# design 1

$ cat src/rtl/debug_trace_serializer_pkg.sv
// -----------------------------------------------------------------------------
// debug_trace_serializer_pkg
// Shared types for the commit-trace serializer:
//   debug_bus_t  - one committed instruction as seen on a commit debug bus
//   trace_rec_t  - one queued trace record {pc, wen, wnum, wdata}
//   to_trace_rec - builds a trace record from a commit bus; a write to r0 is
//                  not a real register write, so its strobe is cleared
// -----------------------------------------------------------------------------
package debug_trace_serializer_pkg;

    typedef struct packed {
        logic        valid;
        logic [31:0] pc;
        logic [3:0]  wstrb;
        logic [4:0]  dest;
        logic [5:0]  phy_dest;
        logic [31:0] wdata;
        logic [2:0]  br_op;
        logic        predict_sucess;
    } debug_bus_t;

    typedef struct packed {
        logic [31:0] pc;
        logic [3:0]  wen;
        logic [4:0]  wnum;
        logic [31:0] wdata;
    } trace_rec_t;

    function automatic trace_rec_t to_trace_rec(input debug_bus_t b);
        trace_rec_t r;
        r.pc    = b.pc;
        r.wen   = (b.dest == '0) ? '0 : b.wstrb;
        r.wnum  = b.dest;
        r.wdata = b.wdata;
        return r;
    endfunction

endpackage

$ cat src/rtl/debug_trace_serializer_if.sv
// -----------------------------------------------------------------------------
// Interfaces for the commit-trace serializer.
//
// trace_fifo_if : internal push/pop bundle between the serializer and its FIFO
//   push0/data0 : first record of this cycle (always the older one)
//   push1/data1 : second record of this cycle (only asserted with push0)
//   pop         : remove the head entry
//   head/count  : head entry and registered occupancy
//   modports    : master (serializer side), slave (FIFO side)
//
// debug_trace_serializer_if : bundle of everything around the serializer
//   (both commit buses, consumer ready, the trace outputs, status, counters)
//   modports    : master (commit/consumer side), slave (serializer side)
// -----------------------------------------------------------------------------
interface trace_fifo_if #(
    parameter int unsigned DEPTH = 8
) ();
    import debug_trace_serializer_pkg::*;

    localparam int unsigned CW = $clog2(DEPTH) + 1;

    logic          push0;
    logic          push1;
    trace_rec_t    data0;
    trace_rec_t    data1;
    logic          pop;
    trace_rec_t    head;
    logic [CW-1:0] count;

    modport master (output push0, push1, data0, data1, pop, input head, count);
    modport slave  (input push0, push1, data0, data1, pop, output head, count);
endinterface


$ cat src/rtl/debug_trace_serializer_trace_fifo.sv
// -----------------------------------------------------------------------------
// trace_fifo
// Two-write, one-read synchronous FIFO of trace_rec_t.
//   clk   : clock, all state on posedge
//   reset : asynchronous active-high reset of pointers and count
//   fif   : trace_fifo_if.slave (push0/push1/data0/data1/pop in,
//           head/count out)
// The caller guarantees push1 only with push0 and never exceeds capacity.
// Storage is not reset; head is only meaningful while count != 0.
// -----------------------------------------------------------------------------
module trace_fifo
    import debug_trace_serializer_pkg::*;
#(
    parameter int unsigned DEPTH = 8
) (
    input  logic       clk,
    input  logic       reset,
    trace_fifo_if.slave fif
);
    localparam int unsigned PW = $clog2(DEPTH);
    localparam int unsigned CW = PW + 1;

    trace_rec_t    mem_q [DEPTH];
    logic [PW-1:0] wr_ptr_q, wr_ptr_d;
    logic [PW-1:0] rd_ptr_q, rd_ptr_d;
    logic [CW-1:0] count_q, count_d;

    // Pointers are exactly log2(DEPTH) bits, so they wrap modulo DEPTH.
    always_comb begin
        wr_ptr_d = wr_ptr_q + PW'(fif.push0) + PW'(fif.push1);
        rd_ptr_d = rd_ptr_q + PW'(fif.pop);
        count_d  = count_q + CW'(fif.push0) + CW'(fif.push1) - CW'(fif.pop);
    end

    always_ff @(posedge clk or posedge reset) begin
        if (reset) begin
            wr_ptr_q <= '0;
            rd_ptr_q <= '0;
            count_q  <= '0;
        end else begin
            wr_ptr_q <= wr_ptr_d;
            rd_ptr_q <= rd_ptr_d;
            count_q  <= count_d;
        end
    end

    always_ff @(posedge clk) begin
        if (fif.push0) mem_q[wr_ptr_q] <= fif.data0;
        if (fif.push1) mem_q[wr_ptr_q + PW'(1)] <= fif.data1;
    end

    assign fif.head  = mem_q[rd_ptr_q];
    assign fif.count = count_q;

endmodule

$ cat src/rtl/debug_trace_serializer.sv
// -----------------------------------------------------------------------------
// debug_trace_serializer
// Turns up to two committed instructions per cycle into a one-per-cycle
// register-writeback trace stream, with commit performance counters.
//   clk, reset          : clock; asynchronous active-high reset
//   debug_bus1/2        : older/younger committed instruction this cycle
//   out_ready           : consumer takes the presented head record
//   debug_wb_*          : head record (all zero while the queue is empty)
//   stall_req           : fewer than two free entries remain
//   overflow            : sticky, a record was lost for lack of space
//   inst_cnt/br_cnt/mispred_cnt : free-running commit counters (wrap 2^32)
// -----------------------------------------------------------------------------
module debug_trace_serializer
    import debug_trace_serializer_pkg::*;
#(
    parameter int unsigned DEPTH         = 8,
    parameter bit          DROP_NO_WRITE = 1'b1
) (
    input  logic        clk,
    input  logic        reset,
    input  debug_bus_t  debug_bus1,
    input  debug_bus_t  debug_bus2,
    input  logic        out_ready,
    output logic        debug_wb_valid,
    output logic [31:0] debug_wb_pc,
    output logic [3:0]  debug_wb_rf_wen,
    output logic [4:0]  debug_wb_rf_wnum,
    output logic [31:0] debug_wb_rf_wdata,
    output logic        stall_req,
    output logic        overflow,
    output logic [31:0] inst_cnt,
    output logic [31:0] br_cnt,
    output logic [31:0] mispred_cnt
);
    localparam int unsigned   CW      = $clog2(DEPTH) + 1;
    localparam logic [CW-1:0] DEPTH_C = CW'(DEPTH);

    trace_fifo_if #(.DEPTH(DEPTH)) fif ();

    trace_fifo #(.DEPTH(DEPTH)) u_trace_fifo (
        .clk   (clk),
        .reset (reset),
        .fif   (fif)
    );

    trace_rec_t    rec1, rec2, head;
    logic          want1, want2;
    logic          pop, push0, push1, lost;
    logic [CW-1:0] count, cap;
    logic          overflow_q, overflow_d;
    logic [31:0]   inst_cnt_q, inst_cnt_d;
    logic [31:0]   br_cnt_q, br_cnt_d;
    logic [31:0]   mispred_cnt_q, mispred_cnt_d;
    logic          unused_bits;

    assign count = fif.count;

    // Candidates are placed in commit order into slot0/slot1; space runs out
    // from the back, so the younger record is the one dropped first.
    always_comb begin
        rec1  = to_trace_rec(debug_bus1);
        rec2  = to_trace_rec(debug_bus2);
        want1 = debug_bus1.valid && (!DROP_NO_WRITE || (rec1.wen != '0));
        want2 = debug_bus2.valid && (!DROP_NO_WRITE || (rec2.wen != '0));
        pop   = (count != '0) && out_ready;
        cap   = DEPTH_C - count + CW'(pop);
        push0 = (want1 || want2) && (cap >= CW'(1));
        push1 = want1 && want2 && (cap >= CW'(2));
        lost  = ((want1 || want2) && !push0) || (want1 && want2 && !push1);

        overflow_d = overflow_q | lost;

        inst_cnt_d = inst_cnt_q + 32'(debug_bus1.valid) + 32'(debug_bus2.valid);
        br_cnt_d   = br_cnt_q
                   + 32'(debug_bus1.valid && (debug_bus1.br_op != '0))
                   + 32'(debug_bus2.valid && (debug_bus2.br_op != '0));
        mispred_cnt_d = mispred_cnt_q
                   + 32'(debug_bus1.valid && (debug_bus1.br_op != '0) && !debug_bus1.predict_sucess)
                   + 32'(debug_bus2.valid && (debug_bus2.br_op != '0) && !debug_bus2.predict_sucess);
    end

    assign fif.push0 = push0;
    assign fif.push1 = push1;
    assign fif.data0 = want1 ? rec1 : rec2;
    assign fif.data1 = rec2;
    assign fif.pop   = pop;

    always_ff @(posedge clk or posedge reset) begin
        if (reset) begin
            overflow_q    <= 1'b0;
            inst_cnt_q    <= '0;
            br_cnt_q      <= '0;
            mispred_cnt_q <= '0;
        end else begin
            overflow_q    <= overflow_d;
            inst_cnt_q    <= inst_cnt_d;
            br_cnt_q      <= br_cnt_d;
            mispred_cnt_q <= mispred_cnt_d;
        end
    end

    // Storage is not reset, so the head is masked while the queue is empty.
    assign debug_wb_valid    = (count != '0);
    assign head              = debug_wb_valid ? fif.head : '0;
    assign debug_wb_pc       = head.pc;
    assign debug_wb_rf_wen   = head.wen;
    assign debug_wb_rf_wnum  = head.wnum;
    assign debug_wb_rf_wdata = head.wdata;

    assign stall_req   = ((DEPTH_C - count) < CW'(2));
    assign overflow    = overflow_q;
    assign inst_cnt    = inst_cnt_q;
    assign br_cnt      = br_cnt_q;
    assign mispred_cnt = mispred_cnt_q;

    assign unused_bits = ^{debug_bus1.phy_dest, debug_bus2.phy_dest};

endmodule

$ cat config.mk
export PLATFORM = sky130hd
export DESIGN_NAME = debug_trace_serializer
export DESIGN_NICKNAME = d
export VERILOG_FILES = /design/src/rtl/debug_trace_serializer_pkg.sv /design/src/rtl/debug_trace_serializer_if.sv /design/src/rtl/debug_trace_serializer_trace_fifo.sv /design/src/rtl/debug_trace_serializer.sv
export SDC_FILE = /design/constraint.sdc
export NUM_CORES = 1
export LEC_CHECK = 0
export CELL_PAD_IN_SITES_DETAIL_PLACEMENT = 1
export CELL_PAD_IN_SITES_GLOBAL_PLACEMENT = 1
export CORE_MARGIN = 10
export CORE_UTILIZATION = 48
export CTS_CLUSTER_SIZE = 40
export DETAILED_ROUTE_END_ITERATION = 16
export PLACE_DENSITY = 0.77
export SLEW_MARGIN = 15
export SYNTH_ARGS = -nofsm -noshare
export SYNTH_HDL_FRONTEND = slang
export SYNTH_SLANG_ARGS = --single-unit
export TNS_END_PERCENT = 1
$ cat constraint.sdc
create_clock -name clk -period 14.3 [get_ports clk]
set_input_delay 1.43 -clock clk [delete_from_list [all_inputs] [get_ports clk]]
set_output_delay 1.43 -clock clk [all_outputs]
set_load 0.05 [all_outputs]
# design 2

===== src/rtl/div_cfg_ctrl_pkg.sv =====
// div_cfg_ctrl shared types and constants.
// State encoding, response bytes and default header byte.
package div_cfg_ctrl_pkg;

    typedef enum logic [2:0] {
        ST_IDLE,
        ST_GET_LO,
        ST_GET_HI,
        ST_CHECK,
        ST_WAIT_EDGE,
        ST_SEND
    } state_e;

    localparam logic [7:0] ACK_BYTE   = 8'h06;
    localparam logic [7:0] NAK_BYTE   = 8'h15;
    localparam logic [7:0] HEADER_DEF = 8'hA5;

endpackage


===== src/rtl/div_cfg_ctrl_byte_timeout.sv =====
// Inter-byte gap counter for the command receiver.
// Flags expiry after LIMIT cycles without a clear.
module div_cfg_ctrl_byte_timeout #(
    parameter logic [23:0] LIMIT = 24'd1_000_000
) (
    input  logic clk_i,
    input  logic rst_i,
    input  logic en_i,
    input  logic clr_i,
    output logic expired_o
);

    logic [23:0] cnt_q;
    logic [23:0] cnt_d;

    // Count idle cycles while waiting on a payload byte.
    always_comb begin
        cnt_d = cnt_q + 24'd1;
        if (clr_i || !en_i) begin
            cnt_d = '0;
        end
    end

    // Gap counter register.
    always_ff @(posedge clk_i) begin
        if (rst_i) begin
            cnt_q <= '0;
        end else begin
            cnt_q <= cnt_d;
        end
    end

    assign expired_o = en_i && (cnt_q >= (LIMIT - 24'd1));

endmodule


===== src/rtl/div_cfg_ctrl.sv =====
// UART-driven divider factor update controller.
// Receives HEADER+LO+HI, validates, applies on divider edge.
module div_cfg_ctrl
    import div_cfg_ctrl_pkg::*;
#(
    parameter logic [15:0] DEFAULT_FACTOR = 16'd1000,
    parameter logic [15:0] MIN_FACTOR     = 16'd2,
    parameter logic [7:0]  HEADER         = HEADER_DEF,
    parameter logic [23:0] TIMEOUT_CYCLES = 24'd1_000_000
) (
    input  logic        clk_i,
    input  logic        rst_i,
    input  logic [7:0]  rx_data_i,
    input  logic        rx_valid_i,
    input  logic        clk_div_i,
    output logic [15:0] factor_o,
    output logic        upd_done_o,
    output logic        err_o,
    output logic        busy_o,
    output logic [7:0]  tx_data_o,
    output logic        tx_valid_o,
    input  logic        tx_ready_i
);

    state_e      state_q, state_d;
    logic [15:0] cand_q, cand_d;
    logic [15:0] factor_q, factor_d;
    logic [7:0]  tx_data_q, tx_data_d;
    logic        upd_q, upd_d;
    logic        div_prev_q;
    logic        err;
    logic        gap_en;
    logic        gap_exp;
    logic        div_rise;

    assign gap_en   = (state_q == ST_GET_LO) ||
                      (state_q == ST_GET_HI);
    assign div_rise = clk_div_i && !div_prev_q;

    div_cfg_ctrl_byte_timeout #(
        .LIMIT (TIMEOUT_CYCLES)
    ) u_gap (
        .clk_i     (clk_i),
        .rst_i     (rst_i),
        .en_i      (gap_en),
        .clr_i     (rx_valid_i),
        .expired_o (gap_exp)
    );

    // Next-state and command decode; err is a same-cycle pulse.
    always_comb begin
        state_d   = state_q;
        cand_d    = cand_q;
        factor_d  = factor_q;
        tx_data_d = tx_data_q;
        upd_d     = 1'b0;
        err       = 1'b0;
        unique case (state_q)
            ST_IDLE: begin
                if (rx_valid_i && (rx_data_i == HEADER)) begin
                    state_d = ST_GET_LO;
                end
            end
            ST_GET_LO: begin
                if (rx_valid_i) begin
                    cand_d[7:0] = rx_data_i;
                    state_d     = ST_GET_HI;
                end else if (gap_exp) begin
                    err       = 1'b1;
                    tx_data_d = NAK_BYTE;
                    state_d   = ST_SEND;
                end
            end
            ST_GET_HI: begin
                if (rx_valid_i) begin
                    cand_d[15:8] = rx_data_i;
                    state_d      = ST_CHECK;
                end else if (gap_exp) begin
                    err       = 1'b1;
                    tx_data_d = NAK_BYTE;
                    state_d   = ST_SEND;
                end
            end
            ST_CHECK: begin
                if (cand_q >= MIN_FACTOR) begin
                    state_d = ST_WAIT_EDGE;
                end else begin
                    err       = 1'b1;
                    tx_data_d = NAK_BYTE;
                    state_d   = ST_SEND;
                end
            end
            ST_WAIT_EDGE: begin
                if (div_rise) begin
                    factor_d  = cand_q;
                    upd_d     = 1'b1;
                    tx_data_d = ACK_BYTE;
                    state_d   = ST_SEND;
                end
            end
            ST_SEND: begin
                if (tx_ready_i) begin
                    state_d = ST_IDLE;
                end
            end
            default: begin
                state_d = ST_IDLE;
            end
        endcase
    end

    // State, candidate, factor and response registers.
    always_ff @(posedge clk_i) begin
        if (rst_i) begin
            state_q    <= ST_IDLE;
            cand_q     <= '0;
            factor_q   <= DEFAULT_FACTOR;
            tx_data_q  <= '0;
            upd_q      <= 1'b0;
            div_prev_q <= 1'b0;
        end else begin
            state_q    <= state_d;
            cand_q     <= cand_d;
            factor_q   <= factor_d;
            tx_data_q  <= tx_data_d;
            upd_q      <= upd_d;
            div_prev_q <= clk_div_i;
        end
    end

    assign factor_o   = factor_q;
    assign upd_done_o = upd_q;
    assign err_o      = err;
    assign busy_o     = (state_q != ST_IDLE);
    assign tx_data_o  = tx_data_q;
    assign tx_valid_o = (state_q == ST_SEND);

endmodule


===== config.mk =====
export PLATFORM = sky130hd
export DESIGN_NAME = div_cfg_ctrl
export DESIGN_NICKNAME = d
export VERILOG_FILES = /design/src/rtl/div_cfg_ctrl_pkg.sv /design/src/rtl/div_cfg_ctrl_byte_timeout.sv /design/src/rtl/div_cfg_ctrl.sv
export SDC_FILE = /design/constraint.sdc
export NUM_CORES = 1
export LEC_CHECK = 0
export CAP_MARGIN = 40
export CORE_MARGIN = 1
export CORE_UTILIZATION = 40
export CTS_CLUSTER_SIZE = 14
export DETAILED_ROUTE_END_ITERATION = 10
export GPL_TIMING_DRIVEN = 0
export SLEW_MARGIN = 20
export SYNTH_ARGS = -nofsm -noshare
export SYNTH_HDL_FRONTEND = slang
export SYNTH_SLANG_ARGS = --single-unit
export TNS_END_PERCENT = 100

===== constraint.sdc =====
create_clock -name clk_i -period 2.07 [get_ports clk_i]
set_input_delay 0.414 -clock clk_i [delete_from_list [all_inputs] [get_ports clk_i]]
set_output_delay 0.414 -clock clk_i [all_outputs]
set_load 0.03 [all_outputs]

# design 3

<file path="src/rtl/dispatch4_buffer.sv">
// Registered 4-way dispatcher: one tagged word per cycle is steered into one of
// four first-word-fall-through FIFOs, each drained by its own valid/ready consumer.
module dispatch4_buffer #(
    parameter int WIDTH = 16,
    parameter int DEPTH = 4,
    parameter int CNT_W = $clog2(DEPTH) + 1
) (
    input  logic             clk,
    input  logic             rst_n,
    input  logic             flush,
    input  logic             in_valid,
    output logic             in_ready,
    input  logic [1:0]       in_sel,
    input  logic [WIDTH-1:0] in_data,
    output logic [3:0]       out_valid,
    input  logic [3:0]       out_ready,
    output logic [WIDTH-1:0] out_data0,
    output logic [WIDTH-1:0] out_data1,
    output logic [WIDTH-1:0] out_data2,
    output logic [WIDTH-1:0] out_data3,
    output logic [CNT_W-1:0] level0,
    output logic [CNT_W-1:0] level1,
    output logic [CNT_W-1:0] level2,
    output logic [CNT_W-1:0] level3,
    output logic             busy
);

    localparam int PTR_W = (DEPTH > 1) ? $clog2(DEPTH) : 1;

    logic [WIDTH-1:0] mem_r   [4][DEPTH];
    logic [PTR_W-1:0] wptr_r  [4];
    logic [PTR_W-1:0] rptr_r  [4];
    logic [CNT_W-1:0] level_r [4];
    logic [WIDTH-1:0] head_s  [4];

    logic [3:0] full_s;
    logic [3:0] empty_s;
    logic [3:0] push_s;
    logic [3:0] pop_s;
    logic       accept_s;

    // Per-channel status flags and the push/pop strobes; flush masks both.
    always_comb begin
        full_s   = 4'b0000;
        empty_s  = 4'b0000;
        push_s   = 4'b0000;
        pop_s    = 4'b0000;
        accept_s = 1'b0;
        for (int i = 0; i < 4; i++) begin
            full_s[i]  = (level_r[i] == CNT_W'(DEPTH));
            empty_s[i] = (level_r[i] == CNT_W'(0));
        end
        in_ready = ~full_s[in_sel] & ~flush;
        accept_s = in_valid & in_ready;
        for (int i = 0; i < 4; i++) begin
            if (accept_s && (in_sel == 2'(i))) begin
                push_s[i] = 1'b1;
            end else begin
                push_s[i] = 1'b0;
            end
            pop_s[i] = ~empty_s[i] & out_ready[i] & ~flush;
        end
    end

    // Pointer and occupancy state; flush outranks any push or pop.
    always_ff @(posedge clk or negedge rst_n) begin
        if (!rst_n) begin
            for (int i = 0; i < 4; i++) begin
                wptr_r[i]  <= PTR_W'(0);
                rptr_r[i]  <= PTR_W'(0);
                level_r[i] <= CNT_W'(0);
            end
        end else if (flush) begin
            for (int i = 0; i < 4; i++) begin
                wptr_r[i]  <= PTR_W'(0);
                rptr_r[i]  <= PTR_W'(0);
                level_r[i] <= CNT_W'(0);
            end
        end else begin
            for (int i = 0; i < 4; i++) begin
                if (push_s[i]) begin
                    wptr_r[i] <= wptr_r[i] + PTR_W'(1);
                end
                if (pop_s[i]) begin
                    rptr_r[i] <= rptr_r[i] + PTR_W'(1);
                end
                case ({push_s[i], pop_s[i]})
                    2'b10:   level_r[i] <= level_r[i] + CNT_W'(1);
                    2'b01:   level_r[i] <= level_r[i] - CNT_W'(1);
                    default: level_r[i] <= level_r[i];
                endcase
            end
        end
    end

    // Storage is not reset; empty channels mask their head word instead.
    always_ff @(posedge clk) begin
        for (int i = 0; i < 4; i++) begin
            if (push_s[i]) begin
                mem_r[i][wptr_r[i]] <= in_data;
            end
        end
    end

    // Head words and status, all derived from registered state only.
    always_comb begin
        for (int i = 0; i < 4; i++) begin
            if (empty_s[i]) begin
                head_s[i] = '0;
            end else begin
                head_s[i] = mem_r[i][rptr_r[i]];
            end
        end
        out_valid = ~empty_s;
        busy      = |(~empty_s);
    end

    assign out_data0 = head_s[0];
    assign out_data1 = head_s[1];
    assign out_data2 = head_s[2];
    assign out_data3 = head_s[3];
    assign level0    = level_r[0];
    assign level1    = level_r[1];
    assign level2    = level_r[2];
    assign level3    = level_r[3];

endmodule

</file>
<file path="config.mk">
export PLATFORM = sky130hd
export DESIGN_NAME = dispatch4_buffer
export DESIGN_NICKNAME = d
export VERILOG_FILES = /design/src/rtl/dispatch4_buffer.sv
export SDC_FILE = /design/constraint.sdc
export NUM_CORES = 1
export LEC_CHECK = 0
export ABC_CLOCK_PERIOD_IN_PS = 5600
export CORE_MARGIN = 5
export CORE_UTILIZATION = 45
export DETAILED_ROUTE_END_ITERATION = 6
export PLACE_DENSITY = 0.65
export SYNTH_ARGS = -nofsm -noshare
export SYNTH_HDL_FRONTEND = slang
export SYNTH_SLANG_ARGS = --single-unit
export TNS_END_PERCENT = 10
</file>
<file path="constraint.sdc">
create_clock -name clk -period 5.6 [get_ports clk]
set_input_delay 0.56 -clock clk [delete_from_list [all_inputs] [get_ports clk]]
set_output_delay 0.56 -clock clk [all_outputs]
set_load 0.005 [all_outputs]
</file>
# design 4

$ cat src/rtl/fc_frame_sequencer.sv
// fc_frame_sequencer: one FC classification pass per feature frame.
// Optional watchdog: define FC_SEQ_TIMEOUT_EN.
module fc_frame_sequencer #(
  parameter int DATA_BITS   = 8,
  parameter int CHANNEL_LEN = 3,
  parameter int BEATS       = 16,
  parameter int DRAIN_CYC   = 2,
  parameter int FRAME_W     = 16,
  parameter int TIMEOUT     = 255,
  localparam int IDX_W      = $clog2(BEATS),
  localparam int BW         = CHANNEL_LEN*DATA_BITS
) (
  input  logic               clk,
  input  logic               rst_n,
  input  logic               s_valid,
  output logic               s_ready,
  input  logic [BW-1:0]      s_data,
  input  logic               s_last,
  output logic               dp_clr,
  output logic               dp_val,
  output logic [BW-1:0]      dp_data,
  output logic [IDX_W-1:0]   dp_idx,
  input  logic [3:0]         dp_decision,
  output logic               m_valid,
  input  logic               m_ready,
  output logic [3:0]         m_decision,
  output logic [FRAME_W-1:0] m_frame,
  output logic               busy,
  output logic               err_len,
  output logic               err_timeout
);

  localparam int DW = $clog2(DRAIN_CYC+1);

  typedef enum logic [2:0] {
    S_IDLE,
    S_CLR,
    S_ACC,
    S_DRAIN,
    S_OUT
  } state_t;

  state_t             r_state;
  state_t             w_next;
  logic [IDX_W-1:0]   r_beat;
  logic [DW-1:0]      r_drain;
  logic               r_dp_val;
  logic [BW-1:0]      r_dp_data;
  logic [IDX_W-1:0]   r_dp_idx;
  logic               r_m_valid;
  logic [3:0]         r_m_dec;
  logic [FRAME_W-1:0] r_m_frame;
  logic               r_err_len;

  logic w_hs;
  logic w_last_beat;
  logic w_early;
  logic w_drain_done;
  logic w_tmo;

  assign w_hs         = s_valid & s_ready;
  assign w_last_beat  = (r_beat == IDX_W'(BEATS-1));
  assign w_early      = w_hs & s_last & ~w_last_beat;
  assign w_drain_done = (r_state == S_DRAIN) &&
                        (r_drain == DW'(DRAIN_CYC));

`ifdef FC_SEQ_TIMEOUT_EN
  localparam int TW = $clog2(TIMEOUT+1);

  logic [TW-1:0] r_idle;
  logic          r_err_tmo;

  assign w_tmo = (r_state == S_ACC) & ~w_hs &
                 (r_idle == TW'(TIMEOUT-1));

  always_ff @(posedge clk or negedge rst_n) begin
    if (!rst_n) begin
      r_idle    <= '0;
      r_err_tmo <= 1'b0;
    end else if (r_state == S_CLR) begin
      r_idle    <= '0;
      r_err_tmo <= 1'b0;
    end else if (r_state == S_ACC) begin
      if (w_hs) begin
        r_idle <= '0;
      end else if (w_tmo) begin
        r_idle    <= '0;
        r_err_tmo <= 1'b1;
      end else begin
        r_idle <= r_idle + TW'(1);
      end
    end
  end

  assign err_timeout = r_err_tmo;
`else
  assign w_tmo       = 1'b0;
  // no watchdog in this build: flag is constant low
  assign err_timeout = (TIMEOUT < 0);
`endif

  always_ff @(posedge clk or negedge rst_n) begin
    if (!rst_n) begin
      r_state <= S_IDLE;
    end else begin
      r_state <= w_next;
    end
  end

  always_comb begin
    w_next = r_state;
    unique case (r_state)
      S_IDLE: begin
        if (s_valid) w_next = S_CLR;
      end
      S_CLR: begin
        w_next = S_ACC;
      end
      S_ACC: begin
        if (w_early) begin
          w_next = S_IDLE;
        end else if (w_hs && w_last_beat) begin
          w_next = S_DRAIN;
        end else if (w_tmo) begin
          w_next = S_IDLE;
        end
      end
      S_DRAIN: begin
        if (w_drain_done) w_next = S_OUT;
      end
      S_OUT: begin
        if (m_ready) w_next = S_IDLE;
      end
      default: begin
        w_next = S_IDLE;
      end
    endcase
  end

  always_ff @(posedge clk or negedge rst_n) begin
    if (!rst_n) begin
      r_beat    <= '0;
      r_drain   <= '0;
      r_dp_val  <= 1'b0;
      r_dp_data <= '0;
      r_dp_idx  <= '0;
      r_m_valid <= 1'b0;
      r_m_dec   <= '0;
      r_m_frame <= '0;
      r_err_len <= 1'b0;
    end else begin
      r_dp_val <= 1'b0;
      if (r_state == S_CLR) begin
        r_beat    <= '0;
        r_drain   <= '0;
        r_err_len <= 1'b0;
      end
      if (w_hs) begin
        r_dp_val  <= 1'b1;
        r_dp_data <= s_data;
        r_dp_idx  <= r_beat;
        r_beat    <= r_beat + IDX_W'(1);
        // misplaced or missing s_last both flag the frame
        if (s_last ^ w_last_beat) r_err_len <= 1'b1;
      end
      if (r_state == S_DRAIN) begin
        if (w_drain_done) begin
          r_drain   <= '0;
          r_m_dec   <= dp_decision;
          r_m_valid <= 1'b1;
        end else begin
          r_drain <= r_drain + DW'(1);
        end
      end
      if ((r_state == S_OUT) && m_ready) begin
        r_m_valid <= 1'b0;
        r_m_frame <= r_m_frame + FRAME_W'(1);
      end
    end
  end

  assign s_ready    = (r_state == S_ACC);
  assign dp_clr     = (r_state == S_CLR);
  assign busy       = (r_state != S_IDLE);
  assign dp_val     = r_dp_val;
  assign dp_data    = r_dp_data;
  assign dp_idx     = r_dp_idx;
  assign m_valid    = r_m_valid;
  assign m_decision = r_m_dec;
  assign m_frame    = r_m_frame;
  assign err_len    = r_err_len;

endmodule

$ cat config.mk
export PLATFORM = sky130hd
export DESIGN_NAME = fc_frame_sequencer
export DESIGN_NICKNAME = d
export VERILOG_FILES = /design/src/rtl/fc_frame_sequencer.sv
export SDC_FILE = /design/constraint.sdc
export NUM_CORES = 1
export LEC_CHECK = 0
export ABC_CLOCK_PERIOD_IN_PS = 2600
export CORE_ASPECT_RATIO = 0.5
export CORE_MARGIN = 5
export CORE_UTILIZATION = 40
export DETAILED_ROUTE_END_ITERATION = 10
export PLACE_DENSITY = 0.73
export SLEW_MARGIN = 20
export SYNTH_ARGS = -nofsm -noshare
export SYNTH_HDL_FRONTEND = slang
export SYNTH_SLANG_ARGS = --single-unit
$ cat constraint.sdc
create_clock -name clk -period 2.6 [get_ports clk]
set_input_delay 0.39 -clock clk [delete_from_list [all_inputs] [get_ports clk]]
set_output_delay 0.39 -clock clk [all_outputs]
set_load 0.005 [all_outputs]
==> design_4/m3.png <==
Scale: 3 px per um.
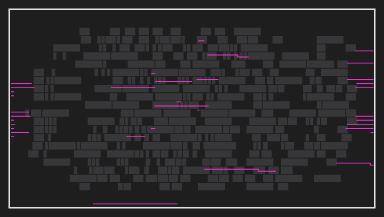
nets with wire on the layer	28
share of all routed wire	4.1%
Vias: 1982
met3 Track Usage GR: 5.16%
WL final: 5.92 mm

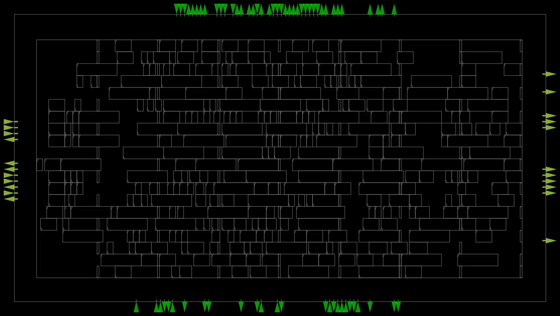
(design_4/placed.png)
Core Rows: 20
Seq/total area: 40.6%

==> flow_summary.yaml, design 4 <==
# generated from flow reports
clock_network:
  cts-root-buf: "clkbuf_16"
  cts.sinks: 60
  htree_num_levels: 3
  clock_latency_ns: 0.32
finish:
  n_fill_cell: 504
  nNetsFinal: 367
routing:
  route.detailed.wl_per_inst_um: 13.9
  drc_errors: 0
sta:
  slew_headroom_pct: 50.2
power:
  pwr-share-clk_pct: 31.3
  pg_comb_mw: 1.16
  p_seq_mw: 1.44
  leakage_nw: 1.71
  p_sw_share_pct: 28.8
  power_density_nw_per_um2: 1020
critical_path:
  required_ns: 2.21
  r2r_cells: 5
  endpoint: "busy"
yosys:
  synth_top_area_share_pct: 60.6
  yosysChipArea_sq_um: 2480
  ys_sh_xor_pct: 5.65
  muxShareOfSynthArea_pct: 2.73
  ys.flops: 60
  ys_sh_simple_pct: 22.9
  synth_seq_share_pct: 60.6
placement:
  dp_cells: 409
run_status:
  status: "complete, no violations"
## design 4: final cells by class
| class | instances | area, sq um | share of cell area (%) |
|---|---|---|---|
| inverters | 3 | 11.3 | 0.305 |
| clock buffers | 12 | 256 | 6.94 |
| well taps | 88 | 110 | 2.98 |
| multi-input cells | 169 | 890 | 24.1 |
| flip-flops and latches | 60 | 1500 | 40.6 |
| repair buffers | 89 | 878 | 23.8 |
| clock inverters | 4 | 47.5 | 1.29 |
## design 4: routing by layer
layer  share of wire [%]  up-vias
li1                    -      969
met1                  42      962
met2                  52       41
met3                 4.1       10
met4                 1.6        0
met5                   0        -
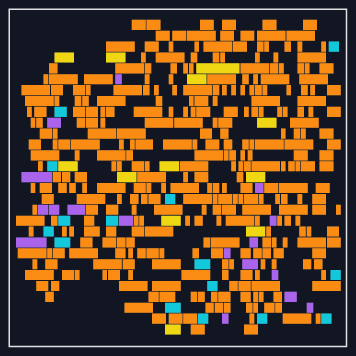
(design_2/sizing.png)
Scale: 4 px per um.
size	colour	cells	most used
x6 and larger	yellow	12	clkbuf_8
x2	purple	17	clkbuf_2
x3 and x4	cyan	15	buf_4
x1 and smaller	orange	328	dfxtp_1
Area growth, synth to finish: 26.4%
Setup WS post-layout: -0.543 ns
Non-Filler Cell Area, Final: 3390 sq um
Non-clk bufs: 56

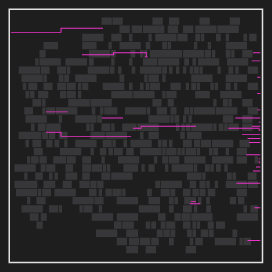
(design_2/m3.png)
Scale: 3 px per um.
longest straight run	23.2 um
nets with wire on the layer	25
main direction	horizontal
wire length on this layer	188 um
share of all routed wire	3.3%

==> flow_summary.yaml, design 2 <==
# generated from flow reports
min_path:
  timing.hold.worst_endpoint: "div_prev_q"
  min_from: "rst_i"
power:
  p_sw_share_pct: 22.5
  power.switching_mw: 0.538
  ir_drop_mv: 0.545
  pwr-share-clk_pct: 45.4
  p_seq_mw: 1.23
yosys:
  top_cell: "dfxtp_1"
  synth-edff-count: 0
  ys.flops: 64
  area_leaders: "dfxtp_1 48%, nand2_1 8.2%, nor2_1 5.4%"
  synth_top_area_share_pct: 47.7
sta:
  slew_headroom_pct: 53.0
  worst_pin_slew_ns: 0.706
  setup_slack_ns: -0.543
  min_period_over_period_pct: 126
  finalSetupTns_ns: -0.543
  finalSetupViolations: 1
  post-route-min-period_ns: 2.61
finish:
  final-comb-area_sq_um: 1340
  layout.cells.most_common: "dfxtp_1"
  sh_comb_area_pct: 39.4
  seq_share_pct: 37.8
  final-clk-cell-share_pct: 6.08
  layout.area.seq_sq_um: 1280
routing:
  vias: 2232
  drc_errors: 4
  drt-initial-drc-count: 106
  antenna_left: 0
  vias_per_cell: 4.97
  drt-met1-wl_mm: 2.80
die:
  num_io_pins: 41
  chipArea_sq_um: 7050
  n_tap_cell: 77
clock_network:
  hold_buffers: 0
  cts.sinks: 64
  htree_num_levels: 3
job:
  tool_warnings: 29
critical_path:
  cp_slowest_cell: "or4_4"
  crit_buf_inv: 1
  required_ns: 1.66
  cp-start-kind: "flip-flop"
  path_cells: "or4_4 > nand4bb_1 > o211a_1 > or3_4 > nand2_4 > buf_6"
run_status:
  status: "finished, violations left"
  violations: "design-rule violations, negative setup slack"
global_routing:
  antenna_found_initial: 0
  grt_first_pass_wirelength_mm: 9.74
  grt_max_degree: 13
placement:
  dp_hpwl_mm: 4.13
design 2: logic make-up after synthesis:
family | synth area share (%)
adders and majority gates | 0.466
AOI/OAI and AO/OA | 9.55
and+or+nand+nor | 27.4
xor gates and xnor gates | 7.50
other | 0.140
muxes | 3.40
buffers and inverters | 3.82
DFF | 47.7
design 2: registers in the layout, indices dropped and copies added, names as in the netlist:
| signal | flops |
|---|---|
| upd_done_o | 1 |
| u_gap.cnt_q | 24 |
| state_q | 3 |
| cand_q | 16 |
| tx_data_o | 3 |
| factor_o | 16 |
| div_prev_q | 1 |
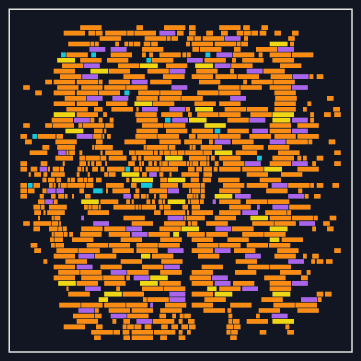
(design_3/sizing.png)
Scale: 2 px per um.
size	colour	cells	most used
x2	purple	76	mux4_2
x6 and larger	yellow	37	clkbuf_16
x1 and smaller	orange	614	edfxtp_1
x3 and x4	cyan	13	clkinvlp_4

==> flow_summary.yaml, design 3 <==
# generated from flow reports
power:
  p_seq_mw: 2.49
  ir_drop_mv: 0.218
  total_power_mw: 5.60
  seq_power_share_pct: 44.4
  comb_power_share_pct: 20.9
  clock_power_mw: 1.94
  p_int_mw: 4.24
  power.switching_mw: 1.37
  pg_comb_mw: 1.17
  p_sw_share_pct: 24.4
global_routing:
  grt_pass1_vias: 6014
  grt_first_pass_wirelength_mm: 36.3
sta:
  hold_viol_final: 0
  setup_slack_ns: 2.14
  maxSlewViolCount: 0
  rsz0062_at_grt: "no"
  finalSetupTns_ns: 0
  clock_skew_ns: 0.0148
  worst_pin_slew_ns: 1.13
  min_period_over_period_pct: 61.8
  post-route-min-period_ns: 3.46
placement:
  dp_slack_ns: 1.93
  place.gp.congestion: 0.716
  place.port_buffers: 107
  dp_cells: 1020
routing:
  route.detailed.wl_per_inst_um: 22.0
  vias: 5743
  antenna_left: 0
  finalWirelength_mm: 23.6
  vias_per_cell: 5.37
  drt-initial-drc-count: 308
finish:
  num_antenna_cells: 0
  synthToLayoutAreaGrowth_pct: 20.2
  layout.cells.most_common: "edfxtp_1"
  utilization_pct: 55.1
  final_cell_area_sq_um: 14000
  final-comb-area_sq_um: 3060
clock_network:
  cts-resized-gates: 0
  postCtsSetupBuffers: 0
  clockBufferDepth: 3
  clkTransAtPathRegs_ns: 0.07
  hold_buffers: 0
  numCtsBuffers: 27
yosys:
  yosysChipArea_sq_um: 11600
  syn_inst: 610
  muxShareOfSynthArea_pct: 13.7
  ys_sh_simple_pct: 7.81
  synthTopCellsByCount: "256 x edfxtp_1, 80 x and2_1, 64 x mux4_2, 29 x nor2_1, 28 x dfrtp_1"
  top_cell: "edfxtp_1"
  synth_cell_types: 43
  synthArstFlopShare_pct: 9.86
  ys_sh_xor_pct: 1.27
run_status:
  status: "complete, no violations"
critical_path:
  crit_start: "level0[2]"
  critical_path.top_delay_family: "simple AND/OR/NAND/NOR gates"
  critPathKind: "flip-flop to output port"
  cp_slowest_cell: "or3_1"
  critical_path_arrival_ns: 2.90
  worst_path_largest_cell_delay_ns: 0.73
  end_kind: "output port"
  endpoint: "busy"
die:
  dieHeight_um: 171
  fp.coreArea_sq_um: 25300
  num_io_pins: 108
min_path:
  hold_class: "input pin to asynchronous set/reset pin"
-- design 3: final cells by class --
cell class                      instances  share of cell area (%)
Clock buffer                           33                    5.29
Clock inverter                         17                    1.68
Inverter                                9                   0.242
Multi-Input combinational cell        286                    21.9
Sequential cell                       284                    60.1
Tap cell                              330                    2.96
Timing Repair Buffer                  111                    7.88
-- design 3: flip-flops by register name, indices dropped and copies added, names as in the netlist --
name,flops
mem_r,256
rptr_r,8
wptr_r,8
level0,3
level1,3
level2,3
level3,3
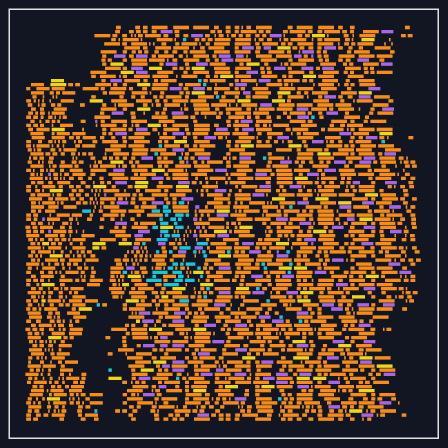
(design_1/sizing.png)
Scale: 1.5 px per um.
size	colour	cells	most used
x1 and smaller	orange	2187	edfxtp_1
x3 and x4	cyan	71	buf_4
x2	purple	177	mux4_2
x6 and larger	yellow	90	clkbuf_16
Area growth, synth to finish: 18.4%
Setup WS post-layout: 7.93 ns

==> flow_summary.yaml, design 1 <==
# generated from flow reports
yosys:
  synth_area_sq_um: 33700
  synthTopCellsByCount: "584 x edfxtp_1, 541 x o2bb2ai_1, 146 x mux4_2, 126 x nand2_1"
  ys_sh_xor_pct: 2.59
  synth_area_per_cell_sq_um: 14.8
  synth-edff-count: 584
  ys_sh_simple_pct: 4.82
placement:
  place.port_buffers: 330
  dp_slack_ns: 7.73
  placed_cell_area_sq_um: 37500
critical_path:
  path_cells: "buf_4 > buf_4 > mux4_2 > mux2i_1 > nor2_1 > clkdlybuf4s50_1"
  r2r-start: "u_trace_fifo.fif.count[1]"
  critPathMostFrequentCell: "buf_4"
  required_ns: 12.87
  path_depth: 6
  critical_path_arrival_ns: 4.94
  r2r_cells: 14
min_path:
  hold_class: "flip-flop to flip-flop"
  min_from: "mispred_cnt[31]"
sta:
  finalSetupViolations: 0
  worst_pin_slew_ns: 1.20
  slew_headroom_pct: 20.3
  maxSlewViolCount: 0
finish:
  fin_cells: 3478
  final_cell_mix: "584 x edfxtp_1, 541 x o2bb2ai_1, 330 x clkdlybuf4s50_1, 146 x mux4_2, 126 x nand2_1"
  num_antenna_cells: 13
  utilization_pct: 57.2
  clockBufferCount: 96
power:
  seq_power_share_pct: 35.0
  clock_power_mw: 1.90
  p_sw_share_pct: 40.9
  largestPowerGroup: "combinational cells"
routing:
  firstDrtPassIters: 5
  finalWirelength_mm: 112
global_routing:
  grt_usage_pct: 27.1
run_status:
  status: "complete, no violations"
clock_network:
  numCtsBuffers: 76
  cts.sinks: 691
  cts_tree: "built"
  clockBufferDepth: 3
die:
  die_w_um: 285
-- design 1: kinds of logic after synthesis --
family | Yosys count
AOI/OAI and AO/OA | 618
xor gates and xnor gates | 99
adders and majority gates | 21
buffers and inverters | 274
DFF | 691
muxes | 220
and+or+nand+nor | 352
-- design 1: per-layer routing --
metal  wire, um  up-vias
met5         81        -
met4       3260       12
met3      10700      215
met2      56300     1184
met1      42000    12064
li1           -     9613

# design 5

==> design_5/sizing.png <==
Scale: 1.5 px per um.
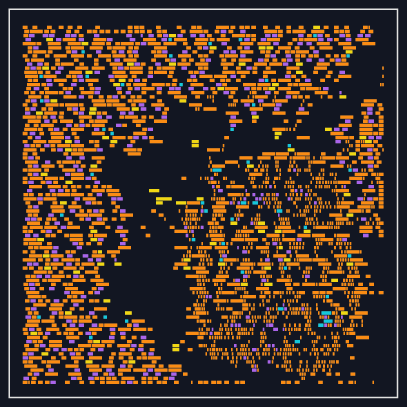

`src/rtl/prefetch_pkg.sv`:
```
// Shared definitions for the stream prefetcher: FSM state encoding,
// default geometry constants and the line-offset helper.
package prefetch_pkg;

  typedef enum logic [1:0] {
    IDLE  = 2'd0,
    REQ   = 2'd1,
    FILL  = 2'd2,
    DRAIN = 2'd3
  } pf_state_e;

  localparam int DEFAULT_LINE_BYTES = 32;
  localparam int DEFAULT_PAGE_BYTES = 4096;

  // Number of byte-offset bits inside one cacheline.
  function automatic int offset_of(input int line_bytes);
    return $clog2(line_bytes);
  endfunction

endpackage

```
`src/rtl/stream_prefetcher.sv`:
```
// Next-N-line prefetcher. A miss trigger opens a sequential stream of up to
// DEGREE line reads that never leaves the trigger's page. Each returned line
// is handed back to the cache over a valid/ready fill handshake. Triggers that
// land inside the running stream are filtered, and one further trigger can
// wait in a pending slot until the current stream finishes.
module stream_prefetcher
  import prefetch_pkg::*;
#(
  parameter int ADDR_W     = 32,
  parameter int LINE_BYTES = DEFAULT_LINE_BYTES,
  parameter int LINE_W     = 256,
  parameter int WAY_W      = 1,
  parameter int DEGREE     = 2,
  parameter int PAGE_BYTES = DEFAULT_PAGE_BYTES
) (
  input  logic              clk,
  input  logic              rst,
  input  logic              trig_valid,
  input  logic [ADDR_W-1:0] trig_addr,
  input  logic [WAY_W-1:0]  trig_way,
  input  logic              flush,
  output logic              pf_read,
  output logic [ADDR_W-1:0] pf_address,
  input  logic [LINE_W-1:0] pf_rdata,
  input  logic              pf_resp,
  output logic              fill_valid,
  input  logic              fill_ready,
  output logic [LINE_W-1:0] fill_data,
  output logic [ADDR_W-1:0] fill_address,
  output logic [WAY_W-1:0]  fill_way,
  output logic              busy
);

  localparam int OFFSET     = offset_of(LINE_BYTES);
  localparam int LN_W       = ADDR_W - OFFSET;
  localparam int PAGE_LINES = PAGE_BYTES / LINE_BYTES;

  // Lines still available after the given line inside its own page, capped at DEGREE.
  function automatic logic [3:0] stream_len(input logic [LN_W-1:0] line);
    logic [31:0] idx;
    logic [31:0] after;
    idx   = 32'(line) & 32'(PAGE_LINES - 1);
    after = 32'(PAGE_LINES - 1) - idx;
    if (after > 32'(DEGREE)) begin
      return 4'(DEGREE);
    end
    return 4'(after);
  endfunction

  pf_state_e         state;
  logic [LN_W-1:0]   cur_line;
  logic [LN_W-1:0]   base_line;
  logic [3:0]        remaining;
  logic [WAY_W-1:0]  way_q;

  logic              pend_valid;
  logic [LN_W-1:0]   pend_line;
  logic [WAY_W-1:0]  pend_way;

  logic [LINE_W-1:0] fill_data_q;
  logic [ADDR_W-1:0] fill_addr_q;
  logic [WAY_W-1:0]  fill_way_q;

  logic [LN_W-1:0]   trig_line;
  logic [3:0]        trig_len;
  logic              trig_dup;
  logic              trig_ok;

  logic [LN_W-1:0]   start_line;
  logic [WAY_W-1:0]  start_way;
  logic [3:0]        start_len;
  logic              start_go;

  logic              unused_offset;

  assign unused_offset = ^trig_addr[OFFSET-1:0];

  // Qualify the incoming trigger: page-limited length and the duplicate
  // window [base_line, base_line+DEGREE] of the stream currently running.
  always_comb begin
    trig_line = trig_addr[ADDR_W-1:OFFSET];
    trig_len  = stream_len(trig_line);
    trig_dup  = (state != IDLE) && ((trig_line - base_line) <= LN_W'(DEGREE));
    trig_ok   = trig_valid && (trig_len != 4'd0) && !trig_dup;
  end

  // From IDLE a fresh trigger takes priority; it is newer than any pending one.
  always_comb begin
    start_line = pend_line;
    start_way  = pend_way;
    start_len  = stream_len(pend_line);
    start_go   = pend_valid;
    if (trig_ok) begin
      start_line = trig_line;
      start_way  = trig_way;
      start_len  = trig_len;
      start_go   = 1'b1;
    end
  end

  // Stream FSM, stream registers, pending slot and the captured fill line.
  always_ff @(posedge clk or posedge rst) begin
    if (rst) begin
      state       <= IDLE;
      cur_line    <= '0;
      base_line   <= '0;
      remaining   <= '0;
      way_q       <= '0;
      pend_valid  <= 1'b0;
      pend_line   <= '0;
      pend_way    <= '0;
      fill_data_q <= '0;
      fill_addr_q <= '0;
      fill_way_q  <= '0;
    end else if (flush) begin
      pend_valid <= 1'b0;
      remaining  <= '0;
      case (state)
        REQ:     state <= pf_resp ? IDLE : DRAIN;
        FILL:    state <= IDLE;
        DRAIN:   if (pf_resp) state <= IDLE;
        default: state <= IDLE;
      endcase
    end else begin
      if (trig_ok && (state != IDLE)) begin
        pend_valid <= 1'b1;
        pend_line  <= trig_line;
        pend_way   <= trig_way;
      end
      case (state)
        IDLE: begin
          if (start_go) begin
            state      <= REQ;
            base_line  <= start_line;
            cur_line   <= start_line + LN_W'(1);
            remaining  <= start_len;
            way_q      <= start_way;
            pend_valid <= 1'b0;
          end
        end
        REQ: begin
          if (pf_resp) begin
            fill_data_q <= pf_rdata;
            fill_addr_q <= {cur_line, {OFFSET{1'b0}}};
            fill_way_q  <= way_q;
            cur_line    <= cur_line + LN_W'(1);
            remaining   <= remaining - 4'd1;
            state       <= FILL;
          end
        end
        FILL: begin
          if (fill_ready) begin
            state <= (remaining != 4'd0) ? REQ : IDLE;
          end
        end
        DRAIN: begin
          if (pf_resp) begin
            state <= IDLE;
          end
        end
        default: state <= IDLE;
      endcase
    end
  end

  assign pf_read      = (state == REQ) || (state == DRAIN);
  assign pf_address   = pf_read ? {cur_line, {OFFSET{1'b0}}} : '0;
  assign fill_valid   = (state == FILL);
  assign fill_data    = fill_data_q;
  assign fill_address = fill_addr_q;
  assign fill_way     = fill_way_q;
  assign busy         = (state != IDLE) || pend_valid;

endmodule

```
`config.mk`:
```
export PLATFORM = sky130hd
export DESIGN_NAME = stream_prefetcher
export DESIGN_NICKNAME = d
export VERILOG_FILES = /design/src/rtl/prefetch_pkg.sv /design/src/rtl/stream_prefetcher.sv
export SDC_FILE = /design/constraint.sdc
export NUM_CORES = 1
export LEC_CHECK = 0
export ABC_AREA = 1
export CORE_MARGIN = 8
export CORE_UTILIZATION = 31
export CTS_BUF_LIST = sky130_fd_sc_hd__clkbuf_4 sky130_fd_sc_hd__clkbuf_8
export DETAILED_ROUTE_END_ITERATION = 12
export HOLD_SLACK_MARGIN = 0.05
export PLACE_DENSITY_LB_ADDON = 0.2
export RECOVER_POWER = 50
export SKIP_LAST_GASP = 1
export SLEW_MARGIN = 20
export SYNTH_ARGS = -nofsm -noshare
export SYNTH_HDL_FRONTEND = slang
export SYNTH_SLANG_ARGS = --single-unit
```
`constraint.sdc`:
```
create_clock -name clk -period 17.9 [get_ports clk]
set_input_delay 3.58 -clock clk [delete_from_list [all_inputs] [get_ports clk]]
set_output_delay 3.58 -clock clk [all_outputs]
set_load 0.005 [all_outputs]
```
# design 6

## src/rtl/dm_lsu.sv

```systemverilog
// Load/store unit between the MEM stage and a word-addressed data memory.
// Converts byte/half/word requests to word accesses, with read-modify-write for sub-word stores.
module dm_lsu #(
    parameter int DEPTH = 401
) (
    input  logic        clk,
    input  logic        rst_n,
    input  logic        req_valid,
    output logic        req_ready,
    input  logic        req_we,
    input  logic [1:0]  req_size,
    input  logic        req_signed,
    input  logic [31:0] req_addr,
    input  logic [31:0] req_wdata,
    output logic        rsp_valid,
    output logic        rsp_err,
    output logic [31:0] rsp_rdata,
    output logic        DMWE,
    output logic [31:0] DMA,
    output logic [31:0] DMWD,
    input  logic [31:0] DMRD
);

    typedef enum logic [2:0] {IDLE, LOAD, WRITE, RMW_RD, RMW_WR} state_t;

    state_t      state, state_nx;
    logic        accept;
    logic        req_err;
    logic        we_p0;
    logic [1:0]  size_p0;
    logic        sgn_p0;
    logic [31:0] addr_p0;
    logic [31:0] wdata_p0;
    logic [31:0] buf_p0;

    function automatic logic [31:0] load_extract(input logic [31:0] w, input logic [1:0] size,
                                                 input logic sgn, input logic [1:0] off);
        logic [7:0]  b;
        logic [15:0] h;
        b = w[{off, 3'b000} +: 8];
        h = off[1] ? w[31:16] : w[15:0];
        case (size)
            2'b00:   return sgn ? {{24{b[7]}}, b} : {24'b0, b};
            2'b01:   return sgn ? {{16{h[15]}}, h} : {16'b0, h};
            default: return w;
        endcase
    endfunction

    function automatic logic [31:0] store_merge(input logic [31:0] old, input logic [31:0] wd,
                                                input logic [1:0] size, input logic [1:0] off);
        logic [31:0] r;
        r = old;
        case (size)
            2'b00: r[{off, 3'b000} +: 8] = wd[7:0];
            2'b01: begin
                if (off[1]) r[31:16] = wd[15:0];
                else        r[15:0]  = wd[15:0];
            end
            default: r = wd;
        endcase
        return r;
    endfunction

    // Errors are decided from the live request so no memory cycle is ever issued for them.
    always_comb begin
        req_err = 1'b0;
        if (req_size == 2'b11)                            req_err = 1'b1;
        if (req_size == 2'b01 && req_addr[0])             req_err = 1'b1;
        if (req_size == 2'b10 && req_addr[1:0] != 2'b00)  req_err = 1'b1;
        if ({2'b00, req_addr[31:2]} >= 32'(DEPTH))        req_err = 1'b1;
    end

    assign accept = (state == IDLE) && req_valid;

    always_ff @(posedge clk or negedge rst_n) begin
        if (!rst_n) state <= IDLE;
        else        state <= state_nx;
    end

    always_comb begin
        state_nx  = state;
        req_ready = 1'b0;
        DMWE      = 1'b0;
        DMA       = 32'b0;
        DMWD      = 32'b0;
        case (state)
            IDLE: begin
                req_ready = 1'b1;
                if (req_valid && !req_err) begin
                    if (!req_we)                 state_nx = LOAD;
                    else if (req_size == 2'b10)  state_nx = WRITE;
                    else                         state_nx = RMW_RD;
                end
            end
            LOAD: begin
                DMA      = {2'b00, addr_p0[31:2]};
                state_nx = IDLE;
            end
            WRITE: begin
                DMWE     = 1'b1;
                DMA      = {2'b00, addr_p0[31:2]};
                DMWD     = wdata_p0;
                state_nx = IDLE;
            end
            RMW_RD: begin
                DMA      = {2'b00, addr_p0[31:2]};
                state_nx = RMW_WR;
            end
            RMW_WR: begin
                DMWE     = 1'b1;
                DMA      = {2'b00, addr_p0[31:2]};
                DMWD     = buf_p0;
                state_nx = IDLE;
            end
            default: state_nx = IDLE;
        endcase
    end

    // Request latch, merge buffer and single-cycle response registers.
    always_ff @(posedge clk or negedge rst_n) begin
        if (!rst_n) begin
            we_p0     <= 1'b0;
            size_p0   <= 2'b00;
            sgn_p0    <= 1'b0;
            addr_p0   <= 32'b0;
            wdata_p0  <= 32'b0;
            buf_p0    <= 32'b0;
            rsp_valid <= 1'b0;
            rsp_err   <= 1'b0;
            rsp_rdata <= 32'b0;
        end else begin
            rsp_valid <= 1'b0;
            rsp_err   <= 1'b0;
            rsp_rdata <= 32'b0;
            if (accept) begin
                we_p0    <= req_we;
                size_p0  <= req_size;
                sgn_p0   <= req_signed;
                addr_p0  <= req_addr;
                wdata_p0 <= req_wdata;
                if (req_err) begin
                    rsp_valid <= 1'b1;
                    rsp_err   <= 1'b1;
                end
            end
            case (state)
                LOAD: begin
                    rsp_valid <= 1'b1;
                    rsp_rdata <= load_extract(DMRD, size_p0, sgn_p0, addr_p0[1:0]);
                end
                WRITE, RMW_WR: rsp_valid <= 1'b1;
                RMW_RD: buf_p0 <= store_merge(DMRD, wdata_p0, size_p0, addr_p0[1:0]);
                default: ;
            endcase
        end
    end

    logic unused_we;
    assign unused_we = we_p0;

endmodule

```

## config.mk

```make
export PLATFORM = sky130hd
export DESIGN_NAME = dm_lsu
export DESIGN_NICKNAME = d
export VERILOG_FILES = /design/src/rtl/dm_lsu.sv
export SDC_FILE = /design/constraint.sdc
export NUM_CORES = 1
export LEC_CHECK = 0
export CELL_PAD_IN_SITES_DETAIL_PLACEMENT = 0
export CELL_PAD_IN_SITES_GLOBAL_PLACEMENT = 1
export CORE_MARGIN = 2
export CORE_UTILIZATION = 35
export CTS_CLUSTER_DIAMETER = 120
export DETAILED_ROUTE_END_ITERATION = 6
export GPL_TIMING_DRIVEN = 0
export PLACE_DENSITY = 0.85
export SYNTH_ARGS = -nofsm -noshare
export SYNTH_HDL_FRONTEND = slang
export SYNTH_SLANG_ARGS = --single-unit
```

## constraint.sdc

```tcl
create_clock -name clk -period 3.1 [get_ports clk]
set_input_delay 0.31 -clock clk [delete_from_list [all_inputs] [get_ports clk]]
set_output_delay 0.31 -clock clk [all_outputs]
set_load 0.01 [all_outputs]
```

==> design_5/m3.png <==
Scale: 1 px per um.
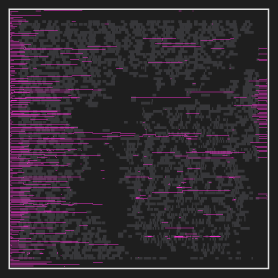
main direction	horizontal
wire length on this layer	6250 um
share of all routed wire	9.0%
WL final: 69.5 mm
Vias: 15299

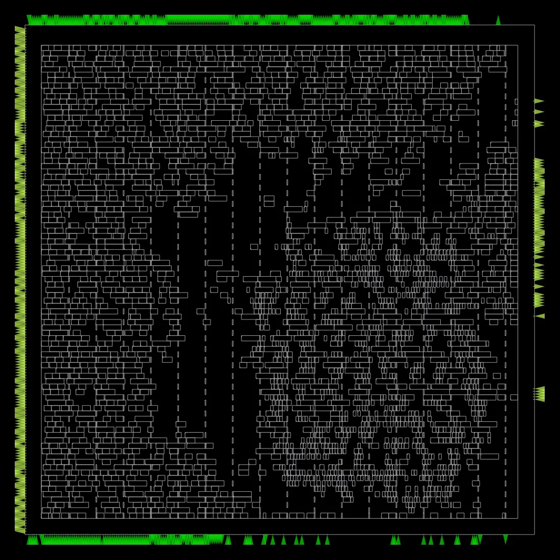
(design_5/placed.png)
fin util: 45.7%
Core ar.: 57700 sq um
layout filler cell count: 5566
Core Rows: 88
Seq/total area: 35.5%

About design_5/sizing.png:
size	colour	cells	most used
x6 and larger	yellow	89	clkbuf_8
x2	purple	356	mux2_2
x1 and smaller	orange	2024	nand2_1
x3 and x4	cyan	46	clkbuf_4
Non-Filler Cell Area, Final: 26300 sq um
Non-clk bufs: 612
Setup WS post-layout: 7.20 ns
Area growth, synth to finish: 45.4%

==> flow_summary.yaml, design 5 <==
# generated from flow reports
run_status:
  violations: "max-capacitance violations, max-slew violations"
  status: "finished, violations left"
critical_path:
  crit_fanout: 119
  end_kind: "asynchronous set/reset pin"
  r2r_slack_ns: 13.11
  crit_buf_inv: 3
  cp_slowest_cell: "clkbuf_1"
yosys:
  ys_sh_xor_pct: 0.725
  synth_warnings: 0
  synth_cell_types: 44
  synth-edff-count: 0
  fa_ha_area_share_pct: 2.11
  ys.flops: 374
  flop_cell: "dfrtp_1"
  synth_seq_share_pct: 51.7
  synthTopCellsByCount: "440 x nand2_1, 374 x dfrtp_1, 280 x mux2_2, 209 x inv_1, 120 x nand3_1"
  synth_area_per_cell_sq_um: 9.81
sta:
  clock_skew_ns: 0.0207
  maxSlewViolCount: 247
  post-route-min-period_ns: 10.70
  min_period_over_period_pct: 59.8
  hold_viol_final: 0
  finalSetupTns_ns: 0
  rsz0062_at_grt: "no"
  whs_ns: 0.486
placement:
  placed_cell_area_sq_um: 24900
  place.port_buffers: 603
  dp_hpwl_mm: 54.5
  dp_cells: 3158
  place.gp.congestion: 0.872
global_routing:
  grt_pass1_vias: 15987
  grt_overflow_total: 0
  use_met3_pct: 7.94
finish:
  final-comb-area_sq_um: 7590
  final_cell_mix: "440 x nand2_1, 374 x dfrtp_1, 338 x clkdlybuf4s50_1, 280 x mux2_2, 265 x dlygate4sd3_1"
  final-clk-cell-share_pct: 5.52
  dominant_cells: "registers"
  layout.area.seq_sq_um: 9360
  nNonClkInverters: 224
  fin_cells: 3287
power:
  pwr-share-clk_pct: 19.6
  ir_drop_mv: 0.0842
  clock_power_mw: 0.867
  comb_power_share_pct: 46.7
  p_int_mw: 2.80
  pg_comb_mw: 2.06
  power_density_nw_per_um2: 168
routing:
  antenna_left: 0
  drt-met1-wl_mm: 25.1
  highest_layer: "met5"
  drt-initial-drc-count: 751
  firstDrtPassIters: 5
  drc_errors: 0
die:
  dieHeight_um: 258
  chipArea_sq_um: 66400
  initCoreUtil_pct: 31.4
job:
  cap_violations: 3
clock_network:
  cts-root-buf: "clkbuf_8"
  postCtsSetupBuffers: 0
  hold_buffers: 0
  cts-resized-gates: 0
  htree_num_levels: 3
  cts.sinks: 374
  clock_latency_ns: 0.63
design 5: worst paths after layout:
path                                from        endpoint  cells past startpoint
min                        pend_line[23]   pend_line[23]                      2
min in group asynchronous            rst   fill_data[87]                      2
min reg2reg                pend_line[23]   pend_line[23]                      2
max reg2reg                     state[0]  fill_data[131]                      8
max in group clk            trig_addr[5]    cur_line[14]                     27
max                                  rst   base_line[21]                      3
design 5: through the flow:
stage	worst slack, ns	utilization, %	power [mW]
finish	7.20	45.7	4.42
global route	5.65	45.6	4.75
CTS	10.15	45.7	4.61
detailed placement	9.47	43.1	3.70
global placement	9.51	43.1	3.68
floorplan	3.93	-	2.50
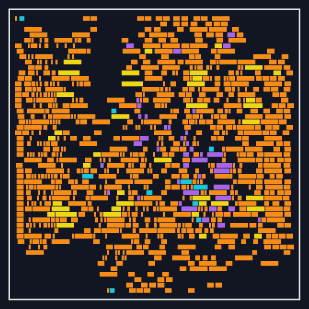
(design_6/sizing.png)
Scale: 2 px per um.
size	colour	cells	most used
x1 and smaller	orange	818	clkdlybuf4s50_1
x2	purple	40	buf_2
x3 and x4	cyan	10	buf_4
x6 and larger	yellow	39	clkbuf_16

==> flow_summary.yaml, design 6 <==
# generated from flow reports
run_status:
  status: "complete, no violations"
die:
  dieHeight_um: 144
critical_path:
  cp-start-kind: "flip-flop"
  r2r-start: "addr_p0[1]"
yosys:
  synth_warnings: 0
  top_cell: "nand2_1"
  synthArstFlopShare_pct: 100
finish:
  final-comb-area_sq_um: 3160
  synthToLayoutAreaGrowth_pct: 43.7
routing:
  wl_met2_mm: 10.8
  drt-met1-wl_mm: 9.69
placement:
  place.gp.congestion: 0.907
sta:
  whs_ns: 0.410
  min_period_over_period_pct: 97.1
  fmaxAchievable_mhz: 332
global_routing:
  grt_usage_pct: 22.6
-- design 6: worst max-delay path, cell delays in order, from the launching register on --
cell and delay [ns]:
dfrtp_1 0.53, nor3b_2 0.39, clkbuf_1 0.51, a22o_1 0.28, clkdlybuf4s50_1 0.57
-- design 6: through the flow --
step	power (mW)	instances
3_3_place_gp	2.58	1138
2_1_floorplan	2.26	673
6_report	4.75	1172
3_5_place_dp	2.59	1139
5_1_grt	4.94	1172
4_1_cts	4.79	1172

==> gallery <==
Placed cells, one colour a class.
image #1
Scale: 2 px per um.
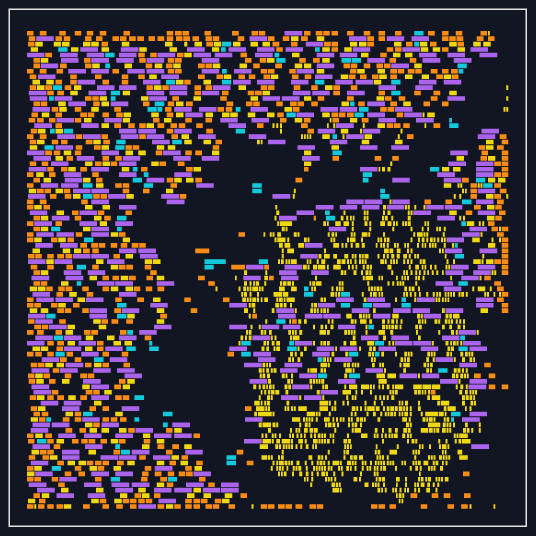
image #2
Scale: 3 px per um.
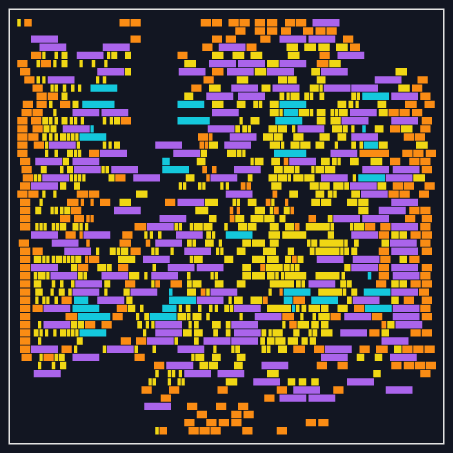
design 5 -> image #1
design 6 -> image #2
- largest die: image #1
- most cells: image #1


# design 7

==> design_7/sizing.png <==
Scale: 3 px per um.
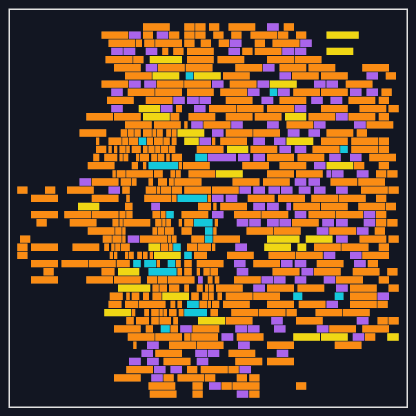

===== src/rtl/cam_yuv_capture.sv =====
`default_nettype none
// ============================================================================
// Module   : cam_yuv_capture
// Purpose  : Samples an OV-style parallel camera bus in the system clock
//            domain and packs the YUYV byte stream into {V, Y1, U, Y0}
//            words, each tagged with word/line coordinates.
// Option   : CAM_CAPTURE_DECIMATE_EN - 2:1 decimation in both axes; only
//            even words of even lines are emitted, with halved coordinates.
// Revision : 1.0 - initial release
// ============================================================================
module cam_yuv_capture #(
  parameter int H_WORDS     = 320,
  parameter int V_LINES     = 480,
  parameter int SYNC_STAGES = 2     // must be 2 or more
) (
  input  logic        clk,
  input  logic        rst_n,
  input  logic        cam_pclk,
  input  logic        cam_href,
  input  logic        cam_vsync,
  input  logic [7:0]  cam_data,
  output logic [31:0] yuv,
  output logic        yuv_valid,
  output logic [9:0]  pix_x,
  output logic [9:0]  pix_y,
  output logic        frame_start,
  output logic        frame_done,
  output logic        sync_err
);

  localparam logic [9:0] c_H_MAX = 10'(H_WORDS);
  localparam logic [9:0] c_V_MAX = 10'(V_LINES);
  localparam int         c_SW    = 11;   // pclk + href + vsync + 8 data bits

  typedef enum logic [1:0] {
    ST_IDLE   = 2'd0,
    ST_BLANK  = 2'd1,
    ST_ACTIVE = 2'd2
  } state_t;

  // Synchronizer chain; index 0 is closest to the pins
  logic [SYNC_STAGES-1:0][c_SW-1:0] sync_q;
  logic [2:0]  prev_q;                  // previous synced {pclk, href, vsync}

  state_t      state_q;
  logic [1:0]  phase_q;
  logic [9:0]  word_q;
  logic [9:0]  line_q;
  logic        line_hit_q;              // a word was captured on this line
  logic        armed_q;                 // frame_start still owed this frame
  logic        frame_start_q;
  logic        sync_err_q;

  logic [23:0] asm_q;                   // bytes 0..2 of the word in progress
  logic        pend_q;
  logic [31:0] pend_word_q;
  logic [9:0]  pend_x_q;
  logic [9:0]  pend_y_q;
  logic        done_pend_q;

  logic [31:0] yuv_q;
  logic        yuv_valid_q;
  logic [9:0]  pix_x_q;
  logic [9:0]  pix_y_q;
  logic        frame_done_q;

  logic        w_pclk_s;
  logic        w_href_s;
  logic        w_vsync_s;
  logic [7:0]  w_data_s;
  logic        w_pclk_rise;
  logic        w_href_fall;
  logic        w_vsync_rise;
  logic        w_vsync_fall;
  logic        w_sample;
  logic        w_word_done;
  logic        w_in_bounds;
  logic        w_emit;
  logic [9:0]  w_x_out;
  logic [9:0]  w_y_out;

  assign {w_pclk_s, w_href_s, w_vsync_s, w_data_s} = sync_q[SYNC_STAGES-1];

  assign w_pclk_rise  =  w_pclk_s  & ~prev_q[2];
  assign w_href_fall  = ~w_href_s  &  prev_q[1];
  assign w_vsync_rise =  w_vsync_s & ~prev_q[0];
  assign w_vsync_fall = ~w_vsync_s &  prev_q[0];

  // A byte is taken only when the synced HREF is still high at the PCLK rise
  assign w_sample    = (state_q == ST_ACTIVE) & w_pclk_rise & w_href_s;
  assign w_word_done = w_sample & (phase_q == 2'd3);
  assign w_in_bounds = (word_q < c_H_MAX) & (line_q < c_V_MAX);

`ifdef CAM_CAPTURE_DECIMATE_EN
  assign w_emit  = ~word_q[0] & ~line_q[0];
  assign w_x_out = {1'b0, word_q[9:1]};
  assign w_y_out = {1'b0, line_q[9:1]};
`else
  assign w_emit  = 1'b1;
  assign w_x_out = word_q;
  assign w_y_out = line_q;
`endif

  // Bring all camera pins (data included) through an equal-depth flop chain
  always_ff @(posedge clk or negedge rst_n) begin
    if (!rst_n) begin
      sync_q <= '0;
      prev_q <= '0;
    end else begin
      sync_q <= {sync_q[SYNC_STAGES-2:0], cam_pclk, cam_href, cam_vsync, cam_data};
      prev_q <= {w_pclk_s, w_href_s, w_vsync_s};
    end
  end

  // Frame/line state machine, counters, frame_start and sticky sync_err
  always_ff @(posedge clk or negedge rst_n) begin
    if (!rst_n) begin
      state_q       <= ST_IDLE;
      phase_q       <= 2'd0;
      word_q        <= '0;
      line_q        <= '0;
      line_hit_q    <= 1'b0;
      armed_q       <= 1'b0;
      frame_start_q <= 1'b0;
      sync_err_q    <= 1'b0;
    end else begin
      frame_start_q <= 1'b0;
      case (state_q)
        ST_IDLE: begin
          // Wait for blanking so a frame already in flight is skipped
          if (w_vsync_s) state_q <= ST_BLANK;
        end
        ST_BLANK: begin
          if (w_vsync_fall) begin
            state_q    <= ST_ACTIVE;
            phase_q    <= 2'd0;
            word_q     <= '0;
            line_q     <= '0;
            line_hit_q <= 1'b0;
            armed_q    <= 1'b1;
          end
        end
        ST_ACTIVE: begin
          if (w_vsync_rise) begin
            // Frame ends; a line still open is aborted
            if (w_href_s || (phase_q != 2'd0)) sync_err_q <= 1'b1;
            state_q    <= ST_BLANK;
            phase_q    <= 2'd0;
            word_q     <= '0;
            line_hit_q <= 1'b0;
            armed_q    <= 1'b0;
          end else if (w_href_fall) begin
            if (phase_q != 2'd0) sync_err_q <= 1'b1;
            if (line_hit_q && (line_q != c_V_MAX)) line_q <= line_q + 10'd1;
            phase_q    <= 2'd0;
            word_q     <= '0;
            line_hit_q <= 1'b0;
          end else if (w_sample) begin
            armed_q <= 1'b0;
            if (armed_q) frame_start_q <= 1'b1;
            if (!w_in_bounds) sync_err_q <= 1'b1;
            phase_q <= phase_q + 2'd1;
            if (w_word_done) begin
              if (w_in_bounds) line_hit_q <= 1'b1;
              if (word_q != c_H_MAX) word_q <= word_q + 10'd1;
            end
          end
        end
        default: state_q <= ST_IDLE;
      endcase
    end
  end

  // Byte assembly; a finished word waits one clk before being presented
  always_ff @(posedge clk or negedge rst_n) begin
    if (!rst_n) begin
      asm_q       <= '0;
      pend_q      <= 1'b0;
      pend_word_q <= '0;
      pend_x_q    <= '0;
      pend_y_q    <= '0;
      done_pend_q <= 1'b0;
    end else begin
      if (w_sample) begin
        case (phase_q)
          2'd0:    asm_q[7:0]   <= w_data_s;
          2'd1:    asm_q[15:8]  <= w_data_s;
          2'd2:    asm_q[23:16] <= w_data_s;
          default: ;
        endcase
      end
      pend_q <= w_word_done & w_in_bounds & w_emit;
      if (w_word_done && w_in_bounds && w_emit) begin
        pend_word_q <= {w_data_s, asm_q};
        pend_x_q    <= w_x_out;
        pend_y_q    <= w_y_out;
      end
      // frame_done shares the word path delay so both land on the same clk
      done_pend_q <= (state_q == ST_ACTIVE) & w_vsync_rise;
    end
  end

  // Output registers; word and coordinates hold until the next word
  always_ff @(posedge clk or negedge rst_n) begin
    if (!rst_n) begin
      yuv_q        <= '0;
      yuv_valid_q  <= 1'b0;
      pix_x_q      <= '0;
      pix_y_q      <= '0;
      frame_done_q <= 1'b0;
    end else begin
      yuv_valid_q  <= pend_q;
      frame_done_q <= done_pend_q;
      if (pend_q) begin
        yuv_q   <= pend_word_q;
        pix_x_q <= pend_x_q;
        pix_y_q <= pend_y_q;
      end
    end
  end

  assign yuv         = yuv_q;
  assign yuv_valid   = yuv_valid_q;
  assign pix_x       = pix_x_q;
  assign pix_y       = pix_y_q;
  assign frame_start = frame_start_q;
  assign frame_done  = frame_done_q;
  assign sync_err    = sync_err_q;

endmodule
`default_nettype wire

===== config.mk =====
export PLATFORM = sky130hd
export DESIGN_NAME = cam_yuv_capture
export DESIGN_NICKNAME = d
export VERILOG_FILES = /design/src/rtl/cam_yuv_capture.sv
export SDC_FILE = /design/constraint.sdc
export NUM_CORES = 1
export LEC_CHECK = 0
export ABC_AREA = 0
export ABC_CLOCK_PERIOD_IN_PS = 2500
export CAP_MARGIN = 20
export CORE_MARGIN = 2
export CORE_UTILIZATION = 45
export DETAILED_ROUTE_END_ITERATION = 8
export PLACE_DENSITY = 0.77
export SLEW_MARGIN = 20
export SYNTH_ARGS = -nofsm -noshare
export SYNTH_HDL_FRONTEND = slang
export SYNTH_SLANG_ARGS = --single-unit

===== constraint.sdc =====
create_clock -name clk -period 2.5 [get_ports clk]
set_clock_uncertainty 0.15 [all_clocks]
set_input_delay 0.5 -clock clk [delete_from_list [all_inputs] [get_ports clk]]
set_output_delay 0.5 -clock clk [all_outputs]
set_load 0.05 [all_outputs]

# design 8

==> src/rtl/palette_pkg.sv <==
// Shared types and reset colours for the Frogger VGA palette mapper.
// The default table holds the 8-bit game colours; narrower or wider channels are derived from it.
package palette_pkg;

    localparam int CODE_W = 6;
    localparam int CHAN_W = 8;

    typedef struct packed {
        logic [CHAN_W-1:0] r;
        logic [CHAN_W-1:0] g;
        logic [CHAN_W-1:0] b;
    } rgb_t;

    localparam logic [CODE_W-1:0] C_WHITE  = 6'd0;
    localparam logic [CODE_W-1:0] C_BLACK  = 6'd1;
    localparam logic [CODE_W-1:0] C_GREEN  = 6'd2;
    localparam logic [CODE_W-1:0] C_RED    = 6'd3;
    localparam logic [CODE_W-1:0] C_LBLUE  = 6'd4;
    localparam logic [CODE_W-1:0] C_YELLOW = 6'd5;
    localparam logic [CODE_W-1:0] C_GREY   = 6'd6;
    localparam logic [CODE_W-1:0] C_ORANGE = 6'd7;
    localparam logic [CODE_W-1:0] C_BROWN  = 6'd8;

    localparam int N_DEFAULTS = 9;

    localparam rgb_t DEFAULT_PALETTE [N_DEFAULTS] = '{
        24'hffffff, 24'h000000, 24'h27b212, 24'hd80222, 24'h5db1f0,
        24'hf1ff0a, 24'hb2b2b0, 24'hf27a00, 24'h663300
    };

endpackage

==> src/rtl/palette_regfile.sv <==
// Flop-based palette: synchronous reset to the game colours, one write port, one async read port.
// Out-of-range addresses are dropped on write and read back as black.
module palette_regfile
    import palette_pkg::*;
#(
    parameter int ENTRIES = 64,
    parameter int CODE_W  = palette_pkg::CODE_W,
    parameter int CHAN_W  = palette_pkg::CHAN_W
) (
    input  logic                clk,
    input  logic                rst_n,
    input  logic                wr_en,
    input  logic [CODE_W-1:0]   wr_addr,
    input  logic [3*CHAN_W-1:0] wr_rgb,
    input  logic [CODE_W-1:0]   rd_addr,
    output logic [3*CHAN_W-1:0] rd_rgb
);

    localparam int IDX_W = (ENTRIES > 1) ? $clog2(ENTRIES) : 1;

    logic [3*CHAN_W-1:0] mem_r [ENTRIES];
    logic                wr_ok_s;
    logic                rd_ok_s;

    // Defaults keep the top CHAN_W bits of the 8-bit colour, zero-extended when wider.
    function automatic logic [CHAN_W-1:0] scale_chan(input logic [7:0] c8);
        logic [31:0] wide_s;
        wide_s = {24'h000000, c8};
        if (CHAN_W < 8) begin
            wide_s = wide_s >> (8 - CHAN_W);
        end else begin
            wide_s = wide_s;
        end
        return wide_s[CHAN_W-1:0];
    endfunction

    function automatic logic [3*CHAN_W-1:0] default_entry(input int idx);
        rgb_t d_s;
        if (idx < N_DEFAULTS) begin
            d_s = DEFAULT_PALETTE[idx];
        end else begin
            d_s = '0;
        end
        return {scale_chan(d_s.r), scale_chan(d_s.g), scale_chan(d_s.b)};
    endfunction

    function automatic logic in_range(input logic [CODE_W-1:0] addr);
        return ({1'b0, addr} < (CODE_W+1)'(ENTRIES));
    endfunction

    assign wr_ok_s = wr_en & in_range(wr_addr);
    assign rd_ok_s = in_range(rd_addr);

    // Palette storage: reset restores defaults, otherwise accept in-range writes.
    always_ff @(posedge clk) begin
        if (!rst_n) begin
            for (int i = 0; i < ENTRIES; i++) begin
                mem_r[i] <= default_entry(i);
            end
        end else if (wr_ok_s) begin
            mem_r[wr_addr[IDX_W-1:0]] <= wr_rgb;
        end
    end

    // Asynchronous read with range check folded in.
    always_comb begin
        rd_rgb = '0;
        if (rd_ok_s) begin
            rd_rgb = mem_r[rd_addr[IDX_W-1:0]];
        end else begin
            rd_rgb = '0;
        end
    end

endmodule

==> src/rtl/palette_mapper.sv <==
// Two-stage colour-code to RGB mapper: stage 1 registers the pixel, stage 2 looks up,
// applies blank/dim and registers the VGA outputs.
module palette_mapper
    import palette_pkg::*;
#(
    parameter int CODE_W  = palette_pkg::CODE_W,
    parameter int ENTRIES = 64,
    parameter int CHAN_W  = palette_pkg::CHAN_W
) (
    input  logic                Clk,
    input  logic                Reset_n,
    input  logic                pix_valid,
    input  logic                blank,
    input  logic [CODE_W-1:0]   colorcode,
    input  logic [1:0]          dim,
    input  logic                wr_en,
    input  logic [CODE_W-1:0]   wr_addr,
    input  logic [3*CHAN_W-1:0] wr_rgb,
    output logic                out_valid,
    output logic [CHAN_W-1:0]   VGA_R,
    output logic [CHAN_W-1:0]   VGA_G,
    output logic [CHAN_W-1:0]   VGA_B
);

    logic                valid1_r;
    logic                blank1_r;
    logic [CODE_W-1:0]   code1_r;
    logic [1:0]          dim1_r;
    logic [3*CHAN_W-1:0] rd_rgb_s;
    logic [CHAN_W-1:0]   r_s;
    logic [CHAN_W-1:0]   g_s;
    logic [CHAN_W-1:0]   b_s;

    palette_regfile #(
        .ENTRIES (ENTRIES),
        .CODE_W  (CODE_W),
        .CHAN_W  (CHAN_W)
    ) u_regfile (
        .clk     (Clk),
        .rst_n   (Reset_n),
        .wr_en   (wr_en),
        .wr_addr (wr_addr),
        .wr_rgb  (wr_rgb),
        .rd_addr (code1_r),
        .rd_rgb  (rd_rgb_s)
    );

    // Stage 1: capture the pixel request.
    always_ff @(posedge Clk) begin
        if (!Reset_n) begin
            valid1_r <= 1'b0;
            blank1_r <= 1'b0;
            code1_r  <= '0;
            dim1_r   <= 2'd0;
        end else begin
            valid1_r <= pix_valid;
            blank1_r <= blank;
            code1_r  <= colorcode;
            dim1_r   <= dim;
        end
    end

    // Stage 2 datapath: invalid or blanked slots are black, otherwise dimmed palette colour.
    always_comb begin
        r_s = '0;
        g_s = '0;
        b_s = '0;
        if (valid1_r && !blank1_r) begin
            r_s = rd_rgb_s[3*CHAN_W-1 -: CHAN_W] >> dim1_r;
            g_s = rd_rgb_s[2*CHAN_W-1 -: CHAN_W] >> dim1_r;
            b_s = rd_rgb_s[CHAN_W-1   -: CHAN_W] >> dim1_r;
        end else begin
            r_s = '0;
            g_s = '0;
            b_s = '0;
        end
    end

    // Stage 2: output registers.
    always_ff @(posedge Clk) begin
        if (!Reset_n) begin
            out_valid <= 1'b0;
            VGA_R     <= '0;
            VGA_G     <= '0;
            VGA_B     <= '0;
        end else begin
            out_valid <= valid1_r;
            VGA_R     <= r_s;
            VGA_G     <= g_s;
            VGA_B     <= b_s;
        end
    end

endmodule

==> config.mk <==
export PLATFORM = sky130hd
export DESIGN_NAME = palette_mapper
export DESIGN_NICKNAME = d
export VERILOG_FILES = /design/src/rtl/palette_pkg.sv /design/src/rtl/palette_regfile.sv /design/src/rtl/palette_mapper.sv
export SDC_FILE = /design/constraint.sdc
export NUM_CORES = 2
export LEC_CHECK = 0
export CAP_MARGIN = 20
export CORE_MARGIN = 4
export CORE_UTILIZATION = 29
export DETAILED_ROUTE_END_ITERATION = 8
export SLEW_MARGIN = 25
export SYNTH_ARGS = -nofsm -noshare
export SYNTH_HDL_FRONTEND = slang
export SYNTH_SLANG_ARGS = --single-unit
==> constraint.sdc <==
create_clock -name Clk -period 5.8 [get_ports Clk]
set_input_delay 1.45 -clock Clk [delete_from_list [all_inputs] [get_ports Clk]]
set_output_delay 1.45 -clock Clk [all_outputs]
set_load 0.1 [all_outputs]
# design 9

`src/rtl/risc8_io_pkg.sv`:
```
// Shared risc8 IO-bus definitions: bus widths and GPIO register offsets.
package risc8_io_pkg;
  localparam int IO_ADDR_W = 7;
  localparam int DATA_W    = 8;

  typedef logic [IO_ADDR_W-1:0] io_addr_t;
  typedef logic [DATA_W-1:0]    io_data_t;

  localparam io_addr_t OFS_PIN   = 7'd0;
  localparam io_addr_t OFS_DDR   = 7'd1;
  localparam io_addr_t OFS_PORT  = 7'd2;
  localparam io_addr_t OFS_PCMSK = 7'd3;
  localparam io_addr_t OFS_PCIF  = 7'd4;
endpackage

```
`src/rtl/risc8_sync2.sv`:
```
// Parameterised-width two-flop synchronizer with asynchronous active-low reset.
module risc8_sync2 #(
  parameter int DATA_W = 8
) (
  input  logic              clk,
  input  logic              reset,
  input  logic [DATA_W-1:0] d,
  output logic [DATA_W-1:0] q
);
  logic [DATA_W-1:0] meta_p0;

  always_ff @(posedge clk or negedge reset) begin
    if (!reset) begin
      meta_p0 <= '0;
      q       <= '0;
    end else begin
      meta_p0 <= d;
      q       <= meta_p0;
    end
  end
endmodule

```
`src/rtl/risc8_gpio_port.sv`:
```
// AVR-style PIN/DDR/PORT GPIO port on the risc8 IO bus, 1-cycle registered reads.
// Optional pin-change interrupt (PCMSK/PCIF) enabled by defining RISC8_GPIO_PCINT_EN.
module risc8_gpio_port
  import risc8_io_pkg::*;
#(
  parameter io_addr_t BASE = 7'h36
) (
  input  logic                 clk,
  input  logic                 reset,
  input  logic [IO_ADDR_W-1:0] addr,
  input  logic                 ren,
  input  logic                 wen,
  input  logic [DATA_W-1:0]    wdata,
  output logic [DATA_W-1:0]    rdata,
  output logic                 valid,
  output logic [DATA_W-1:0]    port,
  input  logic [DATA_W-1:0]    pin,
  output logic [DATA_W-1:0]    ddr,
  output logic                 irq
);
  io_addr_t ofs_p0;
  io_data_t sync_pin;
  io_data_t rd_data_p0;
  logic     rd_hit_p0;
  logic     wr_pin_p0, wr_ddr_p0, wr_port_p0;

  risc8_sync2 #(.DATA_W(DATA_W)) u_sync (
    .clk   (clk),
    .reset (reset),
    .d     (pin),
    .q     (sync_pin)
  );

  // Addresses below BASE wrap to large offsets and so never decode.
  assign ofs_p0     = addr - BASE;
  assign wr_pin_p0  = wen && (ofs_p0 == OFS_PIN);
  assign wr_ddr_p0  = wen && (ofs_p0 == OFS_DDR);
  assign wr_port_p0 = wen && (ofs_p0 == OFS_PORT);

`ifdef RISC8_GPIO_PCINT_EN
  io_data_t pcmsk;
  io_data_t prev_pin;
  logic     pcif;
  logic     pc_event;

  assign pc_event = |((sync_pin ^ prev_pin) & pcmsk);
  assign irq      = pcif;

  always_ff @(posedge clk or negedge reset) begin
    if (!reset) begin
      pcmsk    <= '0;
      prev_pin <= '0;
      pcif     <= 1'b0;
    end else begin
      prev_pin <= sync_pin;
      if (wen && (ofs_p0 == OFS_PCMSK)) pcmsk <= wdata;
      // A detected change in the same cycle overrides a software clear.
      if (pc_event) pcif <= 1'b1;
      else if (wen && (ofs_p0 == OFS_PCIF) && wdata[0]) pcif <= 1'b0;
    end
  end
`else
  assign irq = 1'b0;
`endif

  always_comb begin
    rd_data_p0 = '0;
    rd_hit_p0  = 1'b1;
    case (ofs_p0)
      OFS_PIN:   rd_data_p0 = sync_pin;
      OFS_DDR:   rd_data_p0 = ddr;
      OFS_PORT:  rd_data_p0 = port;
`ifdef RISC8_GPIO_PCINT_EN
      OFS_PCMSK: rd_data_p0 = pcmsk;
      OFS_PCIF:  rd_data_p0 = {{(DATA_W-1){1'b0}}, pcif};
`endif
      default:   rd_hit_p0  = 1'b0;
    endcase
  end

  // Response stage: rdata/valid carry the pre-edge register value.
  always_ff @(posedge clk or negedge reset) begin
    if (!reset) begin
      valid <= 1'b0;
      rdata <= '0;
      port  <= '0;
      ddr   <= '0;
    end else begin
      valid <= ren && rd_hit_p0;
      rdata <= (ren && rd_hit_p0) ? rd_data_p0 : '0;
      if (wr_pin_p0)       port <= port ^ wdata;
      else if (wr_port_p0) port <= wdata;
      if (wr_ddr_p0)       ddr  <= wdata;
    end
  end
endmodule

```
`config.mk`:
```
export PLATFORM = sky130hd
export DESIGN_NAME = risc8_gpio_port
export DESIGN_NICKNAME = d
export VERILOG_FILES = /design/src/rtl/risc8_io_pkg.sv /design/src/rtl/risc8_sync2.sv /design/src/rtl/risc8_gpio_port.sv
export SDC_FILE = /design/constraint.sdc
export NUM_CORES = 1
export LEC_CHECK = 0
export CELL_PAD_IN_SITES_DETAIL_PLACEMENT = 1
export CELL_PAD_IN_SITES_GLOBAL_PLACEMENT = 1
export CORE_MARGIN = 4
export CORE_UTILIZATION = 35
export CTS_BUF_LIST = sky130_fd_sc_hd__clkbuf_4 sky130_fd_sc_hd__clkbuf_8
export DETAILED_ROUTE_END_ITERATION = 10
export PLACE_DENSITY_LB_ADDON = 0.1
export SLEW_MARGIN = 20
export SYNTH_ARGS = -nofsm -noshare
export SYNTH_HDL_FRONTEND = slang
export SYNTH_HIERARCHICAL = 1
export SYNTH_SLANG_ARGS = --single-unit
```
`constraint.sdc`:
```
create_clock -name clk -period 2.25 [get_ports clk]
set_input_delay 0.3375 -clock clk [delete_from_list [all_inputs] [get_ports clk]]
set_output_delay 0.3375 -clock clk [all_outputs]
set_load 0.1 [all_outputs]
```
==> design_8/ff_map.png <==
Scale: 1 px per um.
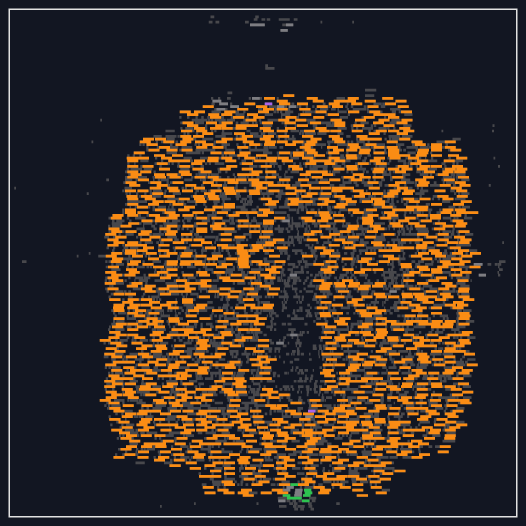
name in the netlist	colour	flops
`VGA_B`	green	8
`u_regfile.mem_r`	orange	1536
`dim1_r`	purple	2
not coloured	25

==> flow_summary.yaml, design 8 <==
# generated from flow reports
clock_network:
  htree_num_levels: 4
  clock_latency_ns: 0.84
  clkTransAtPathRegs_ns: 0.06
yosys:
  top_cell: "edfxtp_1"
  synth_area_leader_cell: "edfxtp_1"
  synth_cell_types: 69
critical_path:
  cp-start-kind: "flip-flop"
  path_depth: 9
job:
  cap_violations: 0
  tool_warnings: 27
routing:
  drt-initial-drc-count: 6151
  drc_errors: 0
  antenna_left: 0
  route.detailed.wl_per_inst_um: 29.4
  finalWirelength_mm: 244
min_path:
  min_from: "dim1_r[1]"
  timing.hold.worst_endpoint: "VGA_G[3]"
  hold_class: "flip-flop to flip-flop"
  hold_depth: 2
sta:
  fmaxAchievable_mhz: 225
run_status:
  status: "complete, no violations"
die:
  dieHeight_um: 506
power:
  power_density_nw_per_um2: 311
finish:
  largest_reg_flops: 1536
  num-nonclk-buffers: 327
  logic_gate_count: 2772
global_routing:
  grt_pass1_vias: 42526
placement:
  place.gp.congestion: 0.992
design 8: power breakdown:
part / internal [mW] / switching (mW)
combinational: 0.710 / 1.56
clock: 5.43 / 4.56
sequential: 13.0 / 0.206
design 8: cells in the final DEF (no fill, tap or decap), types with 23 or more instances in the layout:
master,n
a21oi_1,38
a22oi_1,90
and2_1,1462
buf_2,24
buf_4,240
clkbuf_1,43
clkbuf_16,159
clkdlybuf4s50_1,42
clkinv_1,29
clkinv_2,30
dfxtp_1,29
diode_2,23
edfxtp_1,1536
mux2i_1,166
mux4_2,314
nand2_1,84
nand3_1,29
nor2_1,107
o21ai_2,64
or3_1,101
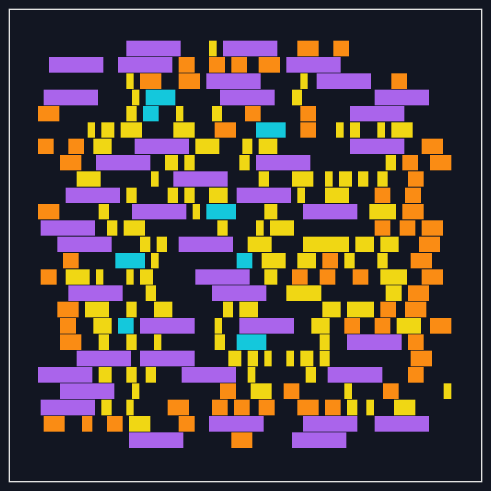
(design_9/class_map.png)
Scale: 6 px per um.
class	colour	cells
clock drivers and dummy loads	cyan	8
remaining logic cells	yellow	104
remaining buffers and delay cells	orange	63
registers	purple	41
Core Rows: 25
Non-Filler Cell Area, Final: 2420 sq um
Seq/total area: 42.3%
Core ar.: 4750 sq um

==> flow_summary.yaml, design 9 <==
# generated from flow reports
sta:
  min_period_over_period_pct: 93.0
  worst_pin_slew_ns: 0.929
  finalSetupTns_ns: 0
  post-route-min-period_ns: 2.09
  clock_skew_ns: 0.00249
  slew_headroom_pct: 38.1
yosys:
  synth_cell_types: 26
  synth_top_area_share_pct: 59.0
  synthArstFlopShare_pct: 100
  synth_seq_share_pct: 59.0
  synth_warnings: 6
  area_leaders: "dfrtp_1 59%, nor2_1 5.2%, mux2i_1 4.6%"
  synth_area_per_cell_sq_um: 11.6
  synth-edff-count: 0
  synthTopCellsByCount: "41 x dfrtp_1, 24 x nor2_1, 15 x o21ai_0, 11 x a21oi_1, 9 x nand3_1"
  ys.flops: 41
  synth_area_sq_um: 1740
  yosysChipArea_sq_um: 1740
  synth_area_leader_cell: "dfrtp_1"
power:
  power_density_nw_per_um2: 704
  clock_power_mw: 0.501
  comb_power_share_pct: 23.9
  p_int_mw: 1.15
  pwr-share-clk_pct: 29.3
die:
  num_io_pins: 53
  chipArea_sq_um: 6160
critical_path:
  end_kind: "flip-flop"
  required_ns: 2.42
  r2r_cells: 4
  path_cells: "clkdlybuf4s50_1 > ha_1 > or3b_2 > a211o_1 > o21ai_0 > nand3_1"
  r2r-start: "port[3]"
  cp_slowest_cell: "or3b_2"
  critical_path_arrival_ns: 2.26
  endpoint: "port[2]"
  cp-start-kind: "input pin"
finish:
  nNetsFinal: 243
  layout.area.seq_sq_um: 1030
  flop-count: 41
  nonClkBufAreaFrac_pct: 22.0
  clockBufferCount: 8
  sh_comb_area_pct: 28.3
  layout.cells.most_common: "dfrtp_1"
  num-nonclk-buffers: 63
  dominant_cells: "registers"
  final-clk-cell-share_pct: 3.77
clock_network:
  htree_num_levels: 2
  cts-root-buf: "clkbuf_8"
  clock_latency_ns: 0.29
  postCtsSetupBuffers: 0
  cts-resized-gates: 0
global_routing:
  gr-usage-met2_pct: 30.9
  grt_max_degree: 42
  grt_pass1_vias: 1653
  use_met3_pct: 4.36
  grt.busiest_layer: "met2"
  antenna_found_initial: 0
run_status:
  status: "complete, no violations"
placement:
  place.gp.congestion: 0.696
  dp_hpwl_mm: 3.59
routing:
  finalWirelength_mm: 4.99
  highest_layer: "met4"
  wl_met3_um: 228
  antenna_left: 0
job:
  cap_violations: 0
min_path:
  hold_class: "input pin to asynchronous set/reset pin"
-- design 9: critical path, delay by kind of cell --
kind,cells,cell delay [ns]
AND-OR/OR-AND,2,0.59
adder cells (fa/ha/maj),1,0.32
AND/OR/NAND/NOR,2,0.56
buffers and inverters,1,0.45
-- design 9: logic make-up after synthesis --
kind of cell	synth area share (%)
fa+ha+maj	0.719
other cells	0.216
compound gates	9.78
xor+xnor	1.94
simple gates	17.0
flops	59.0
mux	9.78
buf+inv	1.58
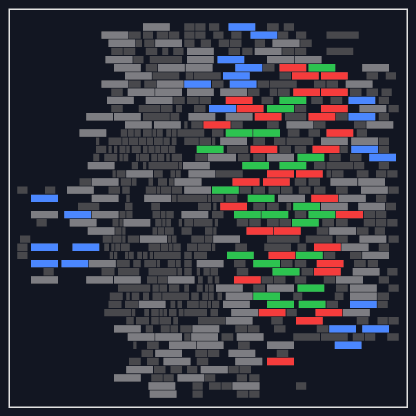
(design_7/ff_map.png)
Scale: 3 px per um.
name in the netlist	colour	flops
`asm_q`	green	24
`pend_word_q`	red	32
`sync_q`	blue	22
not coloured	107

## Picture notes: design_7/sizing.png
size	colour	cells	most used
x3 and x4	cyan	22	buf_4
x2	purple	132	mux2_2
x1 and smaller	orange	415	dfrtp_1
x6 and larger	yellow	30	clkbuf_16

==> flow_summary.yaml, design 7 <==
# generated from flow reports
yosys:
  flop_cell: "dfrtp_1"
  synth_warnings: 0
  synthTopLogicFamily: "multiplexers"
  synthTopCellsByCount: "185 x dfrtp_1, 126 x mux2_2, 19 x inv_1, 13 x nand2_1"
  synth-edff-count: 0
critical_path:
  r2r_slack_ns: 0.22
  path_depth: 1
die:
  die_w_um: 132
sta:
  maxSlewViolCount: 0
min_path:
  min_from: "sync_q[10]"
finish:
  fin_cells: 815
  utilization_pct: 56.7
routing:
  antenna_left: 0
run_status:
  status: "complete, no violations"
global_routing:
  grt_pass1_vias: 4628
-- design 7: timing repair --
action | CTS | global route
gates resized | 0 | 3
endpoints found under the hold margin | 58 | 0
endpoints found under the setup margin | 0 | 7
hold buffers | 1 | 0
-- design 7: flip-flops by register name, indices dropped and copies added (netlist names), 2 cells and up --
| register | cells |
|---|---|
| asm_q | 24 |
| line_q | 10 |
| pend_word_q | 32 |
| pend_x_q | 10 |
| pend_y_q | 10 |
| phase_q | 2 |
| pix_x | 10 |
| pix_y | 10 |
| prev_q | 3 |
| state_q | 2 |
| sync_q | 22 |
| w_x_out | 10 |
| yuv | 32 |

## Gallery

Signal wires on met3.
panel A
Scale: 4 px per um.
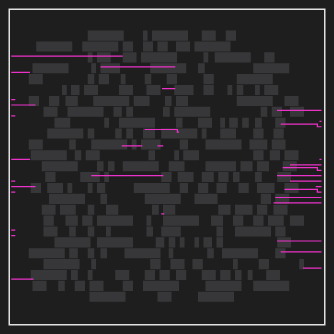
panel B
Scale: 2 px per um.
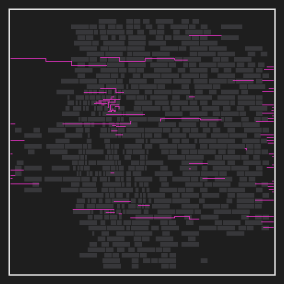
panel C
Scale: 1 px per um.
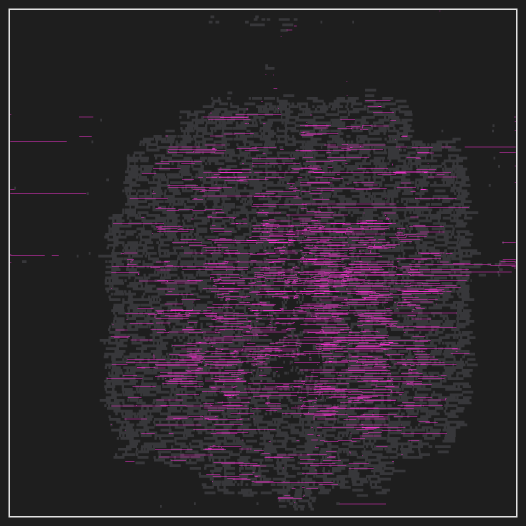
Of these, smallest die: panel A
panel B -> design 7
panel A -> design 9
panel C -> design 8

Key to panel B:
share of all routed wire	3.8%
wire length on this layer	548 um
longest straight run	33.8 um
nets with wire on the layer	59


# design 10

[config.mk]
export PLATFORM = sky130hd
export DESIGN_NAME = sprite_motion_ctrl
export DESIGN_NICKNAME = d
export VERILOG_FILES = /design/src/rtl/vga_pkg.sv /design/src/rtl/sprite_axis_bounce.sv /design/src/rtl/sprite_motion_ctrl.sv
export SDC_FILE = /design/constraint.sdc
export NUM_CORES = 1
export LEC_CHECK = 0
export CAP_MARGIN = 10
export CORE_ASPECT_RATIO = 2
export CORE_MARGIN = 5
export CORE_UTILIZATION = 48
export CTS_CLUSTER_SIZE = 24
export DETAILED_ROUTE_END_ITERATION = 8
export GPL_TIMING_DRIVEN = 0
export PLACE_DENSITY = 0.75
export SYNTH_ARGS = -nofsm -noshare
export SYNTH_HDL_FRONTEND = slang
export SYNTH_SLANG_ARGS = --single-unit
[constraint.sdc]
create_clock -name clk -period 1.9 [get_ports clk]
set_clock_uncertainty 0.2 [all_clocks]
set_input_delay 0.38 -clock clk [delete_from_list [all_inputs] [get_ports clk]]
set_output_delay 0.38 -clock clk [all_outputs]
set_load 0.03 [all_outputs]
[src/rtl/vga_pkg.sv]
//------------------------------------------------------------------------------
// Module : vga_pkg
// Brief  : Shared 640x480 timing constants, coordinate width and the sprite
//          motion FSM state encoding.
// Rev    : 1.0 - initial release
//------------------------------------------------------------------------------
`default_nettype none

package vga_pkg;

  // Width of every pixel / line coordinate on the video path
  localparam int COORD_W = 11;

  // Visible area of the 640x480@60 mode
  localparam int VGA_H_ACTIVE = 640;
  localparam int VGA_V_ACTIVE = 480;

  // Motion FSM encoding
  localparam int ST_W = 2;
  typedef logic [ST_W-1:0] state_t;
  localparam state_t ST_IDLE   = 2'd0;
  localparam state_t ST_CALC   = 2'd1;
  localparam state_t ST_COMMIT = 2'd2;

endpackage : vga_pkg

`default_nettype wire

[src/rtl/sprite_axis_bounce.sv]
//------------------------------------------------------------------------------
// Module : sprite_axis_bounce
// Brief  : One axis of the bouncing-sprite motion. Computes the next position
//          and direction for a single step, clamping at 0 and LIMIT and
//          flagging a reflection. Results are registered on calc_en_i.
// Rev    : 1.0 - initial release
//------------------------------------------------------------------------------
`default_nettype none

module sprite_axis_bounce
  import vga_pkg::*;
#(
  parameter int LIMIT = 296,  // largest legal top-left coordinate
  parameter int STEP  = 2     // movement per update
) (
  input  logic               clk,
  input  logic               rst,
  input  logic [COORD_W-1:0] pos_i,
  input  logic               dir_i,       // 1 = increasing, 0 = decreasing
  input  logic               calc_en_i,
  output logic [COORD_W-1:0] next_pos_o,
  output logic               next_dir_o,
  output logic               flipped_o
);

  // One extra bit so the compares can never wrap
  localparam logic [COORD_W:0]   c_STEP_W   = (COORD_W+1)'(STEP);
  localparam logic [COORD_W:0]   c_LIMIT_W  = (COORD_W+1)'(LIMIT);
  localparam logic [COORD_W-1:0] c_STEP     = COORD_W'(STEP);
  localparam logic [COORD_W-1:0] c_LIMIT    = COORD_W'(LIMIT);

  logic [COORD_W:0]   w_sum_wide;
  logic [COORD_W-1:0] w_pos_d;
  logic               w_dir_d;
  logic               w_flip_d;

  logic [COORD_W-1:0] next_pos_q;
  logic               next_dir_q;
  logic               flipped_q;

  assign w_sum_wide = {1'b0, pos_i} + c_STEP_W;

  // Reflection rule: clamp to the edge and reverse when the step would reach it
  always_comb begin
    w_pos_d  = pos_i;
    w_dir_d  = dir_i;
    w_flip_d = 1'b0;
    if (dir_i) begin
      if (w_sum_wide >= c_LIMIT_W) begin
        w_pos_d  = c_LIMIT;
        w_dir_d  = 1'b0;
        w_flip_d = 1'b1;
      end else begin
        w_pos_d  = pos_i + c_STEP;
      end
    end else begin
      if ({1'b0, pos_i} <= c_STEP_W) begin
        w_pos_d  = '0;
        w_dir_d  = 1'b1;
        w_flip_d = 1'b1;
      end else begin
        w_pos_d  = pos_i - c_STEP;
      end
    end
  end

  // Capture the computed step only in the CALC cycle
  always_ff @(posedge clk) begin
    if (rst) begin
      next_pos_q <= '0;
      next_dir_q <= 1'b1;
      flipped_q  <= 1'b0;
    end else if (calc_en_i) begin
      next_pos_q <= w_pos_d;
      next_dir_q <= w_dir_d;
      flipped_q  <= w_flip_d;
    end
  end

  assign next_pos_o = next_pos_q;
  assign next_dir_o = next_dir_q;
  assign flipped_o  = flipped_q;

endmodule : sprite_axis_bounce

`default_nettype wire

[src/rtl/sprite_motion_ctrl.sv]
//------------------------------------------------------------------------------
// Module : sprite_motion_ctrl
// Brief  : Bouncing-sprite bounding-box generator. Detects the start of
//          vertical blank, then runs IDLE->CALC->COMMIT once per frame (run
//          mode, divided by FRAME_DIV) or once per step request (paused).
// Rev    : 1.0 - initial release
//------------------------------------------------------------------------------
`default_nettype none

module sprite_motion_ctrl
  import vga_pkg::*;
#(
  parameter int H_ACTIVE  = VGA_H_ACTIVE,
  parameter int V_ACTIVE  = VGA_V_ACTIVE,
  parameter int SPR_W     = 344,
  parameter int SPR_H     = 48,
  parameter int X_INIT    = 100,
  parameter int Y_INIT    = 100,
  parameter int STEP_X    = 2,
  parameter int STEP_Y    = 1,
  parameter int FRAME_DIV = 1
) (
  input  logic               clk,
  input  logic               rst,
  input  logic [COORD_W-1:0] hcount_i,
  input  logic [COORD_W-1:0] vcount_i,
  input  logic               run_i,
  input  logic               step_i,
  output logic [COORD_W-1:0] x0_o,
  output logic [COORD_W-1:0] y0_o,
  output logic [COORD_W-1:0] x1_o,
  output logic [COORD_W-1:0] y1_o,
  output logic               frame_tick_o,
  output logic               bounce_o,
  output logic [7:0]         bounce_cnt_o
);

  localparam int DIV_W = (FRAME_DIV > 1) ? $clog2(FRAME_DIV) : 1;

  localparam logic [DIV_W-1:0]   c_DIV_LAST = DIV_W'(FRAME_DIV - 1);
  localparam logic [COORD_W-1:0] c_V_TICK   = COORD_W'(V_ACTIVE);
  localparam logic [COORD_W-1:0] c_X_INIT   = COORD_W'(X_INIT);
  localparam logic [COORD_W-1:0] c_Y_INIT   = COORD_W'(Y_INIT);
  localparam logic [COORD_W-1:0] c_W_M1     = COORD_W'(SPR_W - 1);
  localparam logic [COORD_W-1:0] c_H_M1     = COORD_W'(SPR_H - 1);

  state_t             state_q, state_d;
  logic               frame_tick_q;
  logic [DIV_W-1:0]   div_q, div_d;
  logic               step_pend_q, step_pend_d;
  logic [COORD_W-1:0] x0_q, y0_q, x1_q, y1_q;
  logic               dir_x_q, dir_y_q;
  logic               bounce_q;
  logic [7:0]         bounce_cnt_q;

  logic               w_div_req;
  logic               w_calc_en;
  logic               w_commit_en;
  logic [COORD_W-1:0] w_nx, w_ny;
  logic               w_ndir_x, w_ndir_y;
  logic               w_flip_x, w_flip_y;

  // Pulse once per frame on the first pixel of the first blanking line
  always_ff @(posedge clk) begin
    if (rst) frame_tick_q <= 1'b0;
    else     frame_tick_q <= (hcount_i == '0) && (vcount_i == c_V_TICK);
  end

  assign w_div_req = frame_tick_q && run_i && (div_q == c_DIV_LAST);

  // Frame divider advances only on ticks while running and holds when paused
  always_comb begin
    div_d = div_q;
    if (frame_tick_q && run_i) begin
      div_d = (div_q == c_DIV_LAST) ? '0 : div_q + DIV_W'(1);
    end
  end

  // A paused step is latched until consumed; extra pulses merge into one
  always_comb begin
    step_pend_d = step_pend_q;
    if (w_commit_en)          step_pend_d = 1'b0;
    else if (step_i && !run_i) step_pend_d = 1'b1;
  end

  // FSM state register plus divider and step bookkeeping
  always_ff @(posedge clk) begin
    if (rst) begin
      state_q     <= ST_IDLE;
      div_q       <= '0;
      step_pend_q <= 1'b0;
    end else begin
      state_q     <= state_d;
      div_q       <= div_d;
      step_pend_q <= step_pend_d;
    end
  end

  // FSM next state: start an update only on a frame tick with a request
  always_comb begin
    state_d = state_q;
    case (state_q)
      ST_IDLE:   if (frame_tick_q && (w_div_req || step_pend_q)) state_d = ST_CALC;
      ST_CALC:   state_d = ST_COMMIT;
      ST_COMMIT: state_d = ST_IDLE;
      default:   state_d = ST_IDLE;
    endcase
  end

  // FSM outputs: compute strobe and load strobe
  always_comb begin
    w_calc_en   = 1'b0;
    w_commit_en = 1'b0;
    case (state_q)
      ST_CALC:   w_calc_en   = 1'b1;
      ST_COMMIT: w_commit_en = 1'b1;
      default:   ;
    endcase
  end

  sprite_axis_bounce #(
    .LIMIT (H_ACTIVE - SPR_W),
    .STEP  (STEP_X)
  ) u_axis_x (
    .clk        (clk),
    .rst        (rst),
    .pos_i      (x0_q),
    .dir_i      (dir_x_q),
    .calc_en_i  (w_calc_en),
    .next_pos_o (w_nx),
    .next_dir_o (w_ndir_x),
    .flipped_o  (w_flip_x)
  );

  sprite_axis_bounce #(
    .LIMIT (V_ACTIVE - SPR_H),
    .STEP  (STEP_Y)
  ) u_axis_y (
    .clk        (clk),
    .rst        (rst),
    .pos_i      (y0_q),
    .dir_i      (dir_y_q),
    .calc_en_i  (w_calc_en),
    .next_pos_o (w_ny),
    .next_dir_o (w_ndir_y),
    .flipped_o  (w_flip_y)
  );

  // Bounding box, directions and bounce statistics change only on COMMIT
  always_ff @(posedge clk) begin
    if (rst) begin
      x0_q         <= c_X_INIT;
      y0_q         <= c_Y_INIT;
      x1_q         <= c_X_INIT + c_W_M1;
      y1_q         <= c_Y_INIT + c_H_M1;
      dir_x_q      <= 1'b1;
      dir_y_q      <= 1'b1;
      bounce_q     <= 1'b0;
      bounce_cnt_q <= '0;
    end else begin
      bounce_q <= 1'b0;
      if (w_commit_en) begin
        x0_q    <= w_nx;
        y0_q    <= w_ny;
        x1_q    <= w_nx + c_W_M1;
        y1_q    <= w_ny + c_H_M1;
        dir_x_q <= w_ndir_x;
        dir_y_q <= w_ndir_y;
        if (w_flip_x || w_flip_y) begin
          bounce_q     <= 1'b1;
          bounce_cnt_q <= bounce_cnt_q + 8'd1;
        end
      end
    end
  end

  assign x0_o         = x0_q;
  assign y0_o         = y0_q;
  assign x1_o         = x1_q;
  assign y1_o         = y1_q;
  assign frame_tick_o = frame_tick_q;
  assign bounce_o     = bounce_q;
  assign bounce_cnt_o = bounce_cnt_q;

endmodule : sprite_motion_ctrl

`default_nettype wire
# design 11

`config.mk`:
```
export PLATFORM = sky130hd
export DESIGN_NAME = display_scan_3_digit_flat
export DESIGN_NICKNAME = d
export VERILOG_FILES = /design/src/rtl/display_scan_3_digit_if.sv /design/src/rtl/display_scan_3_digit.sv /design/src/flat_wrapper.sv
export SDC_FILE = /design/constraint.sdc
export NUM_CORES = 1
export LEC_CHECK = 0
export CAP_MARGIN = 20
export CORE_MARGIN = 10
export CORE_UTILIZATION = 50
export DETAILED_ROUTE_END_ITERATION = 16
export GPL_TIMING_DRIVEN = 1
export PLACE_DENSITY = 0.8
export SYNTH_ARGS = -nofsm -noshare
export SYNTH_HDL_FRONTEND = slang
export SYNTH_SLANG_ARGS = --single-unit
export TNS_END_PERCENT = 50
```
`constraint.sdc`:
```
create_clock -name clock -period 2.06 [get_ports clock]
set_clock_uncertainty 0.1 [all_clocks]
set_input_delay 0.515 -clock clock [delete_from_list [all_inputs] [get_ports clock]]
set_output_delay 0.515 -clock clock [all_outputs]
set_load 0.02 [all_outputs]
```
`src/rtl/display_scan_3_digit_if.sv`:
```
// Load handshake bundle for display_scan_3_digit.
// The upstream source (master) presents a 12-bit hex value, a per-digit DP mask
// and a leading-zero-blank flag under load_valid. The scanner (slave) returns
// load_ready while its pending register is empty.
//   value_in     [11:0]  three hex nibbles, [3:0] is digit 0
//   dp_mask_in   [2:0]   DP request, bit i belongs to digit i
//   blank_lz_in          enable leading-zero blanking for this value
//   load_valid           the three fields above are valid
//   load_ready           pending register empty, a load can be accepted
interface display_scan_3_digit_if;
   logic [11:0] value_in;
   logic [2:0]  dp_mask_in;
   logic        blank_lz_in;
   logic        load_valid;
   logic        load_ready;

   modport master (
      output value_in, dp_mask_in, blank_lz_in, load_valid,
      input  load_ready
   );

   modport slave (
      input  value_in, dp_mask_in, blank_lz_in, load_valid,
      output load_ready
   );
endinterface

```
`src/rtl/display_scan_3_digit.sv`:
```
// Time-multiplexing scanner feeding a 3-digit seven-segment decoder.
// Holds an active value/mask/blank set and a one-deep pending set. New loads are
// taken into pending and copied to active only at a frame boundary, so a frame
// never mixes digits of two values.
//   clock         system clock, rising edge
//   reset_n       asynchronous active-low reset
//   ld            load handshake (slave side), see display_scan_3_digit_if
//   display_out   digit nibble, to decoder display_in
//   en_out        digit index 0..2, 3 = all digits off, to decoder en_in
//   dp_out        decimal point of current digit, to decoder dp_in
//   frame_tick    one-cycle pulse on the first displayed digit-0 cycle of a frame
//
// Scan FSM (one state per digit slot, advanced when the slot counter wraps)
//   state  | meaning
//   S_DIG0 | digit 0 slot
//   S_DIG1 | digit 1 slot
//   S_DIG2 | digit 2 slot; its last cycle is the frame boundary
module display_scan_3_digit #(
   parameter int PRESCALE = 50000
) (
   input  logic                    clock,
   input  logic                    reset_n,
   display_scan_3_digit_if.slave   ld,
   output logic [3:0]              display_out,
   output logic [1:0]              en_out,
   output logic                    dp_out,
   output logic                    frame_tick
);

   localparam int CW = (PRESCALE > 1) ? $clog2(PRESCALE) : 1;
   localparam logic [CW-1:0] SLOT_LAST = CW'(PRESCALE - 1);

   typedef enum logic [1:0] {
      S_DIG0 = 2'd0,
      S_DIG1 = 2'd1,
      S_DIG2 = 2'd2
   } state_t;

   state_t        state_q, state_d;
   logic [CW-1:0] slot_cnt_q, slot_cnt_d;
   logic [11:0]   act_val_q, act_val_d;
   logic [2:0]    act_mask_q, act_mask_d;
   logic          act_blank_q, act_blank_d;
   logic [11:0]   pend_val_q, pend_val_d;
   logic [2:0]    pend_mask_q, pend_mask_d;
   logic          pend_blank_q, pend_blank_d;
   logic          pend_full_q, pend_full_d;
   logic          frame_start_q;
   logic [3:0]    display_d;
   logic [1:0]    en_d;
   logic          dp_d;

   logic slot_end, boundary, accept;

   assign slot_end      = (slot_cnt_q == SLOT_LAST);
   assign boundary      = slot_end && (state_q == S_DIG2);
   assign ld.load_ready = !pend_full_q;
   assign accept        = ld.load_valid && !pend_full_q;

   // state register
   always_ff @(posedge clock or negedge reset_n) begin
      if (!reset_n) state_q <= S_DIG0;
      else          state_q <= state_d;
   end

   // next-state logic
   always_comb begin
      state_d = state_q;
      if (slot_end) begin
         case (state_q)
            S_DIG0:  state_d = S_DIG1;
            S_DIG1:  state_d = S_DIG2;
            default: state_d = S_DIG0;
         endcase
      end
   end

   // slot timer and active/pending sets
   always_comb begin
      slot_cnt_d   = slot_end ? '0 : slot_cnt_q + 1'b1;
      act_val_d    = act_val_q;
      act_mask_d   = act_mask_q;
      act_blank_d  = act_blank_q;
      pend_val_d   = pend_val_q;
      pend_mask_d  = pend_mask_q;
      pend_blank_d = pend_blank_q;
      pend_full_d  = pend_full_q;
      if (boundary && pend_full_q) begin
         act_val_d   = pend_val_q;
         act_mask_d  = pend_mask_q;
         act_blank_d = pend_blank_q;
         pend_full_d = 1'b0;
      end
      // accept only happens with pending empty, so it never races the copy above;
      // a load landing on the boundary edge waits for the next frame
      if (accept) begin
         pend_val_d   = ld.value_in;
         pend_mask_d  = ld.dp_mask_in;
         pend_blank_d = ld.blank_lz_in;
         pend_full_d  = 1'b1;
      end
   end

   // output logic, from the current slot and active set (registered below)
   always_comb begin
      logic [3:0] nib;
      logic       dp_sel;
      logic       blank;
      logic [1:0] idx;
      nib    = act_val_q[3:0];
      dp_sel = act_mask_q[0];
      blank  = 1'b0;
      idx    = 2'd0;
      case (state_q)
         S_DIG1: begin
            nib    = act_val_q[7:4];
            dp_sel = act_mask_q[1];
            blank  = act_blank_q && (act_val_q[11:4] == 8'h00) &&
                     !act_mask_q[1] && !act_mask_q[2];
            idx    = 2'd1;
         end
         S_DIG2: begin
            nib    = act_val_q[11:8];
            dp_sel = act_mask_q[2];
            blank  = act_blank_q && (act_val_q[11:8] == 4'h0) && !act_mask_q[2];
            idx    = 2'd2;
         end
         default: ;
      endcase
      display_d = blank ? 4'h0 : nib;
      dp_d      = blank ? 1'b0 : dp_sel;
      en_d      = blank ? 2'd3 : idx;
   end

   always_ff @(posedge clock or negedge reset_n) begin
      if (!reset_n) begin
         slot_cnt_q    <= '0;
         act_val_q     <= 12'h000;
         act_mask_q    <= 3'b000;
         act_blank_q   <= 1'b0;
         pend_val_q    <= 12'h000;
         pend_mask_q   <= 3'b000;
         pend_blank_q  <= 1'b0;
         pend_full_q   <= 1'b0;
         frame_start_q <= 1'b0;
         display_out   <= 4'h0;
         en_out        <= 2'd3;
         dp_out        <= 1'b0;
         frame_tick    <= 1'b0;
      end else begin
         slot_cnt_q    <= slot_cnt_d;
         act_val_q     <= act_val_d;
         act_mask_q    <= act_mask_d;
         act_blank_q   <= act_blank_d;
         pend_val_q    <= pend_val_d;
         pend_mask_q   <= pend_mask_d;
         pend_blank_q  <= pend_blank_d;
         pend_full_q   <= pend_full_d;
         // frame_tick rides the same one-cycle output lag as the digit outputs,
         // so it coincides with the first displayed digit-0 cycle of the frame
         frame_start_q <= boundary;
         display_out   <= display_d;
         en_out        <= en_d;
         dp_out        <= dp_d;
         frame_tick    <= frame_start_q;
      end
   end

endmodule

```
`src/flat_wrapper.sv`:
```
// flat-port wrapper written by rule: the top's interface ports become plain ports
module display_scan_3_digit_flat 
#(
   parameter int PRESCALE = 50000
)
  (clock, reset_n, display_out, en_out, dp_out, frame_tick, ld_value_in, ld_dp_mask_in, ld_blank_lz_in, ld_load_valid, ld_load_ready);
  display_scan_3_digit_if ld_i ();
  input  logic clock;
  input  logic reset_n;
  output logic [3:0] display_out;
  output logic [1:0] en_out;
  output logic dp_out;
  output logic frame_tick;
  input wire logic [$bits(ld_i.value_in)-1:0] ld_value_in;
  input wire logic [$bits(ld_i.dp_mask_in)-1:0] ld_dp_mask_in;
  input wire logic [$bits(ld_i.blank_lz_in)-1:0] ld_blank_lz_in;
  input wire logic [$bits(ld_i.load_valid)-1:0] ld_load_valid;
  output wire logic [$bits(ld_i.load_ready)-1:0] ld_load_ready;
  assign ld_i.value_in = ld_value_in;
  assign ld_i.dp_mask_in = ld_dp_mask_in;
  assign ld_i.blank_lz_in = ld_blank_lz_in;
  assign ld_i.load_valid = ld_load_valid;
  assign ld_load_ready = ld_i.load_ready;
  display_scan_3_digit #(.PRESCALE(PRESCALE)) u_core (.clock(clock), .reset_n(reset_n), .ld(ld_i), .display_out(display_out), .en_out(en_out), .dp_out(dp_out), .frame_tick(frame_tick));
endmodule
```

==> notes/layouts.md <==
Pictures saved along the way, in no particular order.

Cell outlines without signal wires.
picture 1
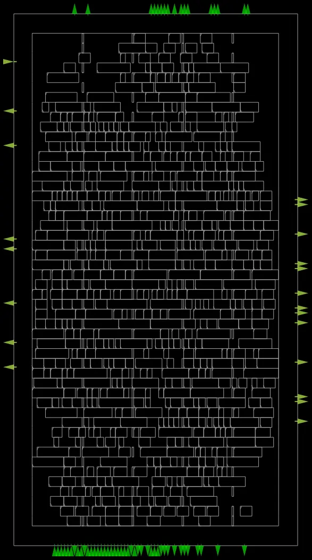
picture 2
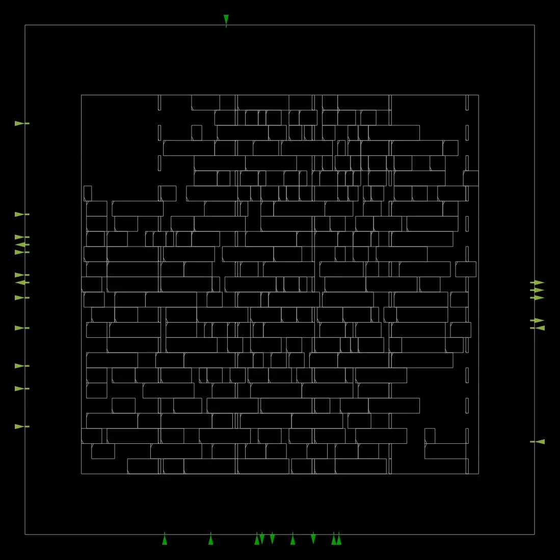
- design 11 = picture 2
- design 10 = picture 1
Of these, most sequential cells: picture 1
Of these, most cells: picture 1

==> design_11/ff_map.png <==
Scale: 4 px per um.
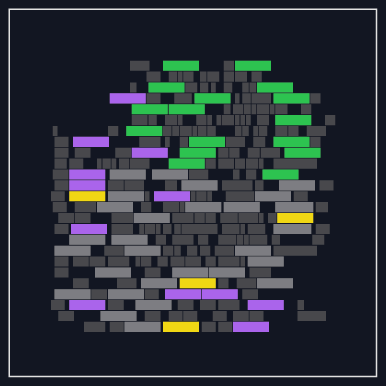
name in the netlist	colour	flops
`u_core.pend_val_q`	purple	12
`u_core.slot_cnt_q`	green	16
`u_core.display_out`	yellow	4
not coloured	28
Flop area: 1500 sq um
Seq/total area: 45.5%
P_seq: 1.24 mW
fin util: 68.1%

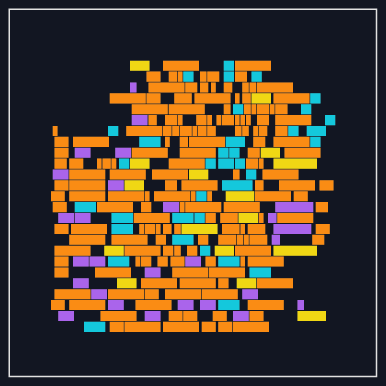
(design_11/sizing.png)
Scale: 4 px per um.
size	colour	cells	most used
x2	purple	27	mux2_2
x3 and x4	cyan	35	buf_4
x6 and larger	yellow	16	clkbuf_8
x1 and smaller	orange	171	dfrtp_1
Area growth, synth to finish: 29.4%
Non-Filler Cell Area, Final: 3300 sq um

==> flow_summary.yaml, design 11 <==
# generated from flow reports
critical_path:
  r2r-start: "u_core.slot_cnt_q[5]"
  r2r_slack_ns: -0.06
  r2r_end: "u_core.act_blank_q"
  r2r_cells: 5
  required_ns: 2.18
yosys:
  syn_nets: 216
  synth_area_sq_um: 2550
  synth_area_per_cell_sq_um: 13.4
  synthTopCellsByCount: "58 x dfrtp_1, 23 x mux2_2, 17 x nor2_1, 8 x mux2_4, 8 x xnor2_1"
  synth-edff-count: 0
  top_cell: "dfrtp_1"
job:
  tool_warnings: 33
clock_network:
  cts-resized-gates: 4
  cts.sinks: 60
  numCtsBuffers: 9
  cts_tree: "built"
  hold_buffers: 0
  clkTransAtPathRegs_ns: 0.06
  cts-root-buf: "clkbuf_8"
finish:
  final-clk-cell-share_pct: 6.78
  num-nonclk-buffers: 49
  largest_reg_flops: 16
  fin_cells: 316
  nNetsFinal: 270
global_routing:
  antenna_found_initial: 0
  gr-usage-met2_pct: 16.9
  grt_max_degree: 61
run_status:
  status: "finished, violations left"
  violations: "negative setup slack"
sta:
  finalSetupViolations: 16
  setup_slack_ns: -0.0643
  rsz0062_at_grt: "yes"
power:
  seq_power_share_pct: 49.5
  p_sw_share_pct: 19.4
min_path:
  hold_class: "input pin to asynchronous set/reset pin"
routing:
  wl_met3_um: 201
  wl_met2_mm: 2.15
  drt-met1-wl_mm: 2.38
  drt-initial-drc-count: 136
die:
  fp.coreArea_sq_um: 4850
  num_io_pins: 28
placement:
  dp_cells: 299
[design 11: placed cells by master (no fill, tap or decap), types with 3 or more instances in the layout]
cell type / instances
dlygate4sd2_1: 3
clkdlybuf4s50_1: 23
clkbuf_8: 11
mux2_2: 21
ha_1: 6
nand3_1: 4
nor2_1: 17
o21ai_0: 3
a22oi_1: 5
mux2_4: 11
buf_4: 19
dfrtp_1: 58
a211oi_1: 5
nand4_1: 5
inv_1: 5
xor2_1: 4
nand2_1: 7
xnor2_1: 8
nor3_1: 3
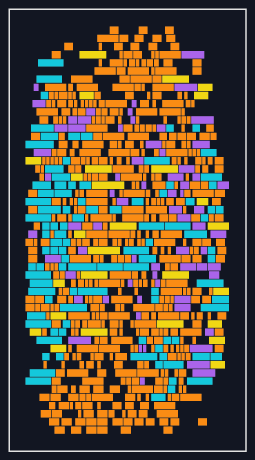
(design_10/sizing.png)
Scale: 3 px per um.
size	colour	cells	most used
x2	purple	68	clkbuf_2
x1 and smaller	orange	497	nand2_1
x6 and larger	yellow	27	clkbuf_16
x3 and x4	cyan	99	buf_4

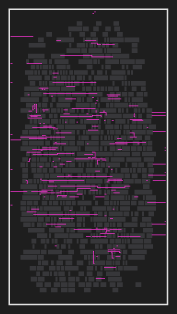
(design_10/m3.png)
Scale: 2 px per um.
share of all routed wire	5.3%
longest straight run	32.0 um
main direction	horizontal
nets with wire on the layer	114

==> flow_summary.yaml, design 10 <==
# generated from flow reports
yosys:
  fa_ha_area_share_pct: 2.51
  synth_top_area_share_pct: 37.9
  synthTopLogicFamily: "simple AND/OR/NAND/NOR gates"
  ys_sh_xor_pct: 8.38
  aoi_share_pct: 19.0
  synth_area_per_cell_sq_um: 8.11
  yosys_cells: 554
  muxShareOfSynthArea_pct: 1.03
  flop_cell: "dfxtp_1"
  synth_area_sq_um: 4490
  synth_seq_share_pct: 37.9
  ys_sh_simple_pct: 24.1
  ys.flops: 85
die:
  rows: 50
  die_w_um: 78.4
  initCoreUtil_pct: 48.5
  fp.coreArea_sq_um: 9260
global_routing:
  grt_usage_pct: 26.5
  grt_overflow_total: 0
  grt_max_degree: 14
  antenna_found_initial: 0
  grt_pass1_vias: 4746
  grt_first_pass_wirelength_mm: 23.8
clock_network:
  cts-root-buf: "clkbuf_16"
  clock_latency_ns: 0.34
  numCtsBuffers: 9
  cts.sinks: 85
  clkTransAtPathRegs_ns: 0.06
  postCtsSetupBuffers: 27
  cts_tree: "built"
  clockBufferDepth: 2
placement:
  place.port_buffers: 78
  dp_cells: 736
  placed_cell_area_sq_um: 5570
  place.gp.congestion: 0.904
  dp_slack_ns: -0.408
critical_path:
  end_kind: "flip-flop"
  r2r_slack_ns: -0.26
  r2r_cells: 8
  critical_path.top_delay_family: "simple AND/OR/NAND/NOR gates"
  crit_fanout: 10
  cp-start-kind: "flip-flop"
  critPathKind: "flip-flop to flip-flop"
  path_depth: 8
  cp_slowest_cell: "dfxtp_4"
  crit_start: "y0_o[6]"
  critical_path_arrival_ns: 2.22
  r2r-start: "y0_o[6]"
run_status:
  status: "finished, violations left"
  violations: "negative setup slack"
power:
  comb_power_share_pct: 2.7
  largestPowerGroup: "the clock network"
  seq_power_share_pct: 47.0
  total_power_mw: 3.75
  power_density_nw_per_um2: 566
routing:
  drc_errors: 0
finish:
  synthToLayoutAreaGrowth_pct: 47.4
  utilization_pct: 71.5
sta:
  finalSetupTns_ns: -4.05
  setup_slack_ns: -0.255
  maxSlewViolCount: 0
  hold_viol_final: 0
  min_period_over_period_pct: 113
  worst_pin_slew_ns: 0.727
  fmaxAchievable_mhz: 464
  finalSetupViolations: 23
job:
  tool_warnings: 33
  cap_violations: 0
min_path:
  hold_class: "flip-flop to flip-flop"
  hold_depth: 2
==> design 10: cell type report <==
cell class	instances	area (sq um)
buffer	32	233
multi-input combinational	409	2970
sequential	85	1770
clock inverter	5	73.8
inverter	21	78.8
clock buffer	11	243
timing repair buffer	128	1120
tap	104	130
fill	669	2640
==> design 10: layer usage <==
layer / global-route usage, % / wire length, um / up-vias
met5: 0 / 0 / -
met4: 18.7 / 1090 / 0
met3: 3.50 / 863 / 89
met2: 49.4 / 8950 / 257
met1: 26.1 / 5350 / 2319
li1: - / - / 2209


==> layout pictures side by side <==
Sequential cells coloured by netlist name.
shot_01.png
Scale: 1.5 px per um.
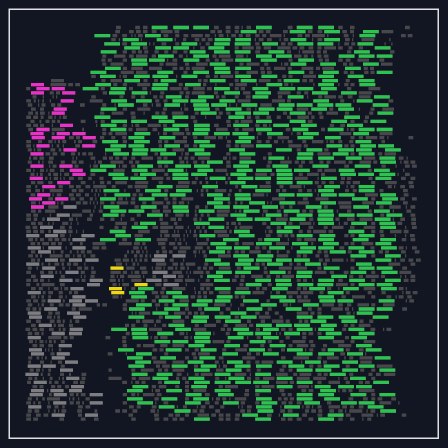
shot_02.png
Scale: 2 px per um.
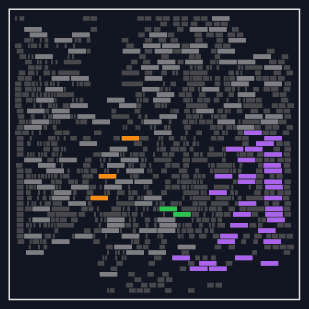
shot_03.png
Scale: 1.5 px per um.
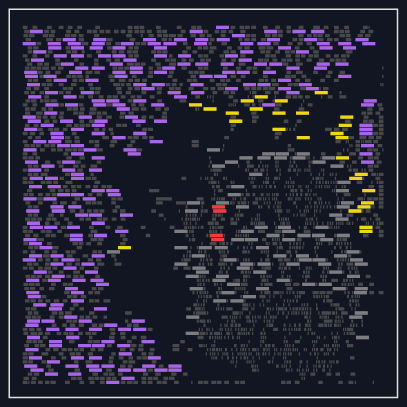
shot_04.png
Scale: 4 px per um.
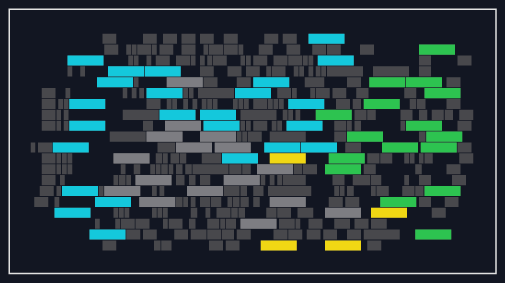
shot_05.png
Scale: 2 px per um.
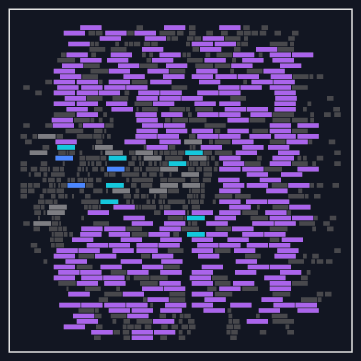
shot_06.png
Scale: 4 px per um.
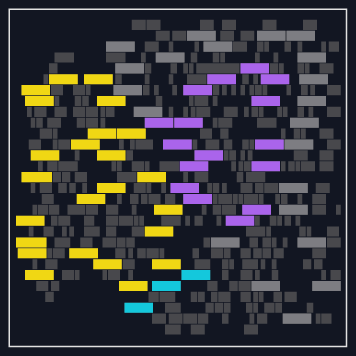
shot_01.png: design 1
shot_02.png: design 6
shot_06.png: design 2
shot_03.png: design 5
shot_04.png: design 4
shot_05.png: design 3
Of these, largest die: shot_01.png

Key to shot_01.png:
name in the netlist	colour	flops
`u_trace_fifo.mem_q`	green	584
`mispred_cnt`	magenta	32
`u_trace_fifo.fif.count`	yellow	4
not coloured	71


==> notes/layouts.md <==
Pictures saved along the way, in no particular order.

Signal wires on met3.
(a)
Scale: 1 px per um.
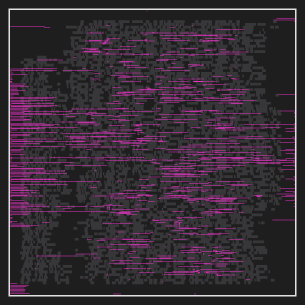
(b)
Scale: 2 px per um.
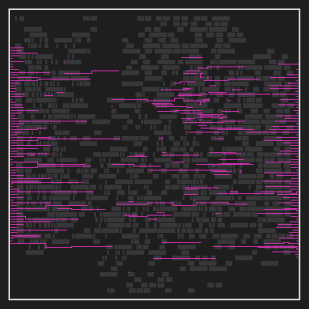
(c)
Scale: 3 px per um.
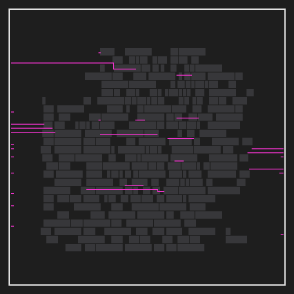
(d)
Scale: 1.5 px per um.
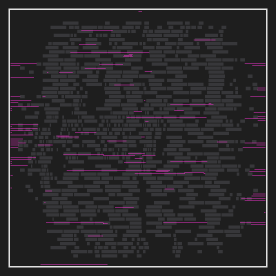
| from | picture |
|---|---|
| design 11 | (c) |
| design 1 | (a) |
| design 6 | (b) |
| design 3 | (d) |
The one with the largest die is (a).
The one with the smallest die is (c).

Key to (d):
nets with wire on the layer	80
longest straight run	68.5 um
wire length on this layer	1150 um
main direction	horizontal
share of all routed wire	4.9%

No activity file was given, so power comes from the tool's default toggle rates.
